######## counter_mod_n ########
`src/rtl/counter_mod_n_pkg.sv`:
```
// Shared constants and helpers for the modulo-N counter family.
package counter_pkg;

  localparam int COUNTER_MAX_N = 65536;

  // max(1, ceil(log2(n))), evaluated at elaboration only.
  function automatic int clog2_min1(input int n);
    int w;
    w = 0;
    while ((1 << w) < n) w++;
    return (w < 1) ? 1 : w;
  endfunction

endpackage

```
`src/rtl/counter_mod_n.sv`:
```
// Free-running modulo-N up-counter: count index, terminal-count decode and
// a registered wrap pulse for downstream phase logic.
module counter_mod_n
  import counter_pkg::*;
#(
  parameter  int N     = 16,
  localparam int WIDTH = clog2_min1(N)
) (
  input  logic             clk,
  input  logic             rst_n,
  output logic [WIDTH-1:0] count,
  output logic             at_max,
  output logic             wrap
);

  localparam logic [WIDTH-1:0] MAX_V = WIDTH'(N - 1);

  generate
    if (N < 2 || N > COUNTER_MAX_N) begin : g_bad_n
      $fatal(1, "counter_mod_n: N=%0d outside legal range 2..%0d", N, COUNTER_MAX_N);
    end
  endgenerate

  logic [WIDTH-1:0] count_q, count_d;
  logic             wrap_q, wrap_d;
  logic             is_max;

  assign is_max  = (count_q == MAX_V);
  // >= also flushes any out-of-range value (e.g. upset bit) back to 0.
  assign count_d = (count_q >= MAX_V) ? '0 : count_q + 1'b1;
  assign wrap_d  = is_max;

  always_ff @(posedge clk or negedge rst_n) begin
    if (!rst_n) begin
      count_q <= '0;
      wrap_q  <= 1'b0;
    end else begin
      count_q <= count_d;
      wrap_q  <= wrap_d;
    end
  end

  assign count  = count_q;
  assign at_max = is_max;
  assign wrap   = wrap_q;

endmodule

```
`config.mk`:
```
export PLATFORM = sky130hd
export DESIGN_NAME = counter_mod_n
export DESIGN_NICKNAME = d
export VERILOG_FILES = /design/src/rtl/counter_mod_n_pkg.sv /design/src/rtl/counter_mod_n.sv
export SDC_FILE = /design/constraint.sdc
export NUM_CORES = 1
export LEC_CHECK = 0
export CAP_MARGIN = 5
export CELL_PAD_IN_SITES_DETAIL_PLACEMENT = 1
export CELL_PAD_IN_SITES_GLOBAL_PLACEMENT = 1
export CORE_AREA = 4 4 41 43
export DETAILED_ROUTE_END_ITERATION = 6
export DIE_AREA = 0 0 45 47
export GPL_TIMING_DRIVEN = 0
export PLACE_DENSITY = 0.44
export SLEW_MARGIN = 20
export SYNTH_ARGS = -nofsm -noshare
export SYNTH_HDL_FRONTEND = slang
export SYNTH_SLANG_ARGS = --single-unit
```
`constraint.sdc`:
```
create_clock -name clk -period 1.1 [get_ports clk]
set_input_delay 0.165 -clock clk [delete_from_list [all_inputs] [get_ports clk]]
set_output_delay 0.165 -clock clk [all_outputs]
set_load 0.01 [all_outputs]
```
######## trap_controller ########
**config.mk**
```make
export PLATFORM = sky130hd
export DESIGN_NAME = trap_controller
export DESIGN_NICKNAME = d
export VERILOG_FILES = /design/src/rtl/trap_controller_pkg.sv /design/src/rtl/trap_controller_irq_sync_edge.sv /design/src/rtl/trap_controller.sv
export SDC_FILE = /design/constraint.sdc
export NUM_CORES = 1
export LEC_CHECK = 0
export ABC_AREA = 1
export CAP_MARGIN = 40
export CORE_MARGIN = 2
export CORE_UTILIZATION = 45
export CTS_CLUSTER_SIZE = 16
export DETAILED_ROUTE_END_ITERATION = 12
export MAX_ROUTING_LAYER = met4
export PLACE_DENSITY = 0.86
export SYNTH_ARGS = -nofsm -noshare
export SYNTH_HDL_FRONTEND = slang
export SYNTH_SLANG_ARGS = --single-unit
```
**constraint.sdc**
```tcl
create_clock -name CLK -period 2.52 [get_ports CLK]
set_input_delay 0.504 -clock CLK [delete_from_list [all_inputs] [get_ports CLK]]
set_output_delay 0.504 -clock CLK [all_outputs]
set_load 0.005 [all_outputs]
```
**src/rtl/trap_controller_pkg.sv**
```systemverilog
// trap_controller_pkg: shared FSM state type, mcause codes and mtvec modes
package trap_controller_pkg;
  typedef enum logic [1:0] {IDLE, TAKE, SETTLE} trap_state_t;
  localparam logic [31:0] CAUSE_ILLEGAL_INST = 32'd2;
  localparam logic [31:0] CAUSE_BREAKPOINT = 32'd3;
  localparam logic [31:0] CAUSE_ECALL_M = 32'd11;
  localparam logic [31:0] CAUSE_IRQ_BASE = 32'd16;
  localparam logic [1:0] MTVEC_DIRECT = 2'd0;
  localparam logic [1:0] MTVEC_VECTORED = 2'd1;
endpackage

```
**src/rtl/trap_controller_irq_sync_edge.sv**
```systemverilog
// irq_sync_edge: STAGES-deep synchroniser on one async line plus rising-edge pulse
//   CLK, nRST (sync, active-low) | irq: raw line | rise: one-cycle pulse per synchronised rising edge
module irq_sync_edge
  import trap_controller_pkg::*;
#(
  parameter int STAGES = 2
) (
  input  logic CLK,
  input  logic nRST,
  input  logic irq,
  output logic rise
);
  logic [STAGES-1:0] sync;
  logic prev;
  always_ff @(posedge CLK) begin
    if (!nRST) begin
      sync <= '0;
      prev <= 1'b0;
    end else begin
      sync <= {sync[STAGES-2:0], irq};
      prev <= sync[STAGES-1];
    end
  end
  assign rise = sync[STAGES-1] & ~prev;
endmodule

```
**src/rtl/trap_controller.sv**
```systemverilog
// trap_controller: arbitrates sync exceptions and latched interrupts, sequences trap entry
//   CLK, nRST (sync, active-low); e2m_valid/e2m_pc, illegal_inst/ecall/ebreak: exception sources
//   irq_in[NUM_IRQ]: async lines; mstatus_mie, mie, mtvec_base, mtvec_mode: CSR state
//   trap_valid/is_interrupt/trap_pc/trap_cause/trap_target: one-cycle CSR commit
//   f2d/d2e/e2m/m2w_flush: pipeline flushes; mip_out: pending at [16+:NUM_IRQ]; busy: FSM not IDLE
//   TRAP_VECTORED_EN: when defined, mtvec_mode==1 vectors interrupts to base + 4*cause
module trap_controller
  import trap_controller_pkg::*;
#(
  parameter int NUM_IRQ = 16,
  parameter int SYNC_STAGES = 2
) (
  input  logic               CLK,
  input  logic               nRST,
  input  logic               e2m_valid,
  input  logic [31:0]        e2m_pc,
  input  logic               illegal_inst,
  input  logic               ecall,
  input  logic               ebreak,
  input  logic [NUM_IRQ-1:0] irq_in,
  input  logic               mstatus_mie,
  input  logic [31:0]        mie,
  input  logic [31:0]        mtvec_base,
  input  logic [1:0]         mtvec_mode,
  output logic               trap_valid,
  output logic               is_interrupt,
  output logic [31:0]        trap_pc,
  output logic [31:0]        trap_cause,
  output logic [31:0]        trap_target,
  output logic               f2d_flush,
  output logic               d2e_flush,
  output logic               e2m_flush,
  output logic               m2w_flush,
  output logic [31:0]        mip_out,
  output logic               busy
);
  trap_state_t state, state_n;
  logic [NUM_IRQ-1:0] rise, pending, cand, clr;
  logic [31:0] pc_q, cause_q, target_q, cause_n, target_n, irq_code;
  logic [4:0] idx, idx_q;
  logic irq_q, any_irq, exc, take;
  logic unused_ok;
  for (genvar g = 0; g < NUM_IRQ; g++) begin : g_sync
    irq_sync_edge #(.STAGES(SYNC_STAGES)) u_sync (.CLK(CLK), .nRST(nRST), .irq(irq_in[g]), .rise(rise[g]));
  end
  assign cand = pending & mie[16 +: NUM_IRQ] & {NUM_IRQ{mstatus_mie}};
  always_comb begin
    idx = '0;
    any_irq = 1'b0;
    for (int i = NUM_IRQ - 1; i >= 0; i--) begin
      if (cand[i]) begin
        idx = 5'(i);
        any_irq = 1'b1;
      end
    end
  end
  assign exc = illegal_inst | ebreak | ecall;
  assign take = (state == IDLE) && e2m_valid && (exc || any_irq);
  assign irq_code = CAUSE_IRQ_BASE + 32'(idx);
  assign cause_n = illegal_inst ? CAUSE_ILLEGAL_INST : ebreak ? CAUSE_BREAKPOINT :
                   ecall ? CAUSE_ECALL_M : (irq_code | 32'h8000_0000);
`ifdef TRAP_VECTORED_EN
  assign target_n = (!exc && mtvec_mode == MTVEC_VECTORED) ? mtvec_base + (irq_code << 2) : mtvec_base;
`else
  assign target_n = mtvec_base;
`endif
  // A rise in the same cycle as the clear keeps the bit set so no edge is lost.
  assign clr = (state == TAKE && irq_q) ? NUM_IRQ'(1) << idx_q : '0;
  assign unused_ok = ^{mie, mtvec_mode};
  always_ff @(posedge CLK) begin
    if (!nRST) begin
      state <= IDLE;
      pending <= '0;
      pc_q <= '0;
      cause_q <= '0;
      target_q <= '0;
      irq_q <= 1'b0;
      idx_q <= '0;
    end else begin
      state <= state_n;
      pending <= (pending & ~clr) | rise;
      if (take) begin
        pc_q <= e2m_pc;
        cause_q <= cause_n;
        target_q <= target_n;
        irq_q <= !exc;
        idx_q <= idx;
      end
    end
  end
  always_comb begin
    state_n = state == IDLE ? (take ? TAKE : IDLE) : state == TAKE ? SETTLE : IDLE;
    trap_valid = state == TAKE;
    is_interrupt = trap_valid & irq_q;
    trap_pc = trap_valid ? pc_q : '0;
    trap_cause = trap_valid ? cause_q : '0;
    trap_target = trap_valid ? target_q : '0;
    f2d_flush = trap_valid;
    d2e_flush = trap_valid;
    e2m_flush = trap_valid;
    m2w_flush = trap_valid;
    mip_out = 32'(pending) << 16;
    busy = state != IDLE;
  end
endmodule

```
######## expr_sequencer ########
$ cat config.mk
export PLATFORM = sky130hd
export DESIGN_NAME = expr_sequencer
export DESIGN_NICKNAME = d
export VERILOG_FILES = /design/src/rtl/expr_seq_pkg.sv /design/src/rtl/expr_step_table.sv /design/src/rtl/expr_sequencer.sv
export SDC_FILE = /design/constraint.sdc
export NUM_CORES = 1
export LEC_CHECK = 0
export CORE_ASPECT_RATIO = 1.75
export CORE_UTILIZATION = 35
export DETAILED_ROUTE_END_ITERATION = 7
export HOLD_SLACK_MARGIN = 0.05
export SYNTH_ARGS = -nofsm -noshare
export SYNTH_HDL_FRONTEND = slang
export SYNTH_SLANG_ARGS = --single-unit
$ cat constraint.sdc
create_clock -name clk -period 4 [get_ports clk]
set_input_delay 0.8 -clock clk [delete_from_list [all_inputs] [get_ports clk]]
set_output_delay 0.8 -clock clk [all_outputs]
set_load 0.005 [all_outputs]
$ cat src/rtl/expr_seq_pkg.sv
// -----------------------------------------------------------------------------
// expr_seq_pkg
// Shared types and control-word field helpers for the expression-solver
// control sequencer.
//
// Control word layout, LSB first:
//   [0]                     last  : terminating step
//   [N_MUX*SEL_W:1]         sel   : mux i at [i*SEL_W+1 +: SEL_W]
//   [N_MUX*SEL_W+1]         op    : ALU operation select
//   [CW-1 -: N_LOAD]        load  : register-load strobes
// -----------------------------------------------------------------------------
package expr_seq_pkg;

  typedef enum logic [1:0] {
    IDLE = 2'd0,
    RUN  = 2'd1,
    DONE = 2'd2
  } seq_state_e;

  localparam int LAST_POS = 0;
  localparam int SEL_LSB  = 1;

  function automatic int op_pos(input int n_mux, input int sel_w);
    return n_mux * sel_w + 1;
  endfunction

  function automatic int load_lsb(input int n_mux, input int sel_w);
    return n_mux * sel_w + 2;
  endfunction

endpackage

$ cat src/rtl/expr_step_table.sv
// -----------------------------------------------------------------------------
// expr_step_table
// N_STEPS x CW control-word table: one synchronous write port, one
// combinational read port, cleared to zero by reset.
//
// Ports:
//   clk, rst  : clock, asynchronous active-high reset (clears every word)
//   we        : write strobe (already qualified by the caller's state)
//   wr_addr   : write address; addresses >= N_STEPS are dropped here
//   wr_data   : word to write
//   rd_addr   : read address (caller keeps it below N_STEPS)
//   rd_data   : word at rd_addr
// -----------------------------------------------------------------------------
module expr_step_table #(
  parameter  int N_STEPS = 7,
  parameter  int CW      = 11,
  localparam int AW      = $clog2(N_STEPS)
) (
  input  logic          clk,
  input  logic          rst,
  input  logic          we,
  input  logic [AW-1:0] wr_addr,
  input  logic [CW-1:0] wr_data,
  input  logic [AW-1:0] rd_addr,
  output logic [CW-1:0] rd_data
);

  localparam logic [AW-1:0] ADDR_MAX = AW'(N_STEPS - 1);

  logic [CW-1:0] mem_q [N_STEPS];
  logic          wr_ok;

  assign wr_ok = we && (wr_addr <= ADDR_MAX);

  // NOTE: this array is reset on purpose -- an unprogrammed or reset table
  // must read back as all-zero words, so it stays in flops rather than RAM.
  always_ff @(posedge clk or posedge rst) begin
    if (rst) begin
      for (int i = 0; i < N_STEPS; i++) mem_q[i] <= '0;
    end else if (wr_ok) begin
      mem_q[wr_addr] <= wr_data;
    end
  end

  assign rd_data = mem_q[rd_addr];

endmodule

$ cat src/rtl/expr_sequencer.sv
// -----------------------------------------------------------------------------
// expr_sequencer
// Programmable control sequencer for the expression-solver datapath. On an
// accepted start it plays table words 0..k onto registered control outputs,
// one per cycle, stopping after a word with last=1 or after word N_STEPS-1,
// then pulses done for one cycle and returns to IDLE.
//
// Build option:
//   SEQ_HOLD_EN : when defined, hold=1 in RUN freezes the step and keeps the
//                 current op/sel with load forced to 0. When undefined, the
//                 hold input is present but has no effect.
//
// Ports:
//   clk, rst   : clock, asynchronous active-high reset
//   start      : run request, honoured only in IDLE
//   prog_we    : table write strobe (IDLE only, prog_addr < N_STEPS)
//   prog_addr  : table write address
//   prog_data  : control word to write
//   hold       : stall request (see SEQ_HOLD_EN)
//   load       : register-load strobes
//   op         : ALU operation select
//   sel        : packed mux selects
//   busy       : high while in RUN
//   done       : one-cycle completion pulse
// -----------------------------------------------------------------------------
module expr_sequencer
  import expr_seq_pkg::*;
#(
  parameter  int N_STEPS = 7,
  parameter  int N_LOAD  = 3,
  parameter  int N_MUX   = 3,
  parameter  int SEL_W   = 2,
  localparam int AW      = $clog2(N_STEPS),
  localparam int CW      = N_LOAD + 1 + N_MUX * SEL_W + 1
) (
  input  logic                   clk,
  input  logic                   rst,
  input  logic                   start,
  input  logic                   prog_we,
  input  logic [AW-1:0]          prog_addr,
  input  logic [CW-1:0]          prog_data,
  input  logic                   hold,
  output logic [N_LOAD-1:0]      load,
  output logic                   op,
  output logic [N_MUX*SEL_W-1:0] sel,
  output logic                   busy,
  output logic                   done
);

  localparam int              SW       = N_MUX * SEL_W;
  localparam int              OP_POS   = op_pos(N_MUX, SEL_W);
  localparam int              LOAD_LSB = load_lsb(N_MUX, SEL_W);
  localparam logic [AW-1:0]   STEP_MAX = AW'(N_STEPS - 1);

  seq_state_e        state_q, state_d;
  logic [AW-1:0]     step_q, step_d;
  logic [N_LOAD-1:0] load_q, load_d;
  logic              op_q, op_d;
  logic [SW-1:0]     sel_q, sel_d;
  logic              last_q, last_d;
  logic              busy_q, busy_d;
  logic              done_q, done_d;

  logic [AW-1:0]     rd_addr;
  logic [CW-1:0]     rd_word;
  logic              hold_eff;

`ifdef SEQ_HOLD_EN
  assign hold_eff = hold;
`else
  // Port kept for a uniform interface; tied off so RUN always advances.
  assign hold_eff = hold & 1'b0;
`endif

  expr_step_table #(
    .N_STEPS (N_STEPS),
    .CW      (CW)
  ) u_table (
    .clk     (clk),
    .rst     (rst),
    .we      (prog_we && (state_q == IDLE)),
    .wr_addr (prog_addr),
    .wr_data (prog_data),
    .rd_addr (rd_addr),
    .rd_data (rd_word)
  );

  // The table is read one step ahead: in IDLE it presents word 0 for the
  // start edge, in RUN the word that follows the one on the outputs.
  always_comb begin
    rd_addr = '0;
    if (state_q == RUN && step_q != STEP_MAX) rd_addr = step_q + AW'(1);
  end

  // NOTE: combinational next-state logic uses blocking assignments and
  // gives every output a default first, so no path can infer a latch.
  always_comb begin
    state_d = state_q;
    step_d  = step_q;
    load_d  = '0;
    op_d    = 1'b0;
    sel_d   = '0;
    last_d  = 1'b0;
    busy_d  = 1'b0;
    done_d  = 1'b0;
    unique case (state_q)
      IDLE: begin
        if (start) begin
          state_d = RUN;
          step_d  = '0;
          load_d  = rd_word[LOAD_LSB +: N_LOAD];
          op_d    = rd_word[OP_POS];
          sel_d   = rd_word[SEL_LSB +: SW];
          last_d  = rd_word[LAST_POS];
          busy_d  = 1'b1;
        end
      end
      RUN: begin
        if (hold_eff) begin
          // Stalled: keep the word but suppress register reloads.
          op_d   = op_q;
          sel_d  = sel_q;
          last_d = last_q;
          busy_d = 1'b1;
        end else if (last_q || step_q == STEP_MAX) begin
          state_d = DONE;
          done_d  = 1'b1;
        end else begin
          step_d = step_q + AW'(1);
          load_d = rd_word[LOAD_LSB +: N_LOAD];
          op_d   = rd_word[OP_POS];
          sel_d  = rd_word[SEL_LSB +: SW];
          last_d = rd_word[LAST_POS];
          busy_d = 1'b1;
        end
      end
      DONE: begin
        state_d = IDLE;
      end
      default: begin
        state_d = IDLE;
      end
    endcase
  end

  // NOTE: sequential state uses non-blocking assignments only, so every
  // flop samples the pre-edge value of every other flop.
  always_ff @(posedge clk or posedge rst) begin
    if (rst) begin
      state_q <= IDLE;
      step_q  <= '0;
      load_q  <= '0;
      op_q    <= 1'b0;
      sel_q   <= '0;
      last_q  <= 1'b0;
      busy_q  <= 1'b0;
      done_q  <= 1'b0;
    end else begin
      state_q <= state_d;
      step_q  <= step_d;
      load_q  <= load_d;
      op_q    <= op_d;
      sel_q   <= sel_d;
      last_q  <= last_d;
      busy_q  <= busy_d;
      done_q  <= done_d;
    end
  end

  assign load = load_q;
  assign op   = op_q;
  assign sel  = sel_q;
  assign busy = busy_q;
  assign done = done_q;

endmodule

######## uart_setare_timp ########
==> src/rtl/uart_setare_timp.sv <==
// 8N1 UART receiver plus "T HH:MM CR" command parser; drives the counter's
// serial load path with a one-cycle load strobe and range-checked hours/minutes.
module uart_setare_timp #(
  parameter int unsigned CLKS_PER_BIT = 5208
) (
  input  logic       clock,
  input  logic       reset,
  input  logic       rx,
  output logic [4:0] ore,
  output logic [5:0] minute,
  output logic       load,
  output logic       eroare
);

  localparam int unsigned CW   = $clog2(CLKS_PER_BIT);
  localparam int unsigned HALF = CLKS_PER_BIT / 2;

  typedef enum logic [1:0] {INACTIV, START, DATE, STOP} bit_st_t;
  typedef enum logic [2:0] {AST_T, H1, H2, SEP, M1, M2, CR} parse_st_t;

  logic            rx_m_q, rx_s_q;
  bit_st_t         bst_q, bst_d;
  logic [CW-1:0]   cnt_q, cnt_d;
  logic [2:0]      bidx_q, bidx_d;
  logic [7:0]      sh_q, sh_d;
  parse_st_t       pst_q, pst_d;
  logic [3:0]      h1_q, h1_d, h2_q, h2_d, m1_q, m1_d, m2_q, m2_d;
  logic [4:0]      ore_q, ore_d;
  logic [5:0]      min_q, min_d;
  logic            load_q, load_d, err_q, err_d;

  logic            byte_rdy, stop_ok, match;
  logic [3:0]      digit;
  logic [4:0]      hours;
  logic [5:0]      minutes;

  // Bit-level receiver
  always_comb begin
    bst_d    = bst_q;
    cnt_d    = cnt_q;
    bidx_d   = bidx_q;
    sh_d     = sh_q;
    byte_rdy = 1'b0;
    stop_ok  = 1'b0;
    unique case (bst_q)
      INACTIV: begin
        if (!rx_s_q) begin
          bst_d = START;
          cnt_d = '0;
        end
      end
      START: begin
        if (cnt_q == CW'(HALF - 1)) begin
          cnt_d  = '0;
          bidx_d = '0;
          bst_d  = rx_s_q ? INACTIV : DATE;
        end else begin
          cnt_d = cnt_q + CW'(1);
        end
      end
      DATE: begin
        if (cnt_q == CW'(CLKS_PER_BIT - 1)) begin
          cnt_d = '0;
          sh_d  = {rx_s_q, sh_q[7:1]};
          if (bidx_q == 3'd7) bst_d = STOP;
          else                bidx_d = bidx_q + 3'd1;
        end else begin
          cnt_d = cnt_q + CW'(1);
        end
      end
      STOP: begin
        if (cnt_q == CW'(CLKS_PER_BIT - 1)) begin
          byte_rdy = 1'b1;
          stop_ok  = rx_s_q;
          cnt_d    = '0;
          bst_d    = INACTIV;
        end else begin
          cnt_d = cnt_q + CW'(1);
        end
      end
      default: bst_d = INACTIV;
    endcase
  end

  // ASCII digits 0x30-0x39 carry their value in the low nibble
  assign digit   = sh_q[3:0];
  assign hours   = 5'(h1_q) * 5'd10 + 5'(h2_q);
  assign minutes = 6'(m1_q) * 6'd10 + 6'(m2_q);

  always_comb begin
    unique case (pst_q)
      AST_T:   match = (sh_q == 8'h54);
      H1:      match = (sh_q >= 8'h30) && (sh_q <= 8'h32);
      H2:      match = (sh_q >= 8'h30) && (sh_q <= 8'h39);
      SEP:     match = (sh_q == 8'h3A);
      M1:      match = (sh_q >= 8'h30) && (sh_q <= 8'h35);
      M2:      match = (sh_q >= 8'h30) && (sh_q <= 8'h39);
      CR:      match = (sh_q == 8'h0D);
      default: match = 1'b0;
    endcase
  end

  // Command parser; consumes the byte on the stop-bit sample edge so the
  // registered strobes appear in the following cycle.
  always_comb begin
    pst_d  = pst_q;
    h1_d   = h1_q;
    h2_d   = h2_q;
    m1_d   = m1_q;
    m2_d   = m2_q;
    ore_d  = ore_q;
    min_d  = min_q;
    load_d = 1'b0;
    err_d  = 1'b0;
    if (byte_rdy) begin
      if (!stop_ok) begin
        err_d = 1'b1;
        pst_d = AST_T;
      end else if (match) begin
        unique case (pst_q)
          AST_T: pst_d = H1;
          H1:    begin h1_d = digit; pst_d = H2;  end
          H2:    begin h2_d = digit; pst_d = SEP; end
          SEP:   pst_d = M1;
          M1:    begin m1_d = digit; pst_d = M2;  end
          M2:    begin m2_d = digit; pst_d = CR;  end
          CR: begin
            if (hours <= 5'd23) begin
              ore_d  = hours;
              min_d  = minutes;
              load_d = 1'b1;
            end else begin
              err_d = 1'b1;
            end
            pst_d = AST_T;
          end
          default: pst_d = AST_T;
        endcase
      end else if (pst_q != AST_T) begin
        err_d = 1'b1;
        pst_d = (sh_q == 8'h54) ? H1 : AST_T;
      end
    end
  end

  always_ff @(posedge clock) begin
    if (reset) begin
      rx_m_q <= 1'b1;
      rx_s_q <= 1'b1;
      bst_q  <= INACTIV;
      cnt_q  <= '0;
      bidx_q <= '0;
      sh_q   <= '0;
      pst_q  <= AST_T;
      h1_q   <= '0;
      h2_q   <= '0;
      m1_q   <= '0;
      m2_q   <= '0;
      ore_q  <= '0;
      min_q  <= '0;
      load_q <= 1'b0;
      err_q  <= 1'b0;
    end else begin
      rx_m_q <= rx;
      rx_s_q <= rx_m_q;
      bst_q  <= bst_d;
      cnt_q  <= cnt_d;
      bidx_q <= bidx_d;
      sh_q   <= sh_d;
      pst_q  <= pst_d;
      h1_q   <= h1_d;
      h2_q   <= h2_d;
      m1_q   <= m1_d;
      m2_q   <= m2_d;
      ore_q  <= ore_d;
      min_q  <= min_d;
      load_q <= load_d;
      err_q  <= err_d;
    end
  end

  assign ore    = ore_q;
  assign minute = min_q;
  assign load   = load_q;
  assign eroare = err_q;

endmodule

==> config.mk <==
export PLATFORM = sky130hd
export DESIGN_NAME = uart_setare_timp
export DESIGN_NICKNAME = d
export VERILOG_FILES = /design/src/rtl/uart_setare_timp.sv
export SDC_FILE = /design/constraint.sdc
export NUM_CORES = 1
export LEC_CHECK = 0
export CORE_MARGIN = 2
export CORE_UTILIZATION = 64
export DETAILED_ROUTE_END_ITERATION = 8
export PLACE_DENSITY = 0.86
export SYNTH_ARGS = -nofsm -noshare
export SYNTH_HDL_FRONTEND = slang
export SYNTH_SLANG_ARGS = --single-unit
==> constraint.sdc <==
create_clock -name clock -period 5.65 [get_ports clock]
set_input_delay 0.8475 -clock clock [delete_from_list [all_inputs] [get_ports clock]]
set_output_delay 0.8475 -clock clock [all_outputs]
set_load 0.02 [all_outputs]
### Supply network, counter_mod_n

Scale bar: 10 um. Pins as bars on the die edge.
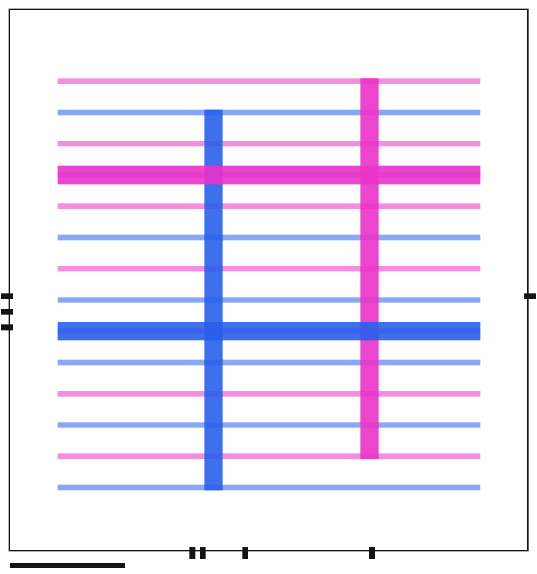
VDD: marked magenta. VSS: marked blue.
14 met1 rails follow the rows. 2 straps on met4.

==> summary.rpt, counter_mod_n <==
RUN METRICS
----------------------------------------------------
[Outcome]
  Outcome ........................ finished, violations left
  Failing checks ........................ setup timing

[Power and ir drop]
  Seq power ........................ between 0.15 and 0.2 mW
  Leading power group ........................ the clock network
  Power Clock ........................ ~0.21 mW
  Relative contribution of combinational cells to total power ........................ 0.017

[GRT]
  Global routing usage on met3 ........................ 0.0345
  Global-route congestion overflow total ........................ 0
  Maximum number of pins on one net before global-route repair ........................ 6
  Met1 Usage GRT ........................ 0.0667

[Floorplan]
  Floorplan die height ........................ 47 um

[Cells and area]
  Final Instance Area ........................ 327 um^2
  Cell Count, Final, Fillers Out ........................ 44

[Detailed routing]
  Total vias in the final route ........................ 154
  Detailed-routed wire length on met3 ........................ 22 um
  Count of TritonRoute iterations in the first routing pass ........................ 1
  Met2 WL ........................ 231 um

[Yosys]
  Sequential cell area fraction in the yosys report ........................ 0.645
  Count of unique library cells instantiated by Yosys ........................ 10
  Area share of the leading cell type in the synthesized netlist ........................ 0.645
  Fraction of the mapped netlist area in simple logic gates ........................ 0.174

[Hold path]
  Path class of the lowest-slack min-delay path ........................ in -> async

[Clock network]
  Clock slew seen by the registers of the worst setup and hold paths ........................ 0.04 ns
  Clock network latency to the later pin of the worst-skew pair ........................ 0.24 ns
  Number of clock sinks ........................ 5
  H-tree depth ........................ 1

[STA]
  Final setup violation count ........................ 2
  Setup slack of the critical path after layout ........................ -0.164 ns
  Worst Tran Pin Value ........................ 0.243 ns

[Worst setup path]
  Register-to-register path setup slack ........................ -0.04 ns

[Placed design]
  Placement-stage worst setup slack ........................ -0.454 ns

[Job]
  Count of warning messages emitted by the tools ........................ 28

----------------------------------------------------
counter_mod_n: final cells by class:
type	count	area (um^2)	share of cell area
sequential	5	126	0.387
timing repair buffer	11	80.1	0.245
multi-input combinational	8	71.3	0.218
clock buffer	4	26.3	0.0805
tap	15	18.8	0.0575
inverter	1	3.75	0.0115
counter_mod_n: state kept, by name (all words and copies together) (netlist names):
signal,count
wrap,1
count,4
counter_mod_n: worst max-delay path, stage by stage, from the launching register on:
cell and delay [ns]:
dfrtp_1 0.38, ha_2 0.19, and3_4 0.18, buf_6 0.11
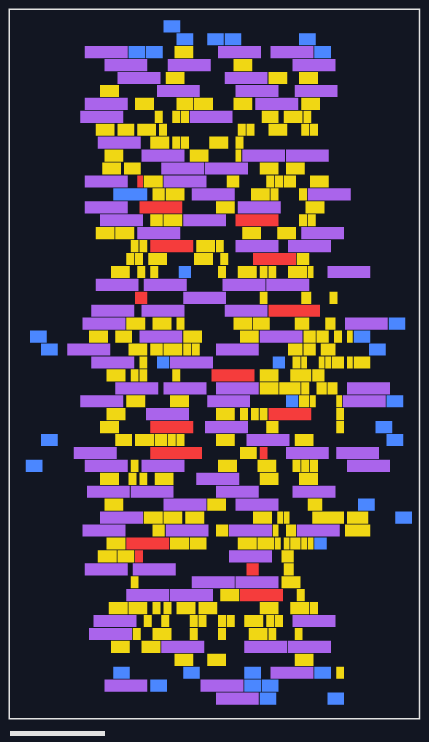
*Placement by cell class, expr_sequencer*
Scale bar: 20 um.
all other logic: marked yellow, cells 223. other buffers and delay cells: marked blue, cells 35. flops: marked purple, cells 95. clock drivers and dummy loads: marked red, cells 16.

==> summary.rpt, expr_sequencer <==
RUN METRICS
----------------------------------------------------
[Clock network]
  CTS max path bufs ........................ 2
  Post-CTS setup-driven buffer insertion count ........................ 0
  Cell resize tally after clock tree synthesis ........................ 0
  Number of buffers inserted for hold repair after clock tree synthesis ........................ 0
  Clock network latency to the later pin of the worst-skew pair ........................ 0.34 ns
  Clock tree from TritonCTS ........................ yes

[Worst setup path]
  Sort of element at the end of the critical path ........................ register
  Crit path max-delay cell type ........................ and3_1
  Register-to-register path setup slack ........................ 1.46 ns
  Classification of the worst setup path ........................ reg -> reg
  R2R depth ........................ 7
  Cell Chain, Critical Path ........................ inv_1 > ha_1 > nand2_1 > buf_4 > and3_1 > a21o_1 > o2111a_1

[Yosys]
  Synth Cell Area ........................ 4320 um^2
  Adder and majority gate portion of the synthesized area ........................ 0.00579
  Number of synthesis warnings ........................ 0
  Cell accounting for the most synthesized area ........................ dfrtp_1
  Sequential cell area fraction in the yosys report ........................ 0.550
  Ys async rst share ........................ 1.00
  Xor/xnor share of the synthesized area ........................ 0
  Mean cell area of the mapped netlist ........................ 12.6 um^2

[STA]
  RSZ-0062 raised after global routing ........................ false

[Detailed routing]
  Total vias in the final route ........................ 2,902
  Initial DRC Count ........................ 176

[Cells and area]
  Most frequent standard cell in the layout excluding fill and tap cells ........................ dfrtp_1
  Layout cell share with drive strength beyond 1 ........................ 0.279
  Cell Count, Final, Fillers Out ........................ 534
  Final-layout clock-cell area share ........................ 0.0619
  Number of inserted diodes ........................ 0
  Layout sequential cell count ........................ approximately 95
  Combinational gate area ........................ 1820 um^2
  Non-clock buffer contribution to total cell area ........................ 0.0686
  Inverter count ........................ 2

[Placed design]
  Total half-perimeter wirelength after legalization and detailed placement ........................ 6450 um

[GRT]
  Maximum number of pins on one net before global-route repair ........................ 55
  First-pass GRT wire length ........................ 16,900 um

[Outcome]
  Outcome ........................ complete, no violations

[Floorplan]
  Chip area ........................ 12,800 um^2
  Tap Cells ........................ ~170

[Power and ir drop]
  Power density normalized to cell area ........................ around 810 nW/um^2

[Hold path]
  Path class of the lowest-slack min-delay path ........................ reg -> reg

[Job]
  Count of warning messages emitted by the tools ........................ 28

----------------------------------------------------
[expr_sequencer: routing by layer]
layer,vias to the layer above,share of wire,GRT usage,routed length [um]
met5,-,0,0,0
met4,0,0.021,0.0683,218
met3,13,0.032,0.0249,342
met2,64,0.54,0.320,5670
met1,1510,0.41,0.212,4340
li1,1315,-,-,-
[expr_sequencer: power by group]
part	total [mW]	internal, mW	switching (mW)
Combinational	1.57	0.768	0.805
Clock	0.908	0.546	0.363
Sequential	1.64	1.41	0.237
Total	4.13	2.72	1.41
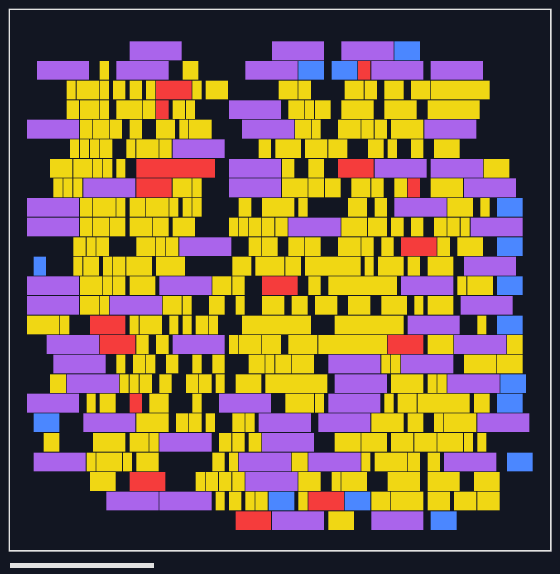
*Placement by cell class, uart_setare_timp*
Scale bar: 20 um.
clock drivers and dummy loads: marked red, cells 16. other buffers and delay cells: marked blue, cells 15. flops: marked purple, cells 60. all other logic: marked yellow, cells 277.

### Signal wires by layer, uart_setare_timp

Only two layers are drawn.
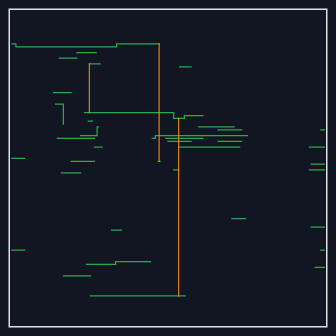
met3: marked green, wire length 265 um. met4: marked orange, wire length 81.6 um.

==> summary.rpt, uart_setare_timp <==
RUN METRICS
----------------------------------------------------
[Outcome]
  Outcome ........................ complete, no violations

[Worst setup path]
  Worst EP arrival ........................ around 3.5 ns
  Termination of the worst setup path ........................ minute[0]$_SDFFE_PP0P_
  Crit path DRT ........................ 5.84 ns
  Critical-path maximum fanout ........................ 14

[Yosys]
  Xor/xnor share of the synthesized area ........................ 0.0232
  Area figure in the yosys stat output ........................ 3230 um^2
  Ys async rst share ........................ 0
  Number of synthesis warnings ........................ 0
  Multiplexer share of the synthesized area ........................ 0.0527
  Area share of the leading cell type in the synthesized netlist ........................ 0.372
  Number of nets at floorplan ........................ ~380
  Ys cells ........................ 359
  Fraction of the mapped netlist area in simple logic gates ........................ 0.241

[Clock network]
  Clock slew seen by the registers of the worst setup and hold paths ........................ approximately 0.070 ns
  Number of clock sinks ........................ 60
  Post-CTS setup-driven buffer insertion count ........................ 0
  H-tree depth ........................ 3

[Hold path]
  Start point of the worst min-delay path ........................ rx_m_q$_SDFF_PP1_
  Hold path cells ........................ 1
  Worst hold path endpoint ........................ rx_s_q$_SDFF_PP1_

[Placed design]
  Final Wtd Congestion ........................ 0.828

[Cells and area]
  Number of nets in the layout ........................ 381
  Area delta synth->final ........................ 9.96%
  Most frequent standard cell in the layout excluding fill and tap cells ........................ dfxtp_1
  Final Util ........................ 0.742
  Largest register by flop count ........................ cnt_q

[Job]
  Count of warning messages emitted by the tools ........................ 26

[Detailed routing]
  DR WL/cell ........................ 14.7 um
  Per-cell via count in the routed design ........................ 6.13
  Highest routed layer ........................ met4
  Number of nets still failing antenna checks after routing ........................ 0
  Initial DRC Count ........................ 165
  Wl on met1 ........................ 2940 um

[GRT]
  Most crowded layer after global routing ........................ met2
  Global routing usage on met3 ........................ 0.0857
  Global-route usage over all layers ........................ 0.249

[STA]
  Tightest slew margin relative to the limit ........................ 0.278
  Achievable frequency ........................ 302 MHz
  Pins over their slew limit ........................ 0
  Clock skew after layout ........................ 0.00562 ns

[Floorplan]
  Row cnt ........................ 25
  Floorplan die width ........................ around 75 um

[Power and ir drop]
  Share of total power in the clock network ........................ 0.465

----------------------------------------------------
-- uart_setare_timp: per-stage QoR --
step                      instances  area, um^2  hold slack (ns)
after floorplan                 359        3230            0.389
after global placement          419        3350            0.407
after detailed placement        419        3350            0.402
after CTS                       435        3550            0.422
after global routing            435        3550            0.450
final                           435        3550            0.415
-- uart_setare_timp: layout make-up --
cell class | instances | area, um^2
clock buffer | 11 | 151
clock inverter | 5 | 50.0
fill | 354 | 1230
inverter | 8 | 30.0
multi-input combinational | 269 | 1890
sequential | 60 | 1200
tap | 67 | 83.8
timing repair buffer | 15 | 145
### Cell placement, trap_controller

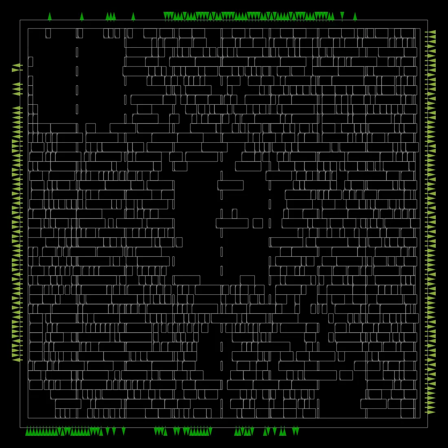
Final Util: 0.659
number of fill cells: 1,031
row cnt: 41
CORE AREA: 12,500 um^2

==> summary.rpt, trap_controller <==
RUN METRICS
----------------------------------------------------
[Worst setup path]
  Setup crit start kind ........................ register
  Cell Chain, Critical Path ........................ inv_1 > nor2_2 > inv_2 > buf_6 > nor2_2 > clkdlybuf4s50_1
  Most repeated library cell on the critical path ........................ nor2_2
  Worst EP arrival ........................ 1.89 ns
  Crit path max-delay cell type ........................ clkdlybuf4s50_1
  Number of buffers and inverters on the critical path ........................ 4

[Power and ir drop]
  Seq power ........................ 2.43 mW
  Sw Ratio ........................ 0.250

[Detailed routing]
  Wl on met1 ........................ 5620 um

[Cells and area]
  Number of inserted diodes ........................ 0
  Register area ........................ ~2800 um^2
  Multi-input gate share of the layout cell area ........................ 0.245
  Layout cell share with drive strength beyond 1 ........................ 0.0848
  Number of nets in the layout ........................ 1,051
  Combinational gate area ........................ 2020 um^2
  Area delta synth->final ........................ 44.3%
  Cell group occupying the most layout area ........................ flip-flops and latches
  Largest registers ranked by flip-flop count ........................ g_sync.u_sync.sync: 32 flops, pc_q: 32 flops, target_q: 32 flops
  Sequential share of cell area ........................ 0.340

[Yosys]
  Most frequently used cell type in the post-synthesis netlist ........................ dfxtp_1
  Top FF cell, synth ........................ dfxtp_1
  Fraction of the mapped netlist area in simple logic gates ........................ 0.162
  Number of synthesis warnings ........................ 0
  Ys cells ........................ 748
  Top cells by area in the synthesized netlist ........................ dfxtp_1, inv_1, buf_4, o21ai_0, nand2_1

[STA]
  Worst hold slack ........................ ~0.4 ns
  Final hold violation count ........................ 0
  Tightest slew margin relative to the limit ........................ 0.624

[Clock network]
  Clock tree from TritonCTS ........................ yes
  Cell resize tally after clock tree synthesis ........................ 2
  Clock slew seen by the registers of the worst setup and hold paths ........................ approximately 0.060 ns

[Placed design]
  Number of buffers added on ports ........................ 195
  Total half-perimeter wirelength after legalization and detailed placement ........................ 10,200 um

[GRT]
  Maximum number of pins on one net before global-route repair ........................ 51
  Vias in the first global route ........................ 4,556
  Global-route usage over all layers ........................ 0.210

[Outcome]
  Outcome ........................ complete, no violations

----------------------------------------------------
trap_controller: path summary, 6_finish.rpt:
kind / from / depth (start not counted) / to / slack, ns
worst max-delay path: state[0]$_SDFF_PN0_ / 6 / trap_pc[12] / 0.13
worst min register to register: g_sync[15].u_sync.sync[0]$_SDFF_PN0_ / 2 / g_sync[15].u_sync.sync[1]$_SDFF_PN0_ / 0.41
worst max register to register: pending[12]$_SDFF_PN0_ / 10 / target_q[0]$_SDFFE_PN0P_ / 0.73
worst min-delay path: g_sync[15].u_sync.sync[0]$_SDFF_PN0_ / 2 / g_sync[15].u_sync.sync[1]$_SDFF_PN0_ / 0.41

## Gallery

Clock distribution.
image #1
Scale bar: 20 um.
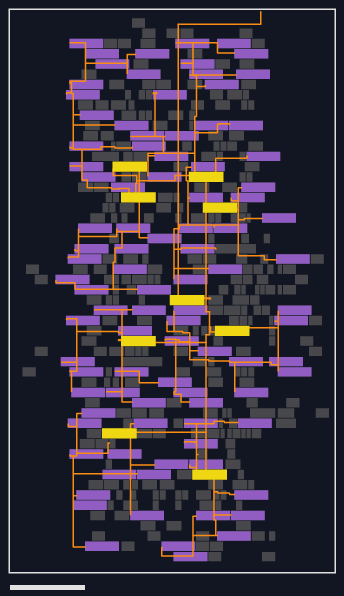
image #2
Scale bar: 20 um.
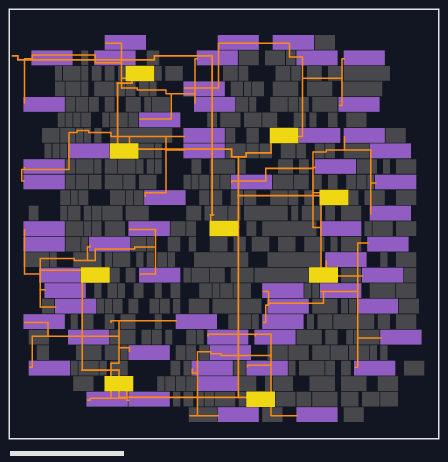
image #3
Scale bar: 20 um.
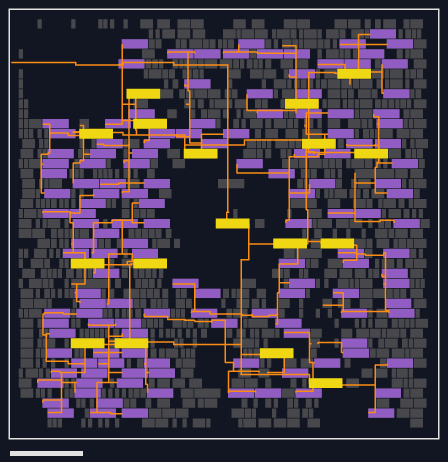
image #4
Scale bar: 10 um.
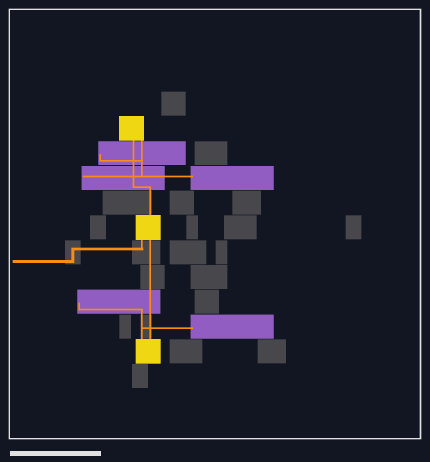
trap_controller is image #3.
counter_mod_n is image #4.
uart_setare_timp is image #2.
expr_sequencer is image #1.
- most sequential cells: image #3
- fewest sequential cells: image #4


######## imem_loader ########
==> config.mk <==
export PLATFORM = sky130hd
export DESIGN_NAME = imem_loader
export DESIGN_NICKNAME = d
export VERILOG_FILES = /design/src/rtl/imem_loader.sv
export SDC_FILE = /design/constraint.sdc
export NUM_CORES = 1
export LEC_CHECK = 0
export ABC_CLOCK_PERIOD_IN_PS = 3500
export CAP_MARGIN = 20
export CORE_UTILIZATION = 46
export CTS_CLUSTER_SIZE = 24
export DETAILED_ROUTE_END_ITERATION = 8
export PLACE_DENSITY = 0.72
export SLEW_MARGIN = 0
export SYNTH_ARGS = -nofsm -noshare
export SYNTH_HDL_FRONTEND = slang
export SYNTH_SLANG_ARGS = --single-unit
==> constraint.sdc <==
create_clock -name clk -period 3.5 [get_ports clk]
set_input_delay 0.7 -clock clk [delete_from_list [all_inputs] [get_ports clk]]
set_output_delay 0.7 -clock clk [all_outputs]
set_load 0.005 [all_outputs]
==> src/rtl/imem_loader.sv <==
// imem_loader: framed byte-stream loader writing 32-bit words into instruction memory; ports: rx byte handshake in, mem write strobe/addr/data out, cpu_hold and load status out
module imem_loader #(
    parameter int ADDR_W = 8,
    parameter int MAX_WORDS = 64
) (
    input  logic              clk,
    input  logic              reset,
    input  logic              start,
    input  logic [7:0]        rx_data,
    input  logic              rx_valid,
    output logic              rx_ready,
    output logic              mem_we,
    output logic [ADDR_W-1:0] mem_addr,
    output logic [31:0]       mem_wdata,
    output logic              cpu_hold,
    output logic              load_done,
    output logic              load_error,
    output logic [6:0]        words_loaded
);
    typedef enum logic [2:0] {IDLE, COUNT, DATA, CHECK, DONE, ERROR} state_t;
    localparam logic [7:0] MAX_B = 8'(MAX_WORDS);
    state_t state, next;
    logic acc;
    logic [1:0] byte_idx;
    logic [6:0] word_idx, count;
    logic [7:0] csum;
    logic [23:0] shreg;
    assign acc = rx_valid && rx_ready;
    always_comb begin
        next = state;
        case (state)
            IDLE:    next = start ? COUNT : IDLE;
            COUNT:   next = !acc ? COUNT : (rx_data == 8'd0 || rx_data > MAX_B) ? ERROR : DATA;
            DATA:    next = (acc && byte_idx == 2'd3 && word_idx + 7'd1 == count) ? CHECK : DATA;
            CHECK:   next = !acc ? CHECK : (rx_data == csum) ? DONE : ERROR;
            default: next = start ? COUNT : state;
        endcase
    end
    always_ff @(posedge clk or posedge reset) begin
        if (reset) begin
            state        <= IDLE;
            rx_ready     <= 1'b0;
            mem_we       <= 1'b0;
            mem_addr     <= '0;
            mem_wdata    <= '0;
            cpu_hold     <= 1'b1;
            load_done    <= 1'b0;
            load_error   <= 1'b0;
            words_loaded <= '0;
            byte_idx     <= '0;
            word_idx     <= '0;
            count        <= '0;
            csum         <= '0;
            shreg        <= '0;
        end else begin
            state      <= next;
            rx_ready   <= next == COUNT || next == DATA || next == CHECK;
            cpu_hold   <= next != DONE;
            load_done  <= next == DONE;
            load_error <= next == ERROR;
            mem_we     <= 1'b0;
            if (state == COUNT && next == DATA) begin
                count        <= rx_data[6:0];
                word_idx     <= '0;
                byte_idx     <= '0;
                csum         <= '0;
                words_loaded <= '0;
            end
            if (state == DATA && acc) begin
                shreg    <= {shreg[15:0], rx_data};
                csum     <= csum ^ rx_data;
                byte_idx <= byte_idx + 2'd1;
                if (byte_idx == 2'd3) begin
                    mem_we       <= 1'b1;
                    mem_addr     <= ADDR_W'({word_idx, 2'b00});
                    mem_wdata    <= {shreg, rx_data};
                    word_idx     <= word_idx + 7'd1;
                    words_loaded <= words_loaded + 7'd1;
                end
            end
        end
    end
endmodule

######## main_control_fsm ########
## config.mk

```make
export PLATFORM = sky130hd
export DESIGN_NAME = main_control_fsm
export DESIGN_NICKNAME = d
export VERILOG_FILES = /design/src/rtl/main_control_fsm_pkg.sv /design/src/rtl/main_control_fsm.sv
export SDC_FILE = /design/constraint.sdc
export NUM_CORES = 1
export LEC_CHECK = 0
export CAP_MARGIN = 20
export CORE_UTILIZATION = 47
export CTS_CLUSTER_DIAMETER = 200
export CTS_CLUSTER_SIZE = 14
export DETAILED_ROUTE_END_ITERATION = 6
export PLACE_DENSITY = 0.83
export SLEW_MARGIN = 15
export SYNTH_ARGS = -nofsm -noshare
export SYNTH_HDL_FRONTEND = slang
export SYNTH_SLANG_ARGS = --single-unit
```

## constraint.sdc

```tcl
create_clock -name clk -period 4.74 [get_ports clk]
set_clock_uncertainty 0.15 [all_clocks]
set_input_delay 1.185 -clock clk [delete_from_list [all_inputs] [get_ports clk]]
set_output_delay 1.185 -clock clk [all_outputs]
set_load 0.05 [all_outputs]
```

## src/rtl/main_control_fsm_pkg.sv

```systemverilog
// Shared definitions for the multicycle main control FSM and the ALU control
// stage: instruction opcodes, ALU operation codes and the controller state set.
package main_control_fsm_pkg;

  // Instruction opcodes (instruction bits [31:26])
  localparam logic [5:0] OP_R    = 6'b000000;
  localparam logic [5:0] OP_LW   = 6'b100011;
  localparam logic [5:0] OP_SW   = 6'b101011;
  localparam logic [5:0] OP_BEQ  = 6'b000100;
  localparam logic [5:0] OP_J    = 6'b000010;
  localparam logic [5:0] OP_ADDI = 6'b001000;
  localparam logic [5:0] OP_ORI  = 6'b001101;

  // ALU operation codes; RTYPE hands the choice to the funct decoder
  localparam logic [2:0] ALU_ADD   = 3'b000;
  localparam logic [2:0] ALU_OR    = 3'b001;
  localparam logic [2:0] ALU_SUB   = 3'b101;
  localparam logic [2:0] ALU_RTYPE = 3'b111;

  // Controller states; FETCH is encoded as zero so the reset value reads as 0
  typedef enum logic [3:0] {
    FETCH    = 4'd0,
    DECODE   = 4'd1,
    MEM_ADDR = 4'd2,
    MEM_RD   = 4'd3,
    MEM_WB   = 4'd4,
    MEM_WR   = 4'd5,
    R_EXEC   = 4'd6,
    R_WB     = 4'd7,
    I_EXEC   = 4'd8,
    I_WB     = 4'd9,
    BRANCH   = 4'd10,
    JUMP     = 4'd11
  } state_e;

endpackage

```

## src/rtl/main_control_fsm.sv

```systemverilog
// Multicycle MIPS-style main control FSM. One state register, a captured copy
// of the opcode taken in DECODE, and a combinational next-state/output decode.
// All control outputs are held at 0 while rst_n is low, so no write strobe or
// memory read can be seen during reset even though FETCH normally reads memory.
module main_control_fsm
  import main_control_fsm_pkg::*;
(
  input  logic       clk,
  input  logic       rst_n,
  input  logic [5:0] opcode,
  input  logic       zero,
  input  logic       mem_ready,
  output logic [2:0] alu_op,
  output logic       pc_write,
  output logic       ir_write,
  output logic       mem_read,
  output logic       mem_write,
  output logic       reg_write,
  output logic       i_or_d,
  output logic       alu_src_a,
  output logic       reg_dst,
  output logic       mem_to_reg,
  output logic [1:0] alu_src_b,
  output logic [1:0] pc_source,
  output logic       illegal_op,
  output logic [3:0] state_dbg
);

  state_e     r_state;
  state_e     w_next;
  logic [5:0] r_opcode;

  assign state_dbg = r_state;

  // State register; reset forces FETCH immediately, independent of clk
  always_ff @(posedge clk or negedge rst_n) begin
    if (!rst_n) begin
      r_state <= FETCH;
    end else begin
      r_state <= w_next;
    end
  end

  // Opcode is captured as it is decoded so later states do not depend on the
  // input staying stable
  always_ff @(posedge clk or negedge rst_n) begin
    if (!rst_n) begin
      r_opcode <= 6'd0;
    end else if (r_state == DECODE) begin
      r_opcode <= opcode;
    end
  end

  // Next-state and control output decode; everything defaults to 0
  always_comb begin
    w_next     = r_state;
    alu_op     = ALU_ADD;
    pc_write   = 1'b0;
    ir_write   = 1'b0;
    mem_read   = 1'b0;
    mem_write  = 1'b0;
    reg_write  = 1'b0;
    i_or_d     = 1'b0;
    alu_src_a  = 1'b0;
    reg_dst    = 1'b0;
    mem_to_reg = 1'b0;
    alu_src_b  = 2'b00;
    pc_source  = 2'b00;
    illegal_op = 1'b0;

    case (r_state)
      FETCH: begin
        mem_read  = 1'b1;
        alu_src_b = 2'b01;
        alu_op    = ALU_ADD;
        if (mem_ready) begin
          ir_write = 1'b1;
          pc_write = 1'b1;
          w_next   = DECODE;
        end
      end
      DECODE: begin
        alu_src_b = 2'b11;
        alu_op    = ALU_ADD;
        case (opcode)
          OP_LW, OP_SW:    w_next = MEM_ADDR;
          OP_R:            w_next = R_EXEC;
          OP_ADDI, OP_ORI: w_next = I_EXEC;
          OP_BEQ:          w_next = BRANCH;
          OP_J:            w_next = JUMP;
          default: begin
            illegal_op = 1'b1;
            w_next     = FETCH;
          end
        endcase
      end
      MEM_ADDR: begin
        alu_src_a = 1'b1;
        alu_src_b = 2'b10;
        alu_op    = ALU_ADD;
        w_next    = (r_opcode == OP_SW) ? MEM_WR : MEM_RD;
      end
      MEM_RD: begin
        mem_read = 1'b1;
        i_or_d   = 1'b1;
        if (mem_ready) w_next = MEM_WB;
      end
      MEM_WB: begin
        reg_write  = 1'b1;
        mem_to_reg = 1'b1;
        w_next     = FETCH;
      end
      MEM_WR: begin
        mem_write = 1'b1;
        i_or_d    = 1'b1;
        if (mem_ready) w_next = FETCH;
      end
      R_EXEC: begin
        alu_src_a = 1'b1;
        alu_src_b = 2'b00;
        alu_op    = ALU_RTYPE;
        w_next    = R_WB;
      end
      R_WB: begin
        reg_write = 1'b1;
        reg_dst   = 1'b1;
        w_next    = FETCH;
      end
      I_EXEC: begin
        alu_src_a = 1'b1;
        alu_src_b = 2'b10;
        alu_op    = (r_opcode == OP_ORI) ? ALU_OR : ALU_ADD;
        w_next    = I_WB;
      end
      I_WB: begin
        reg_write = 1'b1;
        w_next    = FETCH;
      end
      BRANCH: begin
        alu_src_a = 1'b1;
        alu_src_b = 2'b00;
        alu_op    = ALU_SUB;
        pc_source = 2'b01;
        pc_write  = zero;
        w_next    = FETCH;
      end
      JUMP: begin
        pc_source = 2'b10;
        pc_write  = 1'b1;
        w_next    = FETCH;
      end
      default: begin
        w_next = FETCH;
      end
    endcase

    // Quiet every control output while reset is held
    if (!rst_n) begin
      alu_op     = 3'b000;
      pc_write   = 1'b0;
      ir_write   = 1'b0;
      mem_read   = 1'b0;
      mem_write  = 1'b0;
      reg_write  = 1'b0;
      i_or_d     = 1'b0;
      alu_src_a  = 1'b0;
      reg_dst    = 1'b0;
      mem_to_reg = 1'b0;
      alu_src_b  = 2'b00;
      pc_source  = 2'b00;
      illegal_op = 1'b0;
    end
  end

endmodule

```

######## mfsk_mod ########
### src/rtl/mfsk_pkg.sv
// Shared types, default parameters and the Gray decoder for the MFSK modulator.
package mfsk_pkg;

  localparam int SYM_BITS_DEF = 2;
  localparam int DIV_W_DEF    = 8;
  localparam int LEN_W_DEF    = 16;
  localparam int GRAY_W       = 16;

  typedef enum logic [0:0] {
    IDLE = 1'b0,
    SEND = 1'b1
  } state_t;

  // Each binary bit is the XOR of all Gray bits at or above it.
  function automatic logic [GRAY_W-1:0] gray2bin(input logic [GRAY_W-1:0] g);
    logic [GRAY_W-1:0] b;
    b[GRAY_W-1] = g[GRAY_W-1];
    for (int i = GRAY_W - 2; i >= 0; i--) begin
      b[i] = b[i+1] ^ g[i];
    end
    return b;
  endfunction

endpackage

### src/rtl/mfsk_tone_div.sv
// Half-period counter: pulses tog on the last cycle of each half-period.
module mfsk_tone_div
  import mfsk_pkg::*;
#(
  parameter int DIV_W = DIV_W_DEF
) (
  input  logic             clk,
  input  logic             rst,
  input  logic             en,
  input  logic             restart,
  input  logic [DIV_W-1:0] hp,
  output logic             tog
);

  logic [DIV_W-1:0] cnt;

  assign tog = en && (cnt == hp - 1'b1);

  // restart wins so a new symbol always begins a fresh half-period
  always_ff @(posedge clk) begin
    if (rst || restart) begin
      cnt <= '0;
    end else if (tog) begin
      cnt <= '0;
    end else if (en) begin
      cnt <= cnt + 1'b1;
    end
  end

endmodule

### src/rtl/mfsk_mod.sv
// MFSK square-wave modulator with phase-continuous symbol chaining.
// Define MFSK_GRAY_EN to Gray-decode sym_data into the tone index.
module mfsk_mod
  import mfsk_pkg::*;
#(
  parameter int SYM_BITS = SYM_BITS_DEF,
  parameter int DIV_W    = DIV_W_DEF,
  parameter int LEN_W    = LEN_W_DEF
) (
  input  logic                             clk,
  input  logic                             rst,
  input  logic [(2**SYM_BITS)*DIV_W-1:0]   half_per,
  input  logic [LEN_W-1:0]                 sym_len,
  input  logic                             sym_valid,
  input  logic [SYM_BITS-1:0]              sym_data,
  output logic                             sym_ready,
  output logic                             y,
  output logic                             busy,
  output logic                             underrun
);

  localparam int NT = 2**SYM_BITS;

  state_t              state;
  logic [SYM_BITS-1:0] tone_idx;
  logic [DIV_W-1:0]    hp_sel, hp_eff, hp_q;
  logic [LEN_W-1:0]    len_eff, len_q, sym_cnt;
  logic                last, accept, tog;

`ifdef MFSK_GRAY_EN
  assign tone_idx = SYM_BITS'(gray2bin(GRAY_W'(sym_data)));
`else
  assign tone_idx = sym_data;
`endif

  always_comb begin
    hp_sel = '0;
    for (int i = 0; i < NT; i++) begin
      if (tone_idx == SYM_BITS'(i)) hp_sel = half_per[i*DIV_W +: DIV_W];
    end
  end

  // A zero period or length would stall the counters; treat it as one.
  assign hp_eff  = (hp_sel  == '0) ? DIV_W'(1) : hp_sel;
  assign len_eff = (sym_len == '0) ? LEN_W'(1) : sym_len;

  assign busy      = (state == SEND);
  assign last      = busy && (sym_cnt == len_q - 1'b1);
  assign sym_ready = !busy || last;
  assign accept    = sym_valid && sym_ready;

  always_ff @(posedge clk) begin
    if (rst) begin
      state    <= IDLE;
      y        <= 1'b0;
      underrun <= 1'b0;
      hp_q     <= '0;
      len_q    <= '0;
      sym_cnt  <= '0;
    end else begin
      underrun <= last && !accept;
      if (accept) begin
        hp_q    <= hp_eff;
        len_q   <= len_eff;
        sym_cnt <= '0;
        state   <= SEND;
      end else if (last) begin
        state <= IDLE;
      end else if (busy) begin
        sym_cnt <= sym_cnt + 1'b1;
      end
      // On a chained boundary y keeps running; only a true end parks it low.
      if (last && !accept) begin
        y <= 1'b0;
      end else if (tog) begin
        y <= ~y;
      end
    end
  end

  mfsk_tone_div #(.DIV_W(DIV_W)) u_div (
    .clk     (clk),
    .rst     (rst),
    .en      (busy),
    .restart (accept),
    .hp      (hp_q),
    .tog     (tog)
  );

endmodule
### config.mk
export PLATFORM = sky130hd
export DESIGN_NAME = mfsk_mod
export DESIGN_NICKNAME = d
export VERILOG_FILES = /design/src/rtl/mfsk_pkg.sv /design/src/rtl/mfsk_tone_div.sv /design/src/rtl/mfsk_mod.sv
export SDC_FILE = /design/constraint.sdc
export NUM_CORES = 1
export LEC_CHECK = 0
export CORE_AREA = 4 4 101 103
export DETAILED_ROUTE_END_ITERATION = 7
export DIE_AREA = 0 0 105 107
export GPL_TIMING_DRIVEN = 0
export SYNTH_ARGS = -nofsm -noshare
export SYNTH_HDL_FRONTEND = slang
export SYNTH_SLANG_ARGS = --single-unit
export TNS_END_PERCENT = 20
### constraint.sdc
create_clock -name clk -period 7.2 [get_ports clk]
set_clock_uncertainty 0.2 [all_clocks]
set_input_delay 1.44 -clock clk [delete_from_list [all_inputs] [get_ports clk]]
set_output_delay 1.44 -clock clk [all_outputs]
set_load 0.03 [all_outputs]

==> layout pictures side by side <==
Cell placement.
Plate I
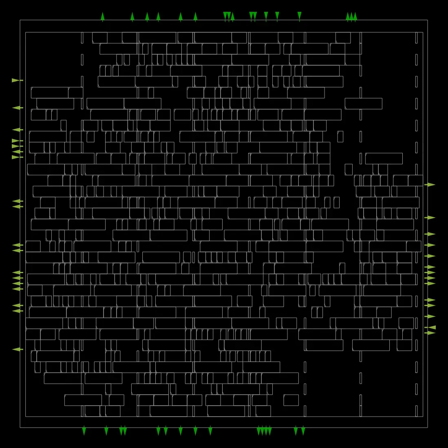
Plate II
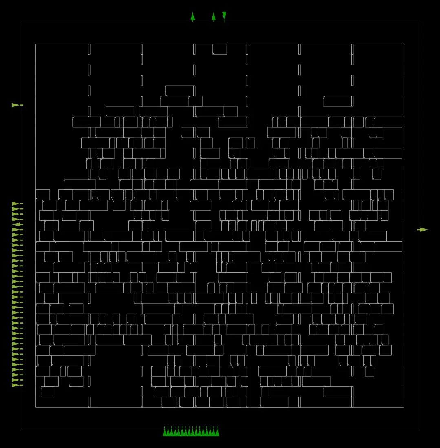
Plate III
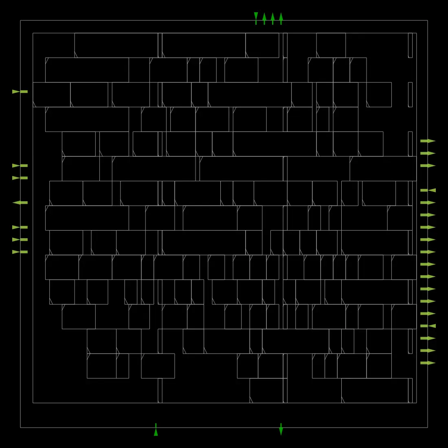
- fewest sequential cells: Plate III
- fewest cells: Plate III
- Plate I = imem_loader
- Plate III = main_control_fsm
- Plate II = mfsk_mod

### Placement by cell class, mfsk_mod

Scale bar: 20 um.
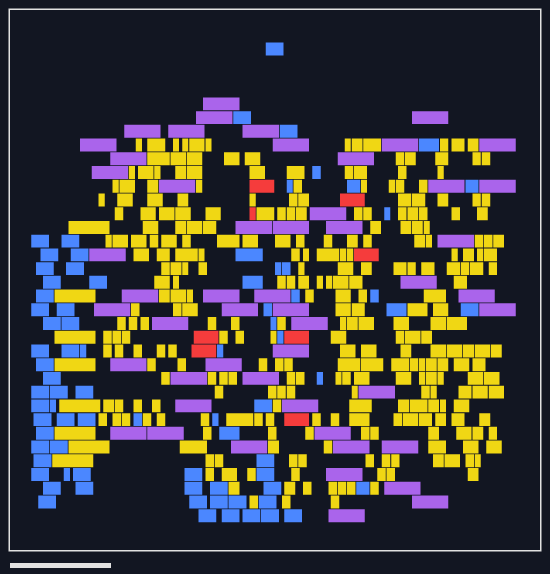
other buffers and delay cells: marked blue, cells 78. flops: marked purple, cells 51. all other logic: marked yellow, cells 301. clock drivers and dummy loads: marked red, cells 8.

### Clock distribution, mfsk_mod

Scale bar: 20 um.
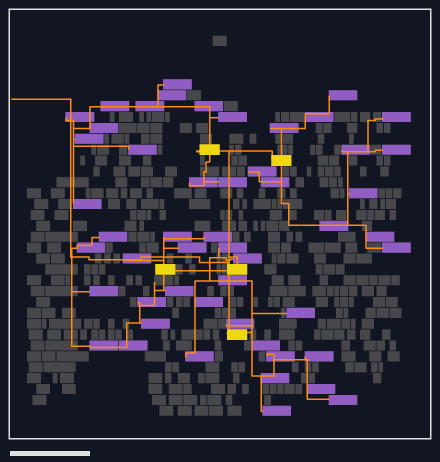
flip-flops: marked purple, count 51. clock wires: marked orange, length 700 um. cells driving clock nets: marked yellow, count 5.
There are 6 routed clock nets.

==> summary.rpt, mfsk_mod <==
RUN METRICS
----------------------------------------------------
[Outcome]
  Outcome ........................ complete, no violations

[Clock network]
  Clock buffer count from CTS ........................ 5
  CTS max path bufs ........................ 2
  Post-CTS setup-driven buffer insertion count ........................ 0
  Clock slew seen by the registers of the worst setup and hold paths ........................ ~0.09 ns

[STA]
  Pins over their slew limit ........................ 0
  Part of the cycle the worst path needs ........................ 0.754

[Detailed routing]
  Count of TritonRoute iterations in the first routing pass ........................ 4
  Number of nets still failing antenna checks after routing ........................ 0
  Overall routed net length ........................ 8480 um

[Placed design]
  Number of buffers added on ports ........................ 53
  # placed instances ........................ 541

[Yosys]
  Sequential cell area fraction in the yosys report ........................ 0.318
  Count of unique library cells instantiated by Yosys ........................ 56
  Number of standard cells after synthesis ........................ 377
  Top FF cell, synth ........................ dfxtp_1

[Power and ir drop]
  Internal power component ........................ 0.458 mW
  Sw Ratio ........................ 0.284

[Worst setup path]
  Crit path DRT ........................ roughly 5.6 ns
  Worst EP arrival ........................ 3.79 ns
  Setup crit start kind ........................ register
  Register-to-register path setup slack ........................ ~3.8 ns
  Critical-path maximum fanout ........................ 10
  Sort of element at the end of the critical path ........................ output port
  R2R depth ........................ 11

[Cells and area]
  Largest registers ranked by flip-flop count ........................ len_q: 16 flops, sym_cnt: 16 flops
  Final Util ........................ 0.433

[Floorplan]
  Fp util ........................ 0.350

[Hold path]
  Worst hold path endpoint ........................ hp_q[7]$_SDFFE_PP0P_

[GRT]
  Global-route congestion overflow total ........................ 0

----------------------------------------------------
mfsk_mod: cell type report:
class | count | area (um^2)
fill | 937 | 5210
clock buffer | 8 | 100
timing repair buffer | 53 | 531
sequential | 51 | 1020
inverter | 11 | 46.3
tap | 111 | 139
multi-input combinational | 290 | 1990
buffer | 25 | 154
mfsk_mod: tightest hold or removal path: stages (launching register included):
cell	delay [ns]
dfxtp_1	0.33
o21ai_1	0.07
a21oi_1	0.07
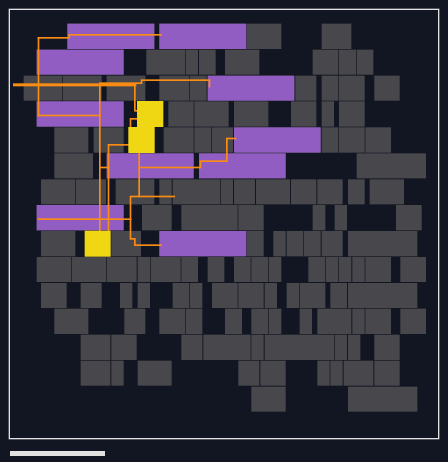
*Clock distribution, main_control_fsm*
Scale bar: 10 um.
clock wires: marked orange, length 137 um. flip-flops: marked purple, count 10. cells driving clock nets: marked yellow, count 3.
There are 4 routed clock nets.

==> summary.rpt, main_control_fsm <==
RUN METRICS
----------------------------------------------------
[Yosys]
  Xor/xnor share of the synthesized area ........................ 0.0405
  Most instantiated cells after synthesis ........................ nor2_1, dfrtp_1, a21oi_1, nand2_1, o21ai_0
  Area share of the leading cell type in the synthesized netlist ........................ 0.289
  Fraction of the mapped netlist area in simple logic gates ........................ 0.344
  Cell accounting for the most synthesized area ........................ dfrtp_1

[Worst setup path]
  Worst reg2reg startpoint ........................ state_dbg[0]$_DFFE_PN0P_
  Setup crit start kind ........................ primary input

[Cells and area]
  Inverter count ........................ 4
  Combinational gate area ........................ 551 um^2
  Number of combinational gates with multiple inputs ........................ 85

[Clock network]
  H-tree depth ........................ 1

[Power and ir drop]
  Internal power component ........................ approximately 0.32 mW

[Detailed routing]
  DR WL/cell ........................ 13.3 um

[Outcome]
  Outcome ........................ complete, no violations

[Hold path]
  Path class of the lowest-slack min-delay path ........................ reg -> reg

[GRT]
  Met2 Usage GRT ........................ 0.417

----------------------------------------------------
==> main_control_fsm: stage by stage <==
stage | utilization | worst slack [ns]
global placement | 0.680 | 0.828
CTS | 0.701 | 0.771
floorplan | - | 0.678
finish | 0.701 | 0.756
global route | 0.701 | 0.692
detailed placement | 0.680 | 0.781
==> main_control_fsm: worst register-to-register path: stages (launching register included) <==
cell and delay [ns]:
dfrtp_1 0.73, nand2b_4 0.14, nor3_4 0.32, mux2_2 0.38
### Supply network, imem_loader

Scale bar: 20 um. Pins as bars on the die edge.
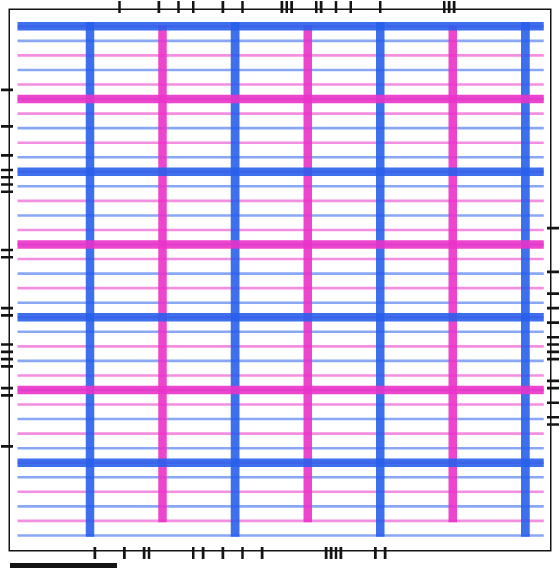
VSS: marked blue. VDD: marked magenta.
64 signal pins sit on the boundary. 7 straps on met4.

==> summary.rpt, imem_loader <==
RUN METRICS
----------------------------------------------------
[Detailed routing]
  Highest routed layer ........................ met4
  Remaining routing DRC violations ........................ 0
  Number of nets still failing antenna checks after routing ........................ 0
  DR WL/cell ........................ 14.3 um
  Met2 WL ........................ ~4400 um

[GRT]
  Met1 Usage GRT ........................ 0.266
  Global-route usage over all layers ........................ 0.198
  Global-route congestion overflow total ........................ 0

[Worst setup path]
  Most repeated library cell on the critical path ........................ or4_4
  Termination of the worst setup path ........................ words_loaded[3]$_DFF_PP0_
  R2R depth ........................ 5
  Setup crit start kind ........................ primary input
  RR Endpoint ........................ word_idx[6]$_DFF_PP0_

[Yosys]
  Cell accounting for the most synthesized area ........................ dfrtp_1
  Number of standard cells after synthesis ........................ 459
  Count of unique library cells instantiated by Yosys ........................ 47
  Multiplexer share of the synthesized area ........................ 0.0572
  Count of flip-flops with a built-in enable after synthesis ........................ 0
  Adder and majority gate portion of the synthesized area ........................ 0.00833
  Most instantiated cells after synthesis ........................ nand2_1, dfrtp_1, o21ai_0
  Top cells by area in the synthesized netlist ........................ dfrtp_1, nand2_1, o21ai_0, mux2i_1, mux2_4
  Sequential cell area fraction in the yosys report ........................ 0.561
  Xor/xnor share of the synthesized area ........................ 0.0389
  Compound-cell area share of the yosys netlist ........................ 0.0780

[Power and ir drop]
  Leading power group ........................ sequential cells
  Total power draw ........................ 2.94 mW
  Sw Ratio ........................ 0.309
  Reported leakage power ........................ 2.65 nW
  Internal power component ........................ 2.03 mW

[Outcome]
  Outcome ........................ complete, no violations

[Clock network]
  Buffer type at the clock tree root ........................ clkbuf_8
  Cell resize tally after clock tree synthesis ........................ 0

[Placed design]
  Final Wtd Congestion ........................ 0.825

[Cells and area]
  Number of nets in the layout ........................ 533
  Number of inserted diodes ........................ 0
  Largest register FFs ........................ 32
  Layout sequential cell count ........................ about 100
  Largest register by flop count ........................ mem_wdata

[STA]
  Clock period minus worst slack ........................ 2.73 ns
  RSZ-0062 raised after global routing ........................ false
  Achievable frequency ........................ 366 MHz

[Hold path]
  Hold path cells ........................ 2

----------------------------------------------------
==> imem_loader: through the flow <==
step	area [um^2]	worst slack (ns)	utilization	hold slack (ns)
finish	5380	0.767	0.574	0.484
CTS	5380	0.775	0.574	0.492
global placement	5200	0.447	0.555	0.454
floorplan	4510	0.155	-	0.439
global route	5380	0.682	0.574	0.508
detailed placement	5200	0.390	0.555	0.461
==> imem_loader: worst max-delay path, delay by kind of cell <==
family	cells	cell delay, ns
simple gates	3	1.35
mux	1	0.14
compound gates	1	0.09
buf+inv	2	0.73

######## ccsds123_image_arbiter ########
### Clock distribution, ccsds123_image_arbiter

Scale bar: 20 um.
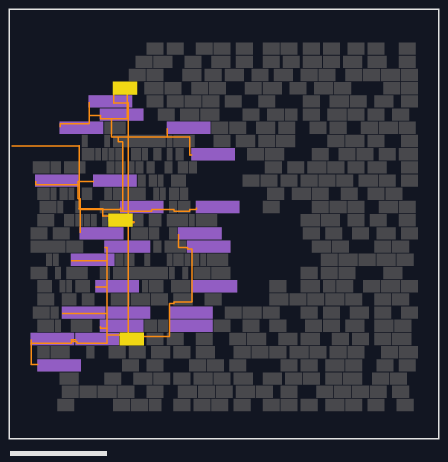

===== src/rtl/ccsds123_image_arbiter.sv =====
// ---------------------------------------------------------------------------
// ccsds123_image_arbiter
//
// Purpose:
//   Shares one CCSDS-123 compressor input stream between two sample sources.
//   A source is granted a whole image: exactly BEATS accepted beats, where
//   BEATS = NX*NY*NZ/PIPELINES. The grant is never changed part way through
//   an image. Each grant pushes the source id into a small tag FIFO. The
//   compressor output (mon_tvalid & mon_tlast) pops that FIFO, so tag_id
//   always names the source of the oldest image still inside the compressor.
//   A new image is refused while the tag FIFO is full.
//
// Configuration macro:
//   CCSDS123_ARB_FIXED_PRIO_EN - when defined, source 0 wins every contention.
//                                When undefined, contention is round-robin.
//
// Ports:
//   clk, areset           single clock, asynchronous active-high reset
//   s0_tdata/tvalid/tready source 0 AXI-Stream slave (PIPELINES*D bits)
//   s1_tdata/tvalid/tready source 1 AXI-Stream slave (PIPELINES*D bits)
//   m_tdata/tvalid/tready  AXI-Stream master towards the compressor input
//   mon_tvalid, mon_tlast  compressor output handshake, observed only
//   tag_id, tag_valid      source of the oldest in-flight image, FIFO non-empty
//   busy                   high while an image transfer is in progress
//   err_underflow          sticky: an image end was seen with no tag queued
// ---------------------------------------------------------------------------
module ccsds123_image_arbiter #(
  parameter int PIPELINES = 4,
  parameter int D         = 16,
  parameter int NX        = 16,
  parameter int NY        = 16,
  parameter int NZ        = 8,
  parameter int TAG_DEPTH = 4
) (
  input  logic                   clk,
  input  logic                   areset,
  input  logic [PIPELINES*D-1:0] s0_tdata,
  input  logic                   s0_tvalid,
  output logic                   s0_tready,
  input  logic [PIPELINES*D-1:0] s1_tdata,
  input  logic                   s1_tvalid,
  output logic                   s1_tready,
  output logic [PIPELINES*D-1:0] m_tdata,
  output logic                   m_tvalid,
  input  logic                   m_tready,
  input  logic                   mon_tvalid,
  input  logic                   mon_tlast,
  output logic                   tag_id,
  output logic                   tag_valid,
  output logic                   busy,
  output logic                   err_underflow
);

  localparam int BEATS = (NX * NY * NZ) / PIPELINES;
  localparam int CNT_W = (BEATS > 1) ? $clog2(BEATS) : 1;
  localparam int PTR_W = (TAG_DEPTH > 1) ? $clog2(TAG_DEPTH) : 1;
  localparam int OCC_W = PTR_W + 1;

  localparam logic [CNT_W-1:0] LAST_BEAT = CNT_W'(BEATS - 1);
  localparam logic [PTR_W-1:0] PTR_LAST  = PTR_W'(TAG_DEPTH - 1);
  localparam logic [OCC_W-1:0] OCC_FULL  = OCC_W'(TAG_DEPTH);

  typedef enum logic {
    IDLE   = 1'b0,
    ACTIVE = 1'b1
  } state_t;

  state_t           state_q, state_d;
  logic             sel_q, sel_d;
  logic             lastGnt_q, lastGnt_d;
  logic [CNT_W-1:0] beatCnt_q, beatCnt_d;
  logic             errUnderflow_q, errUnderflow_d;

  logic             tagMem_q [TAG_DEPTH];
  logic [PTR_W-1:0] wrPtr_q, wrPtr_d;
  logic [PTR_W-1:0] rdPtr_q, rdPtr_d;
  logic [OCC_W-1:0] occ_q, occ_d;

  logic tagFull;
  logic tagEmpty;
  logic tagPush;
  logic tagPopReq;
  logic tagPopOk;
  logic grantSrc;
  logic contendWinner;
  logic selValid;
  logic beatFire;

  // Winner when both sources request in the same IDLE cycle.
`ifdef CCSDS123_ARB_FIXED_PRIO_EN
  assign contendWinner = 1'b0;
`else
  assign contendWinner = ~lastGnt_q;
`endif

  assign tagFull  = (occ_q == OCC_FULL);
  assign tagEmpty = (occ_q == '0);

  // The data path is a plain mux on the grant register so it stays
  // combinational; in IDLE it simply shows the last granted source.
  assign m_tdata  = sel_q ? s1_tdata : s0_tdata;
  assign selValid = sel_q ? s1_tvalid : s0_tvalid;
  assign beatFire = (state_q == ACTIVE) && selValid && m_tready;

  assign busy          = (state_q == ACTIVE);
  assign err_underflow = errUnderflow_q;
  assign tag_valid     = ~tagEmpty;
  assign tag_id        = tagEmpty ? 1'b0 : tagMem_q[rdPtr_q];

  // Grant / transfer FSM: picks a source in IDLE, then streams exactly
  // BEATS handshakes from it before going back to IDLE.
  always_comb begin
    state_d   = state_q;
    sel_d     = sel_q;
    lastGnt_d = lastGnt_q;
    beatCnt_d = beatCnt_q;
    tagPush   = 1'b0;
    grantSrc  = 1'b0;
    m_tvalid  = 1'b0;
    s0_tready = 1'b0;
    s1_tready = 1'b0;

    unique case (state_q)
      IDLE: begin
        if ((s0_tvalid || s1_tvalid) && !tagFull) begin
          if (s0_tvalid && s1_tvalid) begin
            grantSrc = contendWinner;
          end else begin
            grantSrc = s1_tvalid;
          end
          sel_d     = grantSrc;
          lastGnt_d = grantSrc;
          beatCnt_d = '0;
          tagPush   = 1'b1;
          state_d   = ACTIVE;
        end
      end

      ACTIVE: begin
        m_tvalid  = selValid;
        s0_tready = ~sel_q & m_tready;
        s1_tready = sel_q & m_tready;
        if (beatFire) begin
          if (beatCnt_q == LAST_BEAT) begin
            beatCnt_d = '0;
            state_d   = IDLE;
          end else begin
            beatCnt_d = beatCnt_q + 1'b1;
          end
        end
      end

      default: begin
        state_d = IDLE;
      end
    endcase
  end

  // Tag FIFO bookkeeping. A pop on an empty FIFO is dropped and latched
  // as an underflow; a grant is never issued while full, so a push always
  // has room even when it coincides with a pop.
  always_comb begin
    tagPopReq      = mon_tvalid & mon_tlast;
    tagPopOk       = tagPopReq & ~tagEmpty;
    errUnderflow_d = errUnderflow_q | (tagPopReq & tagEmpty);
    wrPtr_d        = wrPtr_q;
    rdPtr_d        = rdPtr_q;
    occ_d          = occ_q;

    if (tagPush) begin
      wrPtr_d = (wrPtr_q == PTR_LAST) ? '0 : wrPtr_q + 1'b1;
    end
    if (tagPopOk) begin
      rdPtr_d = (rdPtr_q == PTR_LAST) ? '0 : rdPtr_q + 1'b1;
    end

    unique case ({tagPush, tagPopOk})
      2'b10:   occ_d = occ_q + 1'b1;
      2'b01:   occ_d = occ_q - 1'b1;
      default: occ_d = occ_q;
    endcase
  end

  // Control state registers. Reset drops any half-transferred image and
  // restores round-robin so source 0 wins the first contention.
  always_ff @(posedge clk or posedge areset) begin
    if (areset) begin
      state_q        <= IDLE;
      sel_q          <= 1'b0;
      lastGnt_q      <= 1'b1;
      beatCnt_q      <= '0;
      errUnderflow_q <= 1'b0;
    end else begin
      state_q        <= state_d;
      sel_q          <= sel_d;
      lastGnt_q      <= lastGnt_d;
      beatCnt_q      <= beatCnt_d;
      errUnderflow_q <= errUnderflow_d;
    end
  end

  // Tag FIFO storage and pointers.
  always_ff @(posedge clk or posedge areset) begin
    if (areset) begin
      wrPtr_q <= '0;
      rdPtr_q <= '0;
      occ_q   <= '0;
      for (int i = 0; i < TAG_DEPTH; i++) begin
        tagMem_q[i] <= 1'b0;
      end
    end else begin
      wrPtr_q <= wrPtr_d;
      rdPtr_q <= rdPtr_d;
      occ_q   <= occ_d;
      if (tagPush) begin
        tagMem_q[wrPtr_q] <= grantSrc;
      end
    end
  end

endmodule


===== config.mk =====
export PLATFORM = sky130hd
export DESIGN_NAME = ccsds123_image_arbiter
export DESIGN_NICKNAME = d
export VERILOG_FILES = /design/src/rtl/ccsds123_image_arbiter.sv
export SDC_FILE = /design/constraint.sdc
export NUM_CORES = 1
export LEC_CHECK = 0
export CORE_MARGIN = 4
export CORE_UTILIZATION = 32
export CTS_CLUSTER_SIZE = 28
export DETAILED_ROUTE_END_ITERATION = 12
export PLACE_DENSITY = 0.87
export SLEW_MARGIN = 20
export SYNTH_ARGS = -nofsm -noshare
export SYNTH_HDL_FRONTEND = slang
export SYNTH_SLANG_ARGS = --single-unit

===== constraint.sdc =====
create_clock -name clk -period 4.3 [get_ports clk]
set_input_delay 0.43 -clock clk [delete_from_list [all_inputs] [get_ports clk]]
set_output_delay 0.43 -clock clk [all_outputs]
set_load 0.1 [all_outputs]

######## multi_cycle_ctrl ########
### config.mk
export PLATFORM = sky130hd
export DESIGN_NAME = multi_cycle_ctrl
export DESIGN_NICKNAME = d
export VERILOG_FILES = /design/src/rtl/multi_cycle_ctrl.sv
export SDC_FILE = /design/constraint.sdc
export NUM_CORES = 1
export LEC_CHECK = 0
export CELL_PAD_IN_SITES_DETAIL_PLACEMENT = 2
export CELL_PAD_IN_SITES_GLOBAL_PLACEMENT = 2
export CORE_MARGIN = 1
export CORE_UTILIZATION = 21
export CTS_CLUSTER_SIZE = 28
export DETAILED_ROUTE_END_ITERATION = 10
export GPL_ROUTABILITY_DRIVEN = 0
export GPL_TIMING_DRIVEN = 0
export PLACE_DENSITY = 0.95
export SKIP_CTS_REPAIR_TIMING = 1
export SYNTH_ARGS = -nofsm -noshare
export SYNTH_HDL_FRONTEND = slang
export SYNTH_SLANG_ARGS = --single-unit
### constraint.sdc
create_clock -name clk -period 4.2 [get_ports clk]
set_clock_uncertainty 0.05 [all_clocks]
set_input_delay 0.84 -clock clk [delete_from_list [all_inputs] [get_ports clk]]
set_output_delay 0.84 -clock clk [all_outputs]
set_load 0.01 [all_outputs]
### src/rtl/multi_cycle_ctrl.sv
// Multi-cycle control FSM: sequences FETCH/DECODE/EXEC/MEM/WB and drives
// the datapath select codes and write enables from state + opcode/funct.
module multi_cycle_ctrl #(
  parameter bit USE_MEM_READY = 1'b1
) (
  input  logic       clk,
  input  logic       reset_n,
  input  logic [5:0] opcode,
  input  logic [5:0] funct,
  input  logic       zero,
  input  logic       mem_ready,
  output logic       ir_we,
  output logic       pc_we,
  output logic [1:0] npc_sel,
  output logic [1:0] npcimm_muxop,
  output logic [1:0] grfa3_muxop,
  output logic [1:0] grfwd_muxop,
  output logic       alub_muxop,
  output logic [2:0] alu_op,
  output logic [1:0] ext_op,
  output logic       grf_we,
  output logic       dm_we,
  output logic       illegal,
  output logic [2:0] state
);

  typedef enum logic [2:0] {
    S_FETCH  = 3'd0,
    S_DECODE = 3'd1,
    S_EXEC   = 3'd2,
    S_MEM    = 3'd3,
    S_WB     = 3'd4
  } state_t;

  typedef enum logic [3:0] {
    I_NOP, I_ILL, I_J, I_JAL, I_JR, I_ADDU, I_SUBU,
    I_ORI, I_LW, I_SW, I_BEQ, I_LUI
  } inst_t;

  localparam logic [2:0] ALU_ADD = 3'b000;
  localparam logic [2:0] ALU_SUB = 3'b001;
  localparam logic [2:0] ALU_OR  = 3'b010;

  state_t cur, nxt;
  inst_t  inst;
  logic   mem_done;

  assign mem_done = USE_MEM_READY ? mem_ready : 1'b1;
  assign state    = cur;

  always_comb begin
    inst = I_ILL;
    case (opcode)
      6'h00: begin
        case (funct)
          6'h00:   inst = I_NOP;
          6'h08:   inst = I_JR;
          6'h21:   inst = I_ADDU;
          6'h23:   inst = I_SUBU;
          default: inst = I_ILL;
        endcase
      end
      6'h02:   inst = I_J;
      6'h03:   inst = I_JAL;
      6'h04:   inst = I_BEQ;
      6'h0d:   inst = I_ORI;
      6'h0f:   inst = I_LUI;
      6'h23:   inst = I_LW;
      6'h2b:   inst = I_SW;
      default: inst = I_ILL;
    endcase
  end

  always_ff @(posedge clk or negedge reset_n) begin
    if (!reset_n) cur <= S_FETCH;
    else          cur <= nxt;
  end

  always_comb begin
    nxt          = S_FETCH;
    ir_we        = 1'b0;
    pc_we        = 1'b0;
    npc_sel      = 2'b00;
    npcimm_muxop = 2'b00;
    grfa3_muxop  = 2'b00;
    grfwd_muxop  = 2'b00;
    alub_muxop   = 1'b0;
    alu_op       = ALU_ADD;
    ext_op       = 2'b00;
    grf_we       = 1'b0;
    dm_we        = 1'b0;
    illegal      = 1'b0;
    case (cur)
      S_FETCH: begin
        ir_we = 1'b1;
        nxt   = S_DECODE;
      end
      S_DECODE: begin
        case (inst)
          I_J: begin
            pc_we = 1'b1; npc_sel = 2'b10; npcimm_muxop = 2'b01;
          end
          I_JAL: begin
            pc_we = 1'b1; npc_sel = 2'b10; npcimm_muxop = 2'b01;
            grf_we = 1'b1; grfa3_muxop = 2'b10; grfwd_muxop = 2'b11;
          end
          I_JR: begin
            pc_we = 1'b1; npc_sel = 2'b10; npcimm_muxop = 2'b10;
          end
          I_NOP: pc_we = 1'b1;
          I_ILL: begin
            pc_we = 1'b1; illegal = 1'b1;
          end
          I_LUI:   nxt = S_WB;
          default: nxt = S_EXEC;
        endcase
      end
      S_EXEC: begin
        case (inst)
          I_ADDU: begin alub_muxop = 1'b1; alu_op = ALU_ADD; nxt = S_WB; end
          I_SUBU: begin alub_muxop = 1'b1; alu_op = ALU_SUB; nxt = S_WB; end
          I_ORI:  begin alu_op = ALU_OR; nxt = S_WB; end
          I_LW, I_SW: begin ext_op = 2'b01; nxt = S_MEM; end
          I_BEQ: begin
            alub_muxop = 1'b1; alu_op = ALU_SUB; ext_op = 2'b01;
            pc_we = 1'b1; npc_sel = zero ? 2'b01 : 2'b00;
          end
          default: nxt = S_FETCH;
        endcase
      end
      S_MEM: begin
        // address computation stays on the ALU for the whole access
        ext_op = 2'b01;
        case (inst)
          I_SW: begin
            dm_we = 1'b1;
            if (mem_done) pc_we = 1'b1;
            else          nxt   = S_MEM;
          end
          I_LW:    nxt = mem_done ? S_WB : S_MEM;
          default: nxt = S_FETCH;
        endcase
      end
      S_WB: begin
        case (inst)
          I_ADDU, I_SUBU: begin
            grf_we = 1'b1; pc_we = 1'b1; grfa3_muxop = 2'b01;
            alub_muxop = 1'b1; alu_op = (inst == I_SUBU) ? ALU_SUB : ALU_ADD;
          end
          I_ORI: begin grf_we = 1'b1; pc_we = 1'b1; alu_op = ALU_OR; end
          I_LW:  begin grf_we = 1'b1; pc_we = 1'b1; grfwd_muxop = 2'b01; end
          I_LUI: begin
            grf_we = 1'b1; pc_we = 1'b1; grfwd_muxop = 2'b10; ext_op = 2'b10;
          end
          default: ;
        endcase
      end
      default: nxt = S_FETCH;
    endcase
    // everything quiet while reset is held, including FETCH's ir_we
    if (!reset_n) begin
      ir_we = 1'b0; pc_we = 1'b0; npc_sel = 2'b00; npcimm_muxop = 2'b00;
      grfa3_muxop = 2'b00; grfwd_muxop = 2'b00; alub_muxop = 1'b0;
      alu_op = ALU_ADD; ext_op = 2'b00; grf_we = 1'b0; dm_we = 1'b0;
      illegal = 1'b0;
    end
  end

endmodule

######## mux_escaneo_param ########
--- src/rtl/mux_escaneo_param.sv ---
// Registered N-channel multiplexer with manual select and masked round-robin scan.
// Outputs are all registered; o_Cambio pulses in the cycle a new o_Canal first appears.
module mux_escaneo_param #(
    parameter  int WIDTH    = 4,
    parameter  int CHANNELS = 4,
    parameter  int DWELL    = 1000,
    localparam int SEL_W    = $clog2(CHANNELS),
    localparam int CNT_W    = (DWELL > 1) ? $clog2(DWELL) : 1
) (
    input  logic                      i_Clk,
    input  logic                      i_Rst,
    input  logic [CHANNELS*WIDTH-1:0] i_Datos,
    input  logic [SEL_W-1:0]          i_Sel,
    input  logic                      i_Modo,
    input  logic                      i_Enable,
    input  logic [CHANNELS-1:0]       i_Mask,
    output logic [WIDTH-1:0]          o_Salida,
    output logic [SEL_W-1:0]          o_Canal,
    output logic [CHANNELS-1:0]       o_Onehot,
    output logic                      o_Cambio
);

    localparam logic [CNT_W-1:0]    CNT_FIN = CNT_W'(DWELL - 1);
    localparam logic [SEL_W-1:0]    ULTIMO  = SEL_W'(CHANNELS - 1);
    localparam logic [CHANNELS-1:0] UNO     = {{(CHANNELS-1){1'b0}}, 1'b1};

    logic [SEL_W-1:0]    r_Canal;
    logic [CNT_W-1:0]    r_Cnt;
    logic [WIDTH-1:0]    r_Salida;
    logic [CHANNELS-1:0] r_Onehot;
    logic                r_Cambio;

    logic [SEL_W-1:0]    w_SelSat;
    logic [SEL_W-1:0]    w_Busca;
    logic [SEL_W-1:0]    w_Sig;
    logic [CNT_W-1:0]    w_CntSig;
    logic [CHANNELS-1:0] w_OnehotSig;
    logic [WIDTH-1:0]    w_DatoSig;

    assign w_SelSat = (int'(i_Sel) >= CHANNELS) ? ULTIMO : i_Sel;

    // Descending sweep so the last hit is the nearest unmasked channel above r_Canal;
    // k = CHANNELS wraps back onto r_Canal itself when it is the only one enabled.
    always_comb begin : busqueda
        w_Busca = r_Canal;
        for (int k = CHANNELS; k >= 1; k--) begin
            if (i_Mask[(int'(r_Canal) + k) % CHANNELS]) begin
                w_Busca = SEL_W'((int'(r_Canal) + k) % CHANNELS);
            end
        end
    end

    always_comb begin : siguiente
        w_Sig       = r_Canal;
        w_CntSig    = r_Cnt;
        w_OnehotSig = '0;
        if (!i_Modo) begin
            w_Sig    = w_SelSat;
            w_CntSig = '0;
        end else if (i_Mask != '0) begin
            if (!i_Mask[r_Canal] || (r_Cnt == CNT_FIN)) begin
                w_Sig    = w_Busca;
                w_CntSig = '0;
            end else begin
                w_CntSig = r_Cnt + 1'b1;
            end
        end
        if (!i_Modo || i_Mask[w_Sig]) begin
            w_OnehotSig = UNO << w_Sig;
        end
    end

    assign w_DatoSig = i_Datos[w_Sig*WIDTH +: WIDTH];

    always_ff @(posedge i_Clk or posedge i_Rst) begin
        if (i_Rst) begin
            r_Canal  <= '0;
            r_Cnt    <= '0;
            r_Salida <= '0;
            r_Onehot <= '0;
            r_Cambio <= 1'b0;
        end else if (i_Enable) begin
            r_Canal  <= w_Sig;
            r_Cnt    <= w_CntSig;
            r_Salida <= w_DatoSig;
            r_Onehot <= w_OnehotSig;
            r_Cambio <= (w_Sig != r_Canal);
        end else begin
            r_Cambio <= 1'b0;
        end
    end

    assign o_Salida = r_Salida;
    assign o_Canal  = r_Canal;
    assign o_Onehot = r_Onehot;
    assign o_Cambio = r_Cambio;

endmodule

--- config.mk ---
export PLATFORM = sky130hd
export DESIGN_NAME = mux_escaneo_param
export DESIGN_NICKNAME = d
export VERILOG_FILES = /design/src/rtl/mux_escaneo_param.sv
export SDC_FILE = /design/constraint.sdc
export NUM_CORES = 1
export LEC_CHECK = 0
export ABC_AREA = 1
export CAP_MARGIN = 20
export CORE_MARGIN = 10
export CORE_UTILIZATION = 40
export DETAILED_ROUTE_END_ITERATION = 8
export HOLD_SLACK_MARGIN = 0.08
export PLACE_DENSITY = 0.7
export SYNTH_ARGS = -nofsm -noshare
export SYNTH_HDL_FRONTEND = slang
export SYNTH_SLANG_ARGS = --single-unit
--- constraint.sdc ---
create_clock -name i_Clk -period 2.2 [get_ports i_Clk]
set_clock_uncertainty 0.15 [all_clocks]
set_input_delay 0.55 -clock i_Clk [delete_from_list [all_inputs] [get_ports i_Clk]]
set_output_delay 0.55 -clock i_Clk [all_outputs]
set_load 0.02 [all_outputs]
######## mc145k_sequencer ########
<file path="src/rtl/mc145k_pkg.sv">
// Shared definitions for the MC145k program/IO sequencer: ICU opcodes and
// program-word field helpers.
package mc145k_pkg;

  localparam int INST_W = 4;

  localparam logic [INST_W-1:0] NOPO = 4'h0;
  localparam logic [INST_W-1:0] LD   = 4'h1;
  localparam logic [INST_W-1:0] LDC  = 4'h2;
  localparam logic [INST_W-1:0] AND  = 4'h3;
  localparam logic [INST_W-1:0] ANDC = 4'h4;
  localparam logic [INST_W-1:0] OR   = 4'h5;
  localparam logic [INST_W-1:0] ORC  = 4'h6;
  localparam logic [INST_W-1:0] XNOR = 4'h7;
  localparam logic [INST_W-1:0] STO  = 4'h8;
  localparam logic [INST_W-1:0] STOC = 4'h9;
  localparam logic [INST_W-1:0] IEN  = 4'hA;
  localparam logic [INST_W-1:0] OEN  = 4'hB;
  localparam logic [INST_W-1:0] JMP  = 4'hC;
  localparam logic [INST_W-1:0] RTN  = 4'hD;
  localparam logic [INST_W-1:0] SKZ  = 4'hE;
  localparam logic [INST_W-1:0] NOPF = 4'hF;

  // Program words are {inst, operand}; word is zero-extended to 32 bits.
  function automatic logic [INST_W-1:0] inst_of(input logic [31:0] word, input int pc_w);
    return INST_W'(word >> pc_w);
  endfunction

endpackage

</file>
<file path="src/rtl/mc145k_ret_stack.sv">
// Return-address LIFO for the sequencer: count-pointer based, push and pop
// never arrive together; overflow/underflow are reported via full/empty.
module mc145k_ret_stack
  import mc145k_pkg::*;
#(
  parameter int W     = 8,
  parameter int DEPTH = 4
) (
  input  logic         clk,
  input  logic         rst_n,
  input  logic         push,
  input  logic         pop,
  input  logic [W-1:0] push_data,
  output logic [W-1:0] top_data,
  output logic         full,
  output logic         empty
);

  localparam int CNT_W = $clog2(DEPTH + 1);
  localparam int IDX_W = (DEPTH > 1) ? $clog2(DEPTH) : 1;

  logic [W-1:0]     mem [DEPTH];
  logic [CNT_W-1:0] count_reg;
  logic [IDX_W-1:0] push_idx;
  logic [IDX_W-1:0] top_idx;

  assign full     = (count_reg == CNT_W'(DEPTH));
  assign empty    = (count_reg == '0);
  assign push_idx = IDX_W'(count_reg);
  assign top_idx  = IDX_W'(count_reg - CNT_W'(1));
  assign top_data = empty ? '0 : mem[top_idx];

  always_ff @(posedge clk) begin
    if (!rst_n) begin
      count_reg <= '0;
    end else if (push && !full) begin
      count_reg <= count_reg + CNT_W'(1);
    end else if (pop && !empty) begin
      count_reg <= count_reg - CNT_W'(1);
    end
  end

  // Storage carries no reset; only the pointer defines validity.
  always_ff @(posedge clk) begin
    if (rst_n && push && !full) begin
      mem[push_idx] <= push_data;
    end
  end

endmodule

</file>
<file path="src/rtl/mc145k_sequencer.sv">
// Program counter, ROM fetch and board IO for the 1-bit ICU; reacts to the
// ICU strobes one cycle after the instruction that raised them.
module mc145k_sequencer
  import mc145k_pkg::*;
#(
  parameter int PC_W         = 8,
  parameter int IO_AW        = 3,
  parameter int STACK_DEPTH  = 4,
  parameter int LOOP_ON_NOPO = 1
) (
  input  logic                 clk,
  input  logic                 rst_n,
  output logic [PC_W-1:0]      prog_addr,
  input  logic [INST_W+PC_W-1:0] prog_data,
  output logic [INST_W-1:0]    i_inst,
  output logic                 i_data,
  input  logic                 write,
  input  logic                 o_data,
  input  logic                 jmp,
  input  logic                 rtn,
  input  logic                 flag0,
  input  logic                 flagf,
  input  logic [2**IO_AW-1:0]  in_port,
  output logic [2**IO_AW-1:0]  out_port,
  output logic                 stk_err
);

  localparam int IO_N = 2**IO_AW;

  logic [PC_W-1:0] pc_reg, pc_next, pc_inc;
  logic [PC_W-1:0] prev_opnd_reg, operand, stk_top;
  logic            squash_reg, call_arm_reg, stk_err_reg;
  logic [IO_N-1:0] out_reg, wr_sel;
  logic            live, do_write, do_jmp, do_rtn, do_flag0;
  logic            push, pop, stk_full, stk_empty;

  assign operand   = prog_data[PC_W-1:0];
  assign prog_addr = pc_reg;
  assign i_inst    = rst_n ? inst_of(32'(prog_data), PC_W) : NOPO;
  assign i_data    = in_port[operand[IO_AW-1:0]];
  assign out_port  = out_reg;
  assign stk_err   = stk_err_reg;

  // Strobes belong to the previous instruction; drop them around reset.
  assign live     = rst_n && !squash_reg;
  assign do_write = live && write;
  assign do_jmp   = live && jmp;
  assign do_rtn   = live && rtn;
  assign do_flag0 = live && flag0;
  assign push     = do_jmp && call_arm_reg;
  assign pop      = do_rtn;
  assign pc_inc   = pc_reg + PC_W'(1);

  mc145k_ret_stack #(
    .W     (PC_W),
    .DEPTH (STACK_DEPTH)
  ) u_stack (
    .clk       (clk),
    .rst_n     (rst_n),
    .push      (push),
    .pop       (pop),
    .push_data (pc_inc),
    .top_data  (stk_top),
    .full      (stk_full),
    .empty     (stk_empty)
  );

  always_comb begin
    pc_next = pc_inc;
    if (do_rtn) begin
      pc_next = stk_empty ? '0 : stk_top;
    end else if (do_jmp) begin
      pc_next = prev_opnd_reg;
    end else if (do_flag0 && (LOOP_ON_NOPO != 0)) begin
      pc_next = '0;
    end
  end

  for (genvar gi = 0; gi < IO_N; gi++) begin : g_wr_sel
    assign wr_sel[gi] = do_write && (prev_opnd_reg[IO_AW-1:0] == IO_AW'(gi));
  end

  always_ff @(posedge clk) begin
    if (!rst_n) begin
      pc_reg        <= '0;
      prev_opnd_reg <= '0;
      call_arm_reg  <= 1'b0;
      squash_reg    <= 1'b1;
      stk_err_reg   <= 1'b0;
      out_reg       <= '0;
    end else begin
      pc_reg        <= pc_next;
      prev_opnd_reg <= operand;
      call_arm_reg  <= flagf && !squash_reg;
      squash_reg    <= 1'b0;
      out_reg       <= (out_reg & ~wr_sel) | (wr_sel & {IO_N{o_data}});
      if ((push && stk_full) || (pop && stk_empty)) begin
        stk_err_reg <= 1'b1;
      end
    end
  end

endmodule
</file>
<file path="config.mk">
export PLATFORM = sky130hd
export DESIGN_NAME = mc145k_sequencer
export DESIGN_NICKNAME = d
export VERILOG_FILES = /design/src/rtl/mc145k_pkg.sv /design/src/rtl/mc145k_ret_stack.sv /design/src/rtl/mc145k_sequencer.sv
export SDC_FILE = /design/constraint.sdc
export NUM_CORES = 1
export LEC_CHECK = 0
export CAP_MARGIN = 40
export CELL_PAD_IN_SITES_DETAIL_PLACEMENT = 0
export CELL_PAD_IN_SITES_GLOBAL_PLACEMENT = 1
export CORE_ASPECT_RATIO = 1.75
export CORE_MARGIN = 5
export CORE_UTILIZATION = 41
export CTS_CLUSTER_DIAMETER = 50
export DETAILED_ROUTE_END_ITERATION = 10
export GPL_TIMING_DRIVEN = 1
export PLACE_DENSITY = 0.87
export SLEW_MARGIN = 20
export SYNTH_ARGS = -nofsm -noshare
export SYNTH_HDL_FRONTEND = slang
export SYNTH_SLANG_ARGS = --single-unit
</file>
<file path="constraint.sdc">
create_clock -name clk -period 2.61 [get_ports clk]
set_clock_uncertainty 0.05 [all_clocks]
set_input_delay 0.783 -clock clk [delete_from_list [all_inputs] [get_ports clk]]
set_output_delay 0.783 -clock clk [all_outputs]
set_load 0.02 [all_outputs]
</file>
### Signal wires by layer, ccsds123_image_arbiter

Only two layers are drawn.
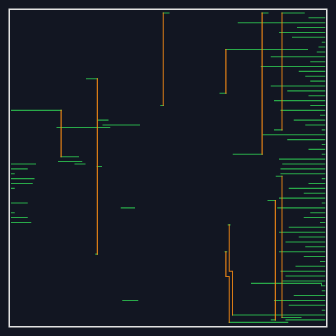
met3: marked green, wire length 708 um. met4: marked orange, wire length 292 um.

### Cell placement, ccsds123_image_arbiter

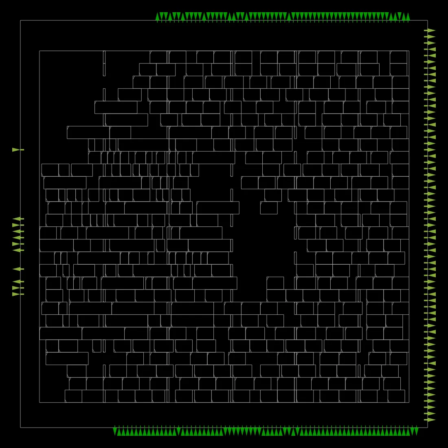
number of fill cells: 491
Cell Count, Final, Fillers Out: 474
row cnt: 28
layout sequential cell count: 24
Final Util: 0.692

## Picture notes: 'Clock distribution' of ccsds123_image_arbiter
flip-flops: marked purple, count 24. clock wires: marked orange, length 319 um. cells driving clock nets: marked yellow, count 3.
There are 4 routed clock nets.

==> summary.rpt, ccsds123_image_arbiter <==
RUN METRICS
----------------------------------------------------
[GRT]
  Initial antenna violation count ........................ 0
  Global-route usage over all layers ........................ 0.208

[STA]
  Setup TNS Final ........................ 0 ns
  RSZ-0062 raised after global routing ........................ false
  Achievable frequency ........................ approximately 290 MHz

[Cells and area]
  Top logic cells by instance count in the layout ........................ clkdlybuf4s50_1, mux2_2, dfrtp_1
  Combinational gate area ........................ 1360 um^2
  Cell group occupying the most layout area ........................ buffers
  Final-layout clock-cell area share ........................ 0.0169
  Number of buffers other than clock buffers in the final layout ........................ 207

[Detailed routing]
  Count of TritonRoute iterations in the first routing pass ........................ 4
  Overall routed net length ........................ between 8000 and 9000 um
  Number of nets still failing antenna checks after routing ........................ 0

[Outcome]
  Outcome ........................ complete, no violations

[Worst setup path]
  Crit path DRT ........................ 3.87 ns
  R2R depth ........................ 4

[Floorplan]
  Floorplan die width ........................ 88.2 um

[Yosys]
  Area share of the leading cell type in the synthesized netlist ........................ 0.378
  Largest combinational cell category by area ........................ multiplexers
  Multiplexer share of the synthesized area ........................ 0.398

[Placed design]
  Total cell area at the placement stage ........................ about 4100 um^2

----------------------------------------------------
-- ccsds123_image_arbiter: metal layers --
metal,global-route usage,part of all wire,up-vias
li1,-,-,1112
met1,0.246,0.38,1096
met2,0.370,0.51,106
met3,0.0386,0.081,21
met4,0.0852,0.033,0
met5,0,0,-
-- ccsds123_image_arbiter: state kept, by name (all words and copies together), names as in the netlist --
register	count
rdPtr_q	2
tagMem_q	4
err_underflow	1
occ_q	3
lastGnt_q	1
beatCnt_q	9
wrPtr_q	2
sel_q	1
busy	1
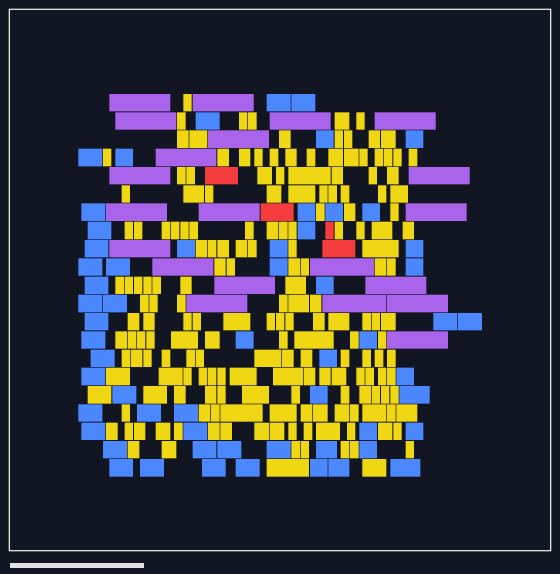
*Placement by cell class, mux_escaneo_param*
Scale bar: 20 um.
clock drivers and dummy loads: marked red, cells 4. all other logic: marked yellow, cells 187. flops: marked purple, cells 21. other buffers and delay cells: marked blue, cells 58.

### Signal wires by layer, mux_escaneo_param

Only two layers are drawn.
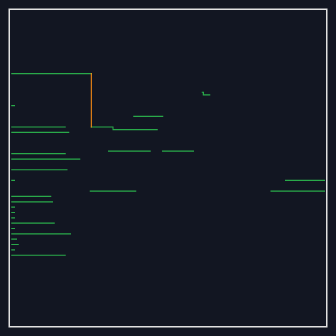
met3: marked green, wire length 241 um. met4: marked orange, wire length 13.6 um.

==> summary.rpt, mux_escaneo_param <==
RUN METRICS
----------------------------------------------------
[STA]
  Worst Tran Pin Value ........................ 0.348 ns
  Tightest slew margin relative to the limit ........................ 0.768

[Yosys]
  Top FF cell, synth ........................ dfrtp_1
  Largest combinational cell category by area ........................ simple AND/OR/NAND/NOR gates
  Ys cells ........................ 212
  Ys async rst share ........................ 1.00
  Area share of the leading cell type in the synthesized netlist ........................ 0.360
  Flops after synth ........................ 21
  Xor/xnor share of the synthesized area ........................ 0.0120
  Number of nets at floorplan ........................ 239
  Adder and majority gate portion of the synthesized area ........................ 0.00856
  Number of standard cells after synthesis ........................ 212
  Sequential cell area fraction in the yosys report ........................ 0.360
  Multiplexer share of the synthesized area ........................ 0
  Compound-cell area share of the yosys netlist ........................ 0.0908

[GRT]
  Most crowded layer after global routing ........................ met2
  Met2 Usage GRT ........................ 0.195
  Maximum number of pins on one net before global-route repair ........................ 22

[Hold path]
  Hold path cells ........................ 2
  Worst hold path endpoint ........................ o_Onehot[0]$_DFFE_PP0P_
  Start point of the worst min-delay path ........................ o_Onehot[0]$_DFFE_PP0P_

[Worst setup path]
  Crit path max-delay cell type ........................ clkdlybuf4s50_1
  Critical-path maximum fanout ........................ 8

[Clock network]
  Clock slew seen by the registers of the worst setup and hold paths ........................ 0.08 ns
  CTS max path bufs ........................ 2
  Number of clock sinks ........................ 21

[Cells and area]
  Cell Count, Final, Fillers Out ........................ 316
  Non-clock buffer contribution to total cell area ........................ 0.245
  Layout sequential cell count ........................ 21
  Largest register FFs ........................ 10
  Sequential share of cell area ........................ 0.245
  Inverter count ........................ 22

[Placed design]
  # placed instances ........................ 304
  Final Wtd Congestion ........................ 0.822

[Detailed routing]
  Per-cell via count in the routed design ........................ 4.84
  Remaining routing DRC violations ........................ 0
  Highest routed layer ........................ met4
  Met2 WL ........................ 1910 um

[Outcome]
  Outcome ........................ complete, no violations

[Power and ir drop]
  Reported net switching power ........................ 0.636 mW
  Sequential cell fraction of total power ........................ 0.318
  Relative contribution of combinational cells to total power ........................ 0.524

[Floorplan]
  CORE AREA ........................ about 3400 um^2

----------------------------------------------------
## mux_escaneo_param: stage by stage
stage	instance area [um^2]	power (mW)	hold WS, ns
after floorplan	1460	0.948	0.317
after global placement	1960	1.22	0.314
after detailed placement	1960	1.23	0.318
after CTS	2030	1.51	0.338
after global routing	2160	1.72	0.364
final	2160	1.60	0.333
## mux_escaneo_param: power by group through the flow
stage               Clock, mW  Combinational, mW  Sequential [mW]
floorplan                   0              0.389            0.560
global placement            0              0.696            0.520
detailed placement          0              0.706            0.519
CTS                     0.255              0.735            0.516
global route            0.272              0.930            0.518
finish                  0.253              0.839            0.510
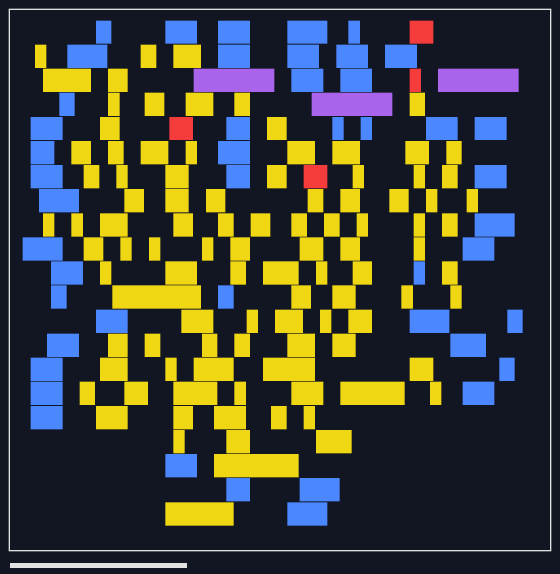
*Placement by cell class, multi_cycle_ctrl*
Scale bar: 20 um.
clock drivers and dummy loads: marked red, cells 4. all other logic: marked yellow, cells 99. other buffers and delay cells: marked blue, cells 46. flops: marked purple, cells 3.

==> summary.rpt, multi_cycle_ctrl <==
RUN METRICS
----------------------------------------------------
[Cells and area]
  Final Instance Area ........................ 1270 um^2
  Area delta synth->final ........................ 73.8%
  Top logic cells by instance count in the layout ........................ clkdlybuf4s50_1, nand2_1, nor2_1

[STA]
  Worst hold slack ........................ 0.786 ns
  Worst Tran Pin Value ........................ approximately 0.53 ns
  Final setup violation count ........................ 1
  Setup slack of the critical path after layout ........................ -0.00272 ns

[GRT]
  Global routing usage on met3 ........................ 0.0299

[Worst setup path]
  Classification of the worst setup path ........................ in -> out

[Placed design]
  Total cell area at the placement stage ........................ 1130 um^2
  Number of buffers added on ports ........................ 34
  # placed instances ........................ 191

[Yosys]
  Top cells by area in the synthesized netlist ........................ dfrtp_1, nor2_1, nand2_1, a21oi_1, a211oi_1
  Most instantiated cells after synthesis ........................ nor2_1, nand2_1, a21oi_1
  Number of synthesis warnings ........................ 0
  Adder and majority gate portion of the synthesized area ........................ 0

[Detailed routing]
  Remaining routing DRC violations ........................ 2

[Outcome]
  Failing checks ........................ DRC, setup timing
  Outcome ........................ finished, violations left

----------------------------------------------------
==> multi_cycle_ctrl: cell type report <==
type	instances	area (um^2)
sequential	3	75.1
fill	395	2070
timing repair buffer	37	368
tap	46	57.6
clock buffer	4	26.3
multi-input combinational	97	687
buffer	9	48.8
inverter	2	7.51
==> multi_cycle_ctrl: routing by layer <==
metal / vias to the layer above / routed length [um]
met5: - / 0
met1: 521 / 1580
li1: 497 / -
met2: 30 / 1600
met4: 0 / 0
met3: 0 / 104
### Placement by cell class, mc145k_sequencer

Scale bar: 20 um.
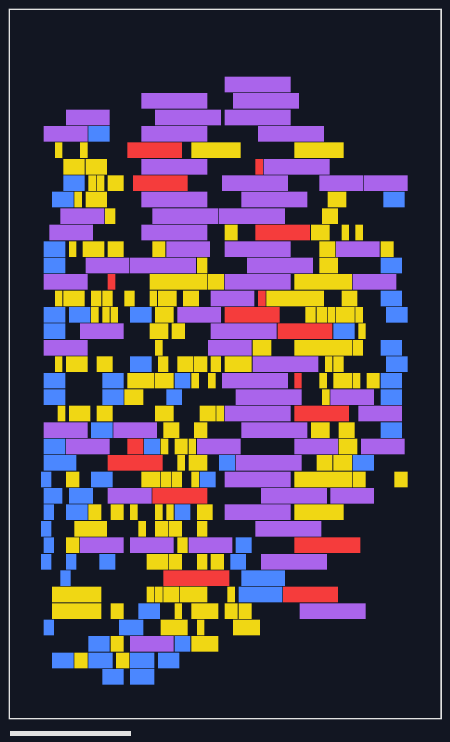
clock drivers and dummy loads: marked red, cells 16. other buffers and delay cells: marked blue, cells 61. flops: marked purple, cells 62. all other logic: marked yellow, cells 138.

### Clock distribution, mc145k_sequencer

Scale bar: 20 um.
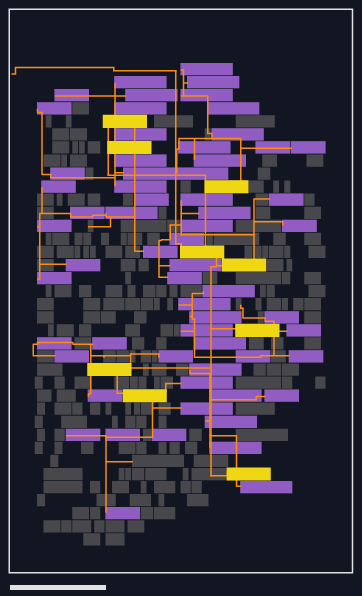
cells driving clock nets: marked yellow, count 9. clock wires: marked orange, length 732 um. flip-flops: marked purple, count 62.
There are 10 routed clock nets.

==> summary.rpt, mc145k_sequencer <==
RUN METRICS
----------------------------------------------------
[GRT]
  Maximum number of pins on one net before global-route repair ........................ 17
  Global-route congestion overflow total ........................ 0
  Global routing usage on met3 ........................ 0.0479

[Cells and area]
  Most frequent standard cell in the layout excluding fill and tap cells ........................ clkdlybuf4s50_1
  Layout cell share with drive strength beyond 1 ........................ 0.173
  Register area ........................ 1560 um^2
  Number of buffers other than clock buffers in the final layout ........................ slightly above 60
  Final-layout clock-cell area share ........................ 0.0850
  Cell Count, Final, Fillers Out ........................ between 300 and 400
  Sequential share of cell area ........................ 0.431
  Top logic cells by instance count in the layout ........................ clkdlybuf4s50_1, edfxtp_1, dfxtp_1

[Detailed routing]
  Remaining routing DRC violations ........................ 0

[Worst setup path]
  Termination of the worst setup path ........................ i_data
  Crit path max-delay cell type ........................ mux4_2
  Worst EP arrival ........................ 1.77 ns
  Register-to-register path setup slack ........................ 0.61 ns
  Setup crit start kind ........................ primary input
  Crit path DRT ........................ 1.78 ns
  Number of buffers and inverters on the critical path ........................ 2
  Family with the most delay on the worst path ........................ multiplexers
  Worst path depth ........................ 4

[STA]
  Worst hold slack ........................ 0.379 ns

[Yosys]
  Number of standard cells after synthesis ........................ 210
  Compound-cell area share of the yosys netlist ........................ 0.0685
  Cell accounting for the most synthesized area ........................ edfxtp_1
  Number of nets at floorplan ........................ between 200 and 250
  Count of flip-flops with a built-in enable after synthesis ........................ 32

[Job]
  Count of warning messages emitted by the tools ........................ 31

[Power and ir drop]
  Total power draw ........................ 2.42 mW

[Outcome]
  Outcome ........................ complete, no violations

[Placed design]
  Final Wtd Congestion ........................ 0.802
  # placed instances ........................ 343

----------------------------------------------------
-- mc145k_sequencer: report_power, final --
group | internal [mW] | switching [mW] | leakage, nW
Clock | 0.828 | 0.383 | 0.145
Combinational | 0.0867 | 0.0711 | 0.691
Sequential | 1.04 | 0.0151 | 0.542
Total | 1.95 | 0.469 | 1.38
-- mc145k_sequencer: what timing repair did --
item,4_1_cts,5_1_grt
setup buffers,0,0
cloned,0,0
endpoints found under the setup margin,5,1
gates resized,52,0
endpoints found under the hold margin,0,0
pin swaps,0,0


==> layout pictures side by side <==
Supply network.
shot_01.png
Scale bar: 20 um. Pins as bars on the die edge.
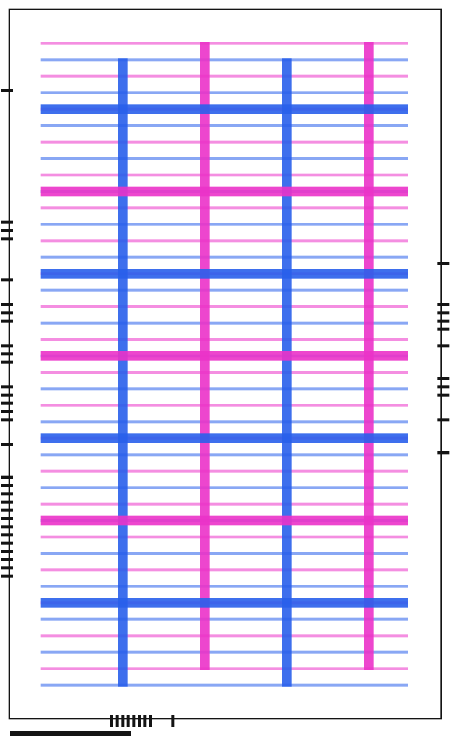
shot_02.png
Scale bar: 20 um. Pins as bars on the die edge.
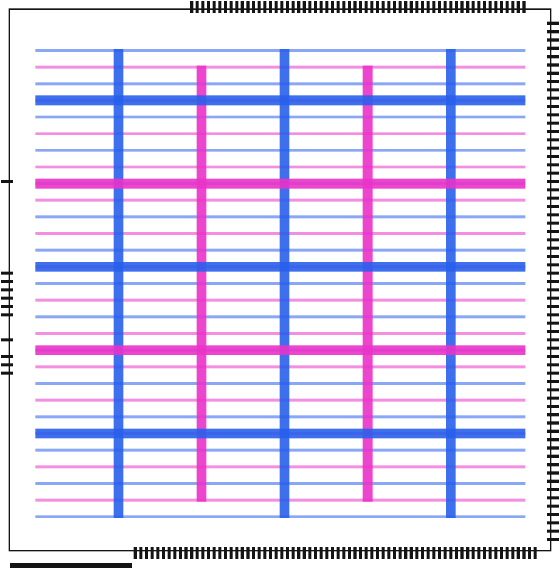
shot_03.png
Scale bar: 20 um. Pins as bars on the die edge.
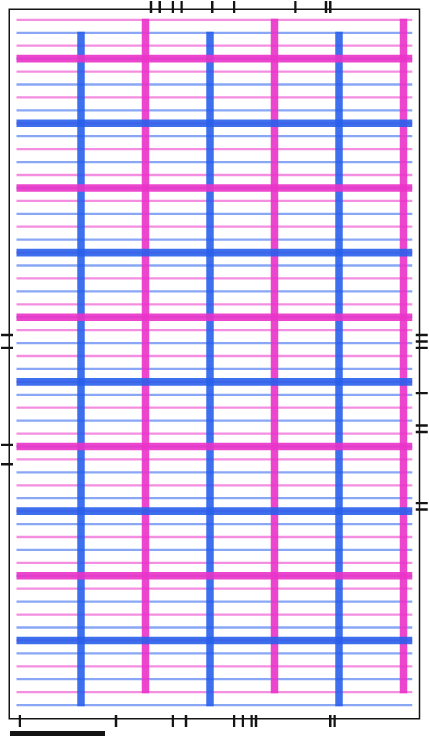
shot_04.png
Scale bar: 20 um. Pins as bars on the die edge.
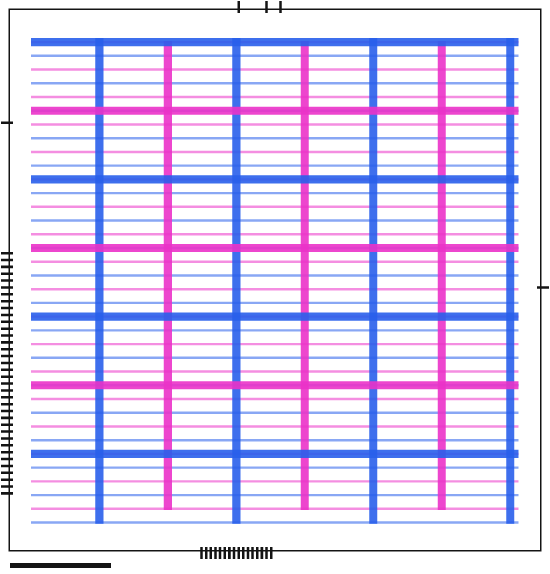
shot_05.png
Scale bar: 10 um. Pins as bars on the die edge.
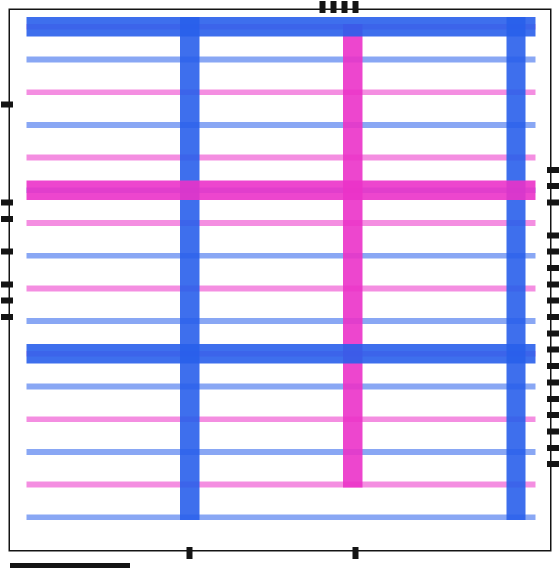
shot_06.png
Scale bar: 20 um. Pins as bars on the die edge.
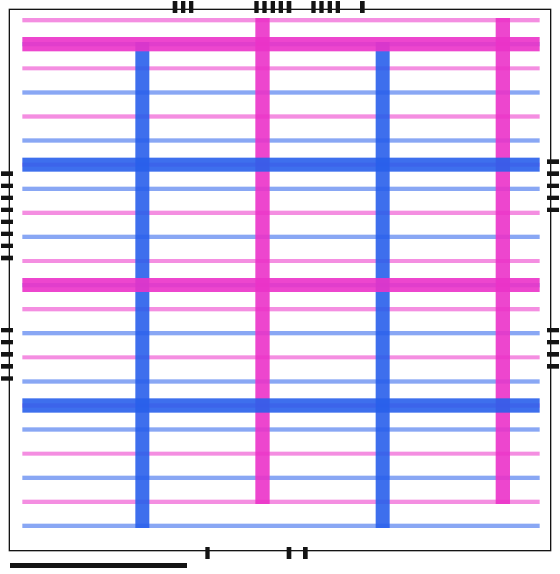
shot_04.png is mfsk_mod.
shot_03.png is expr_sequencer.
shot_05.png is main_control_fsm.
shot_02.png is ccsds123_image_arbiter.
shot_06.png is multi_cycle_ctrl.
shot_01.png is mc145k_sequencer.


==> notes/layouts.md <==
Pictures saved along the way, in no particular order.

Cell placement.
(a)
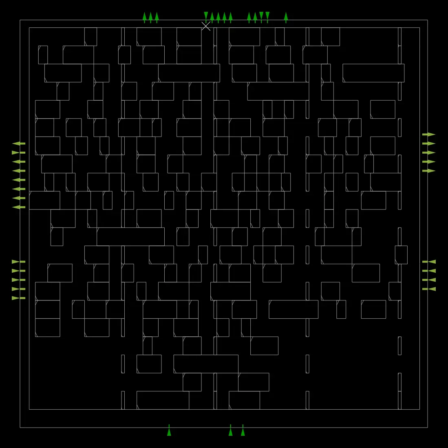
(b)
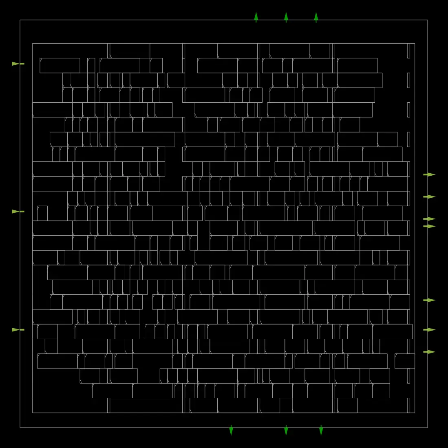
(c)
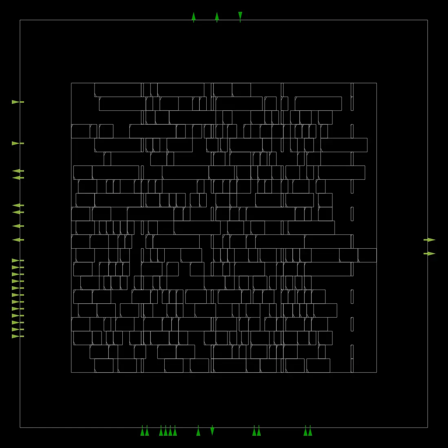
(d)
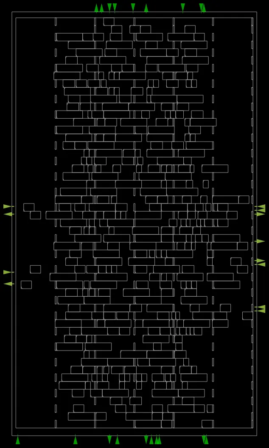
| picture | from |
|---|---|
| (a) | multi_cycle_ctrl |
| (b) | uart_setare_timp |
| (c) | mux_escaneo_param |
| (d) | expr_sequencer |
Of these, fewest cells: (a)
Of these, highest utilization: (b)

No activity file was given, so power comes from the tool's default toggle rates.
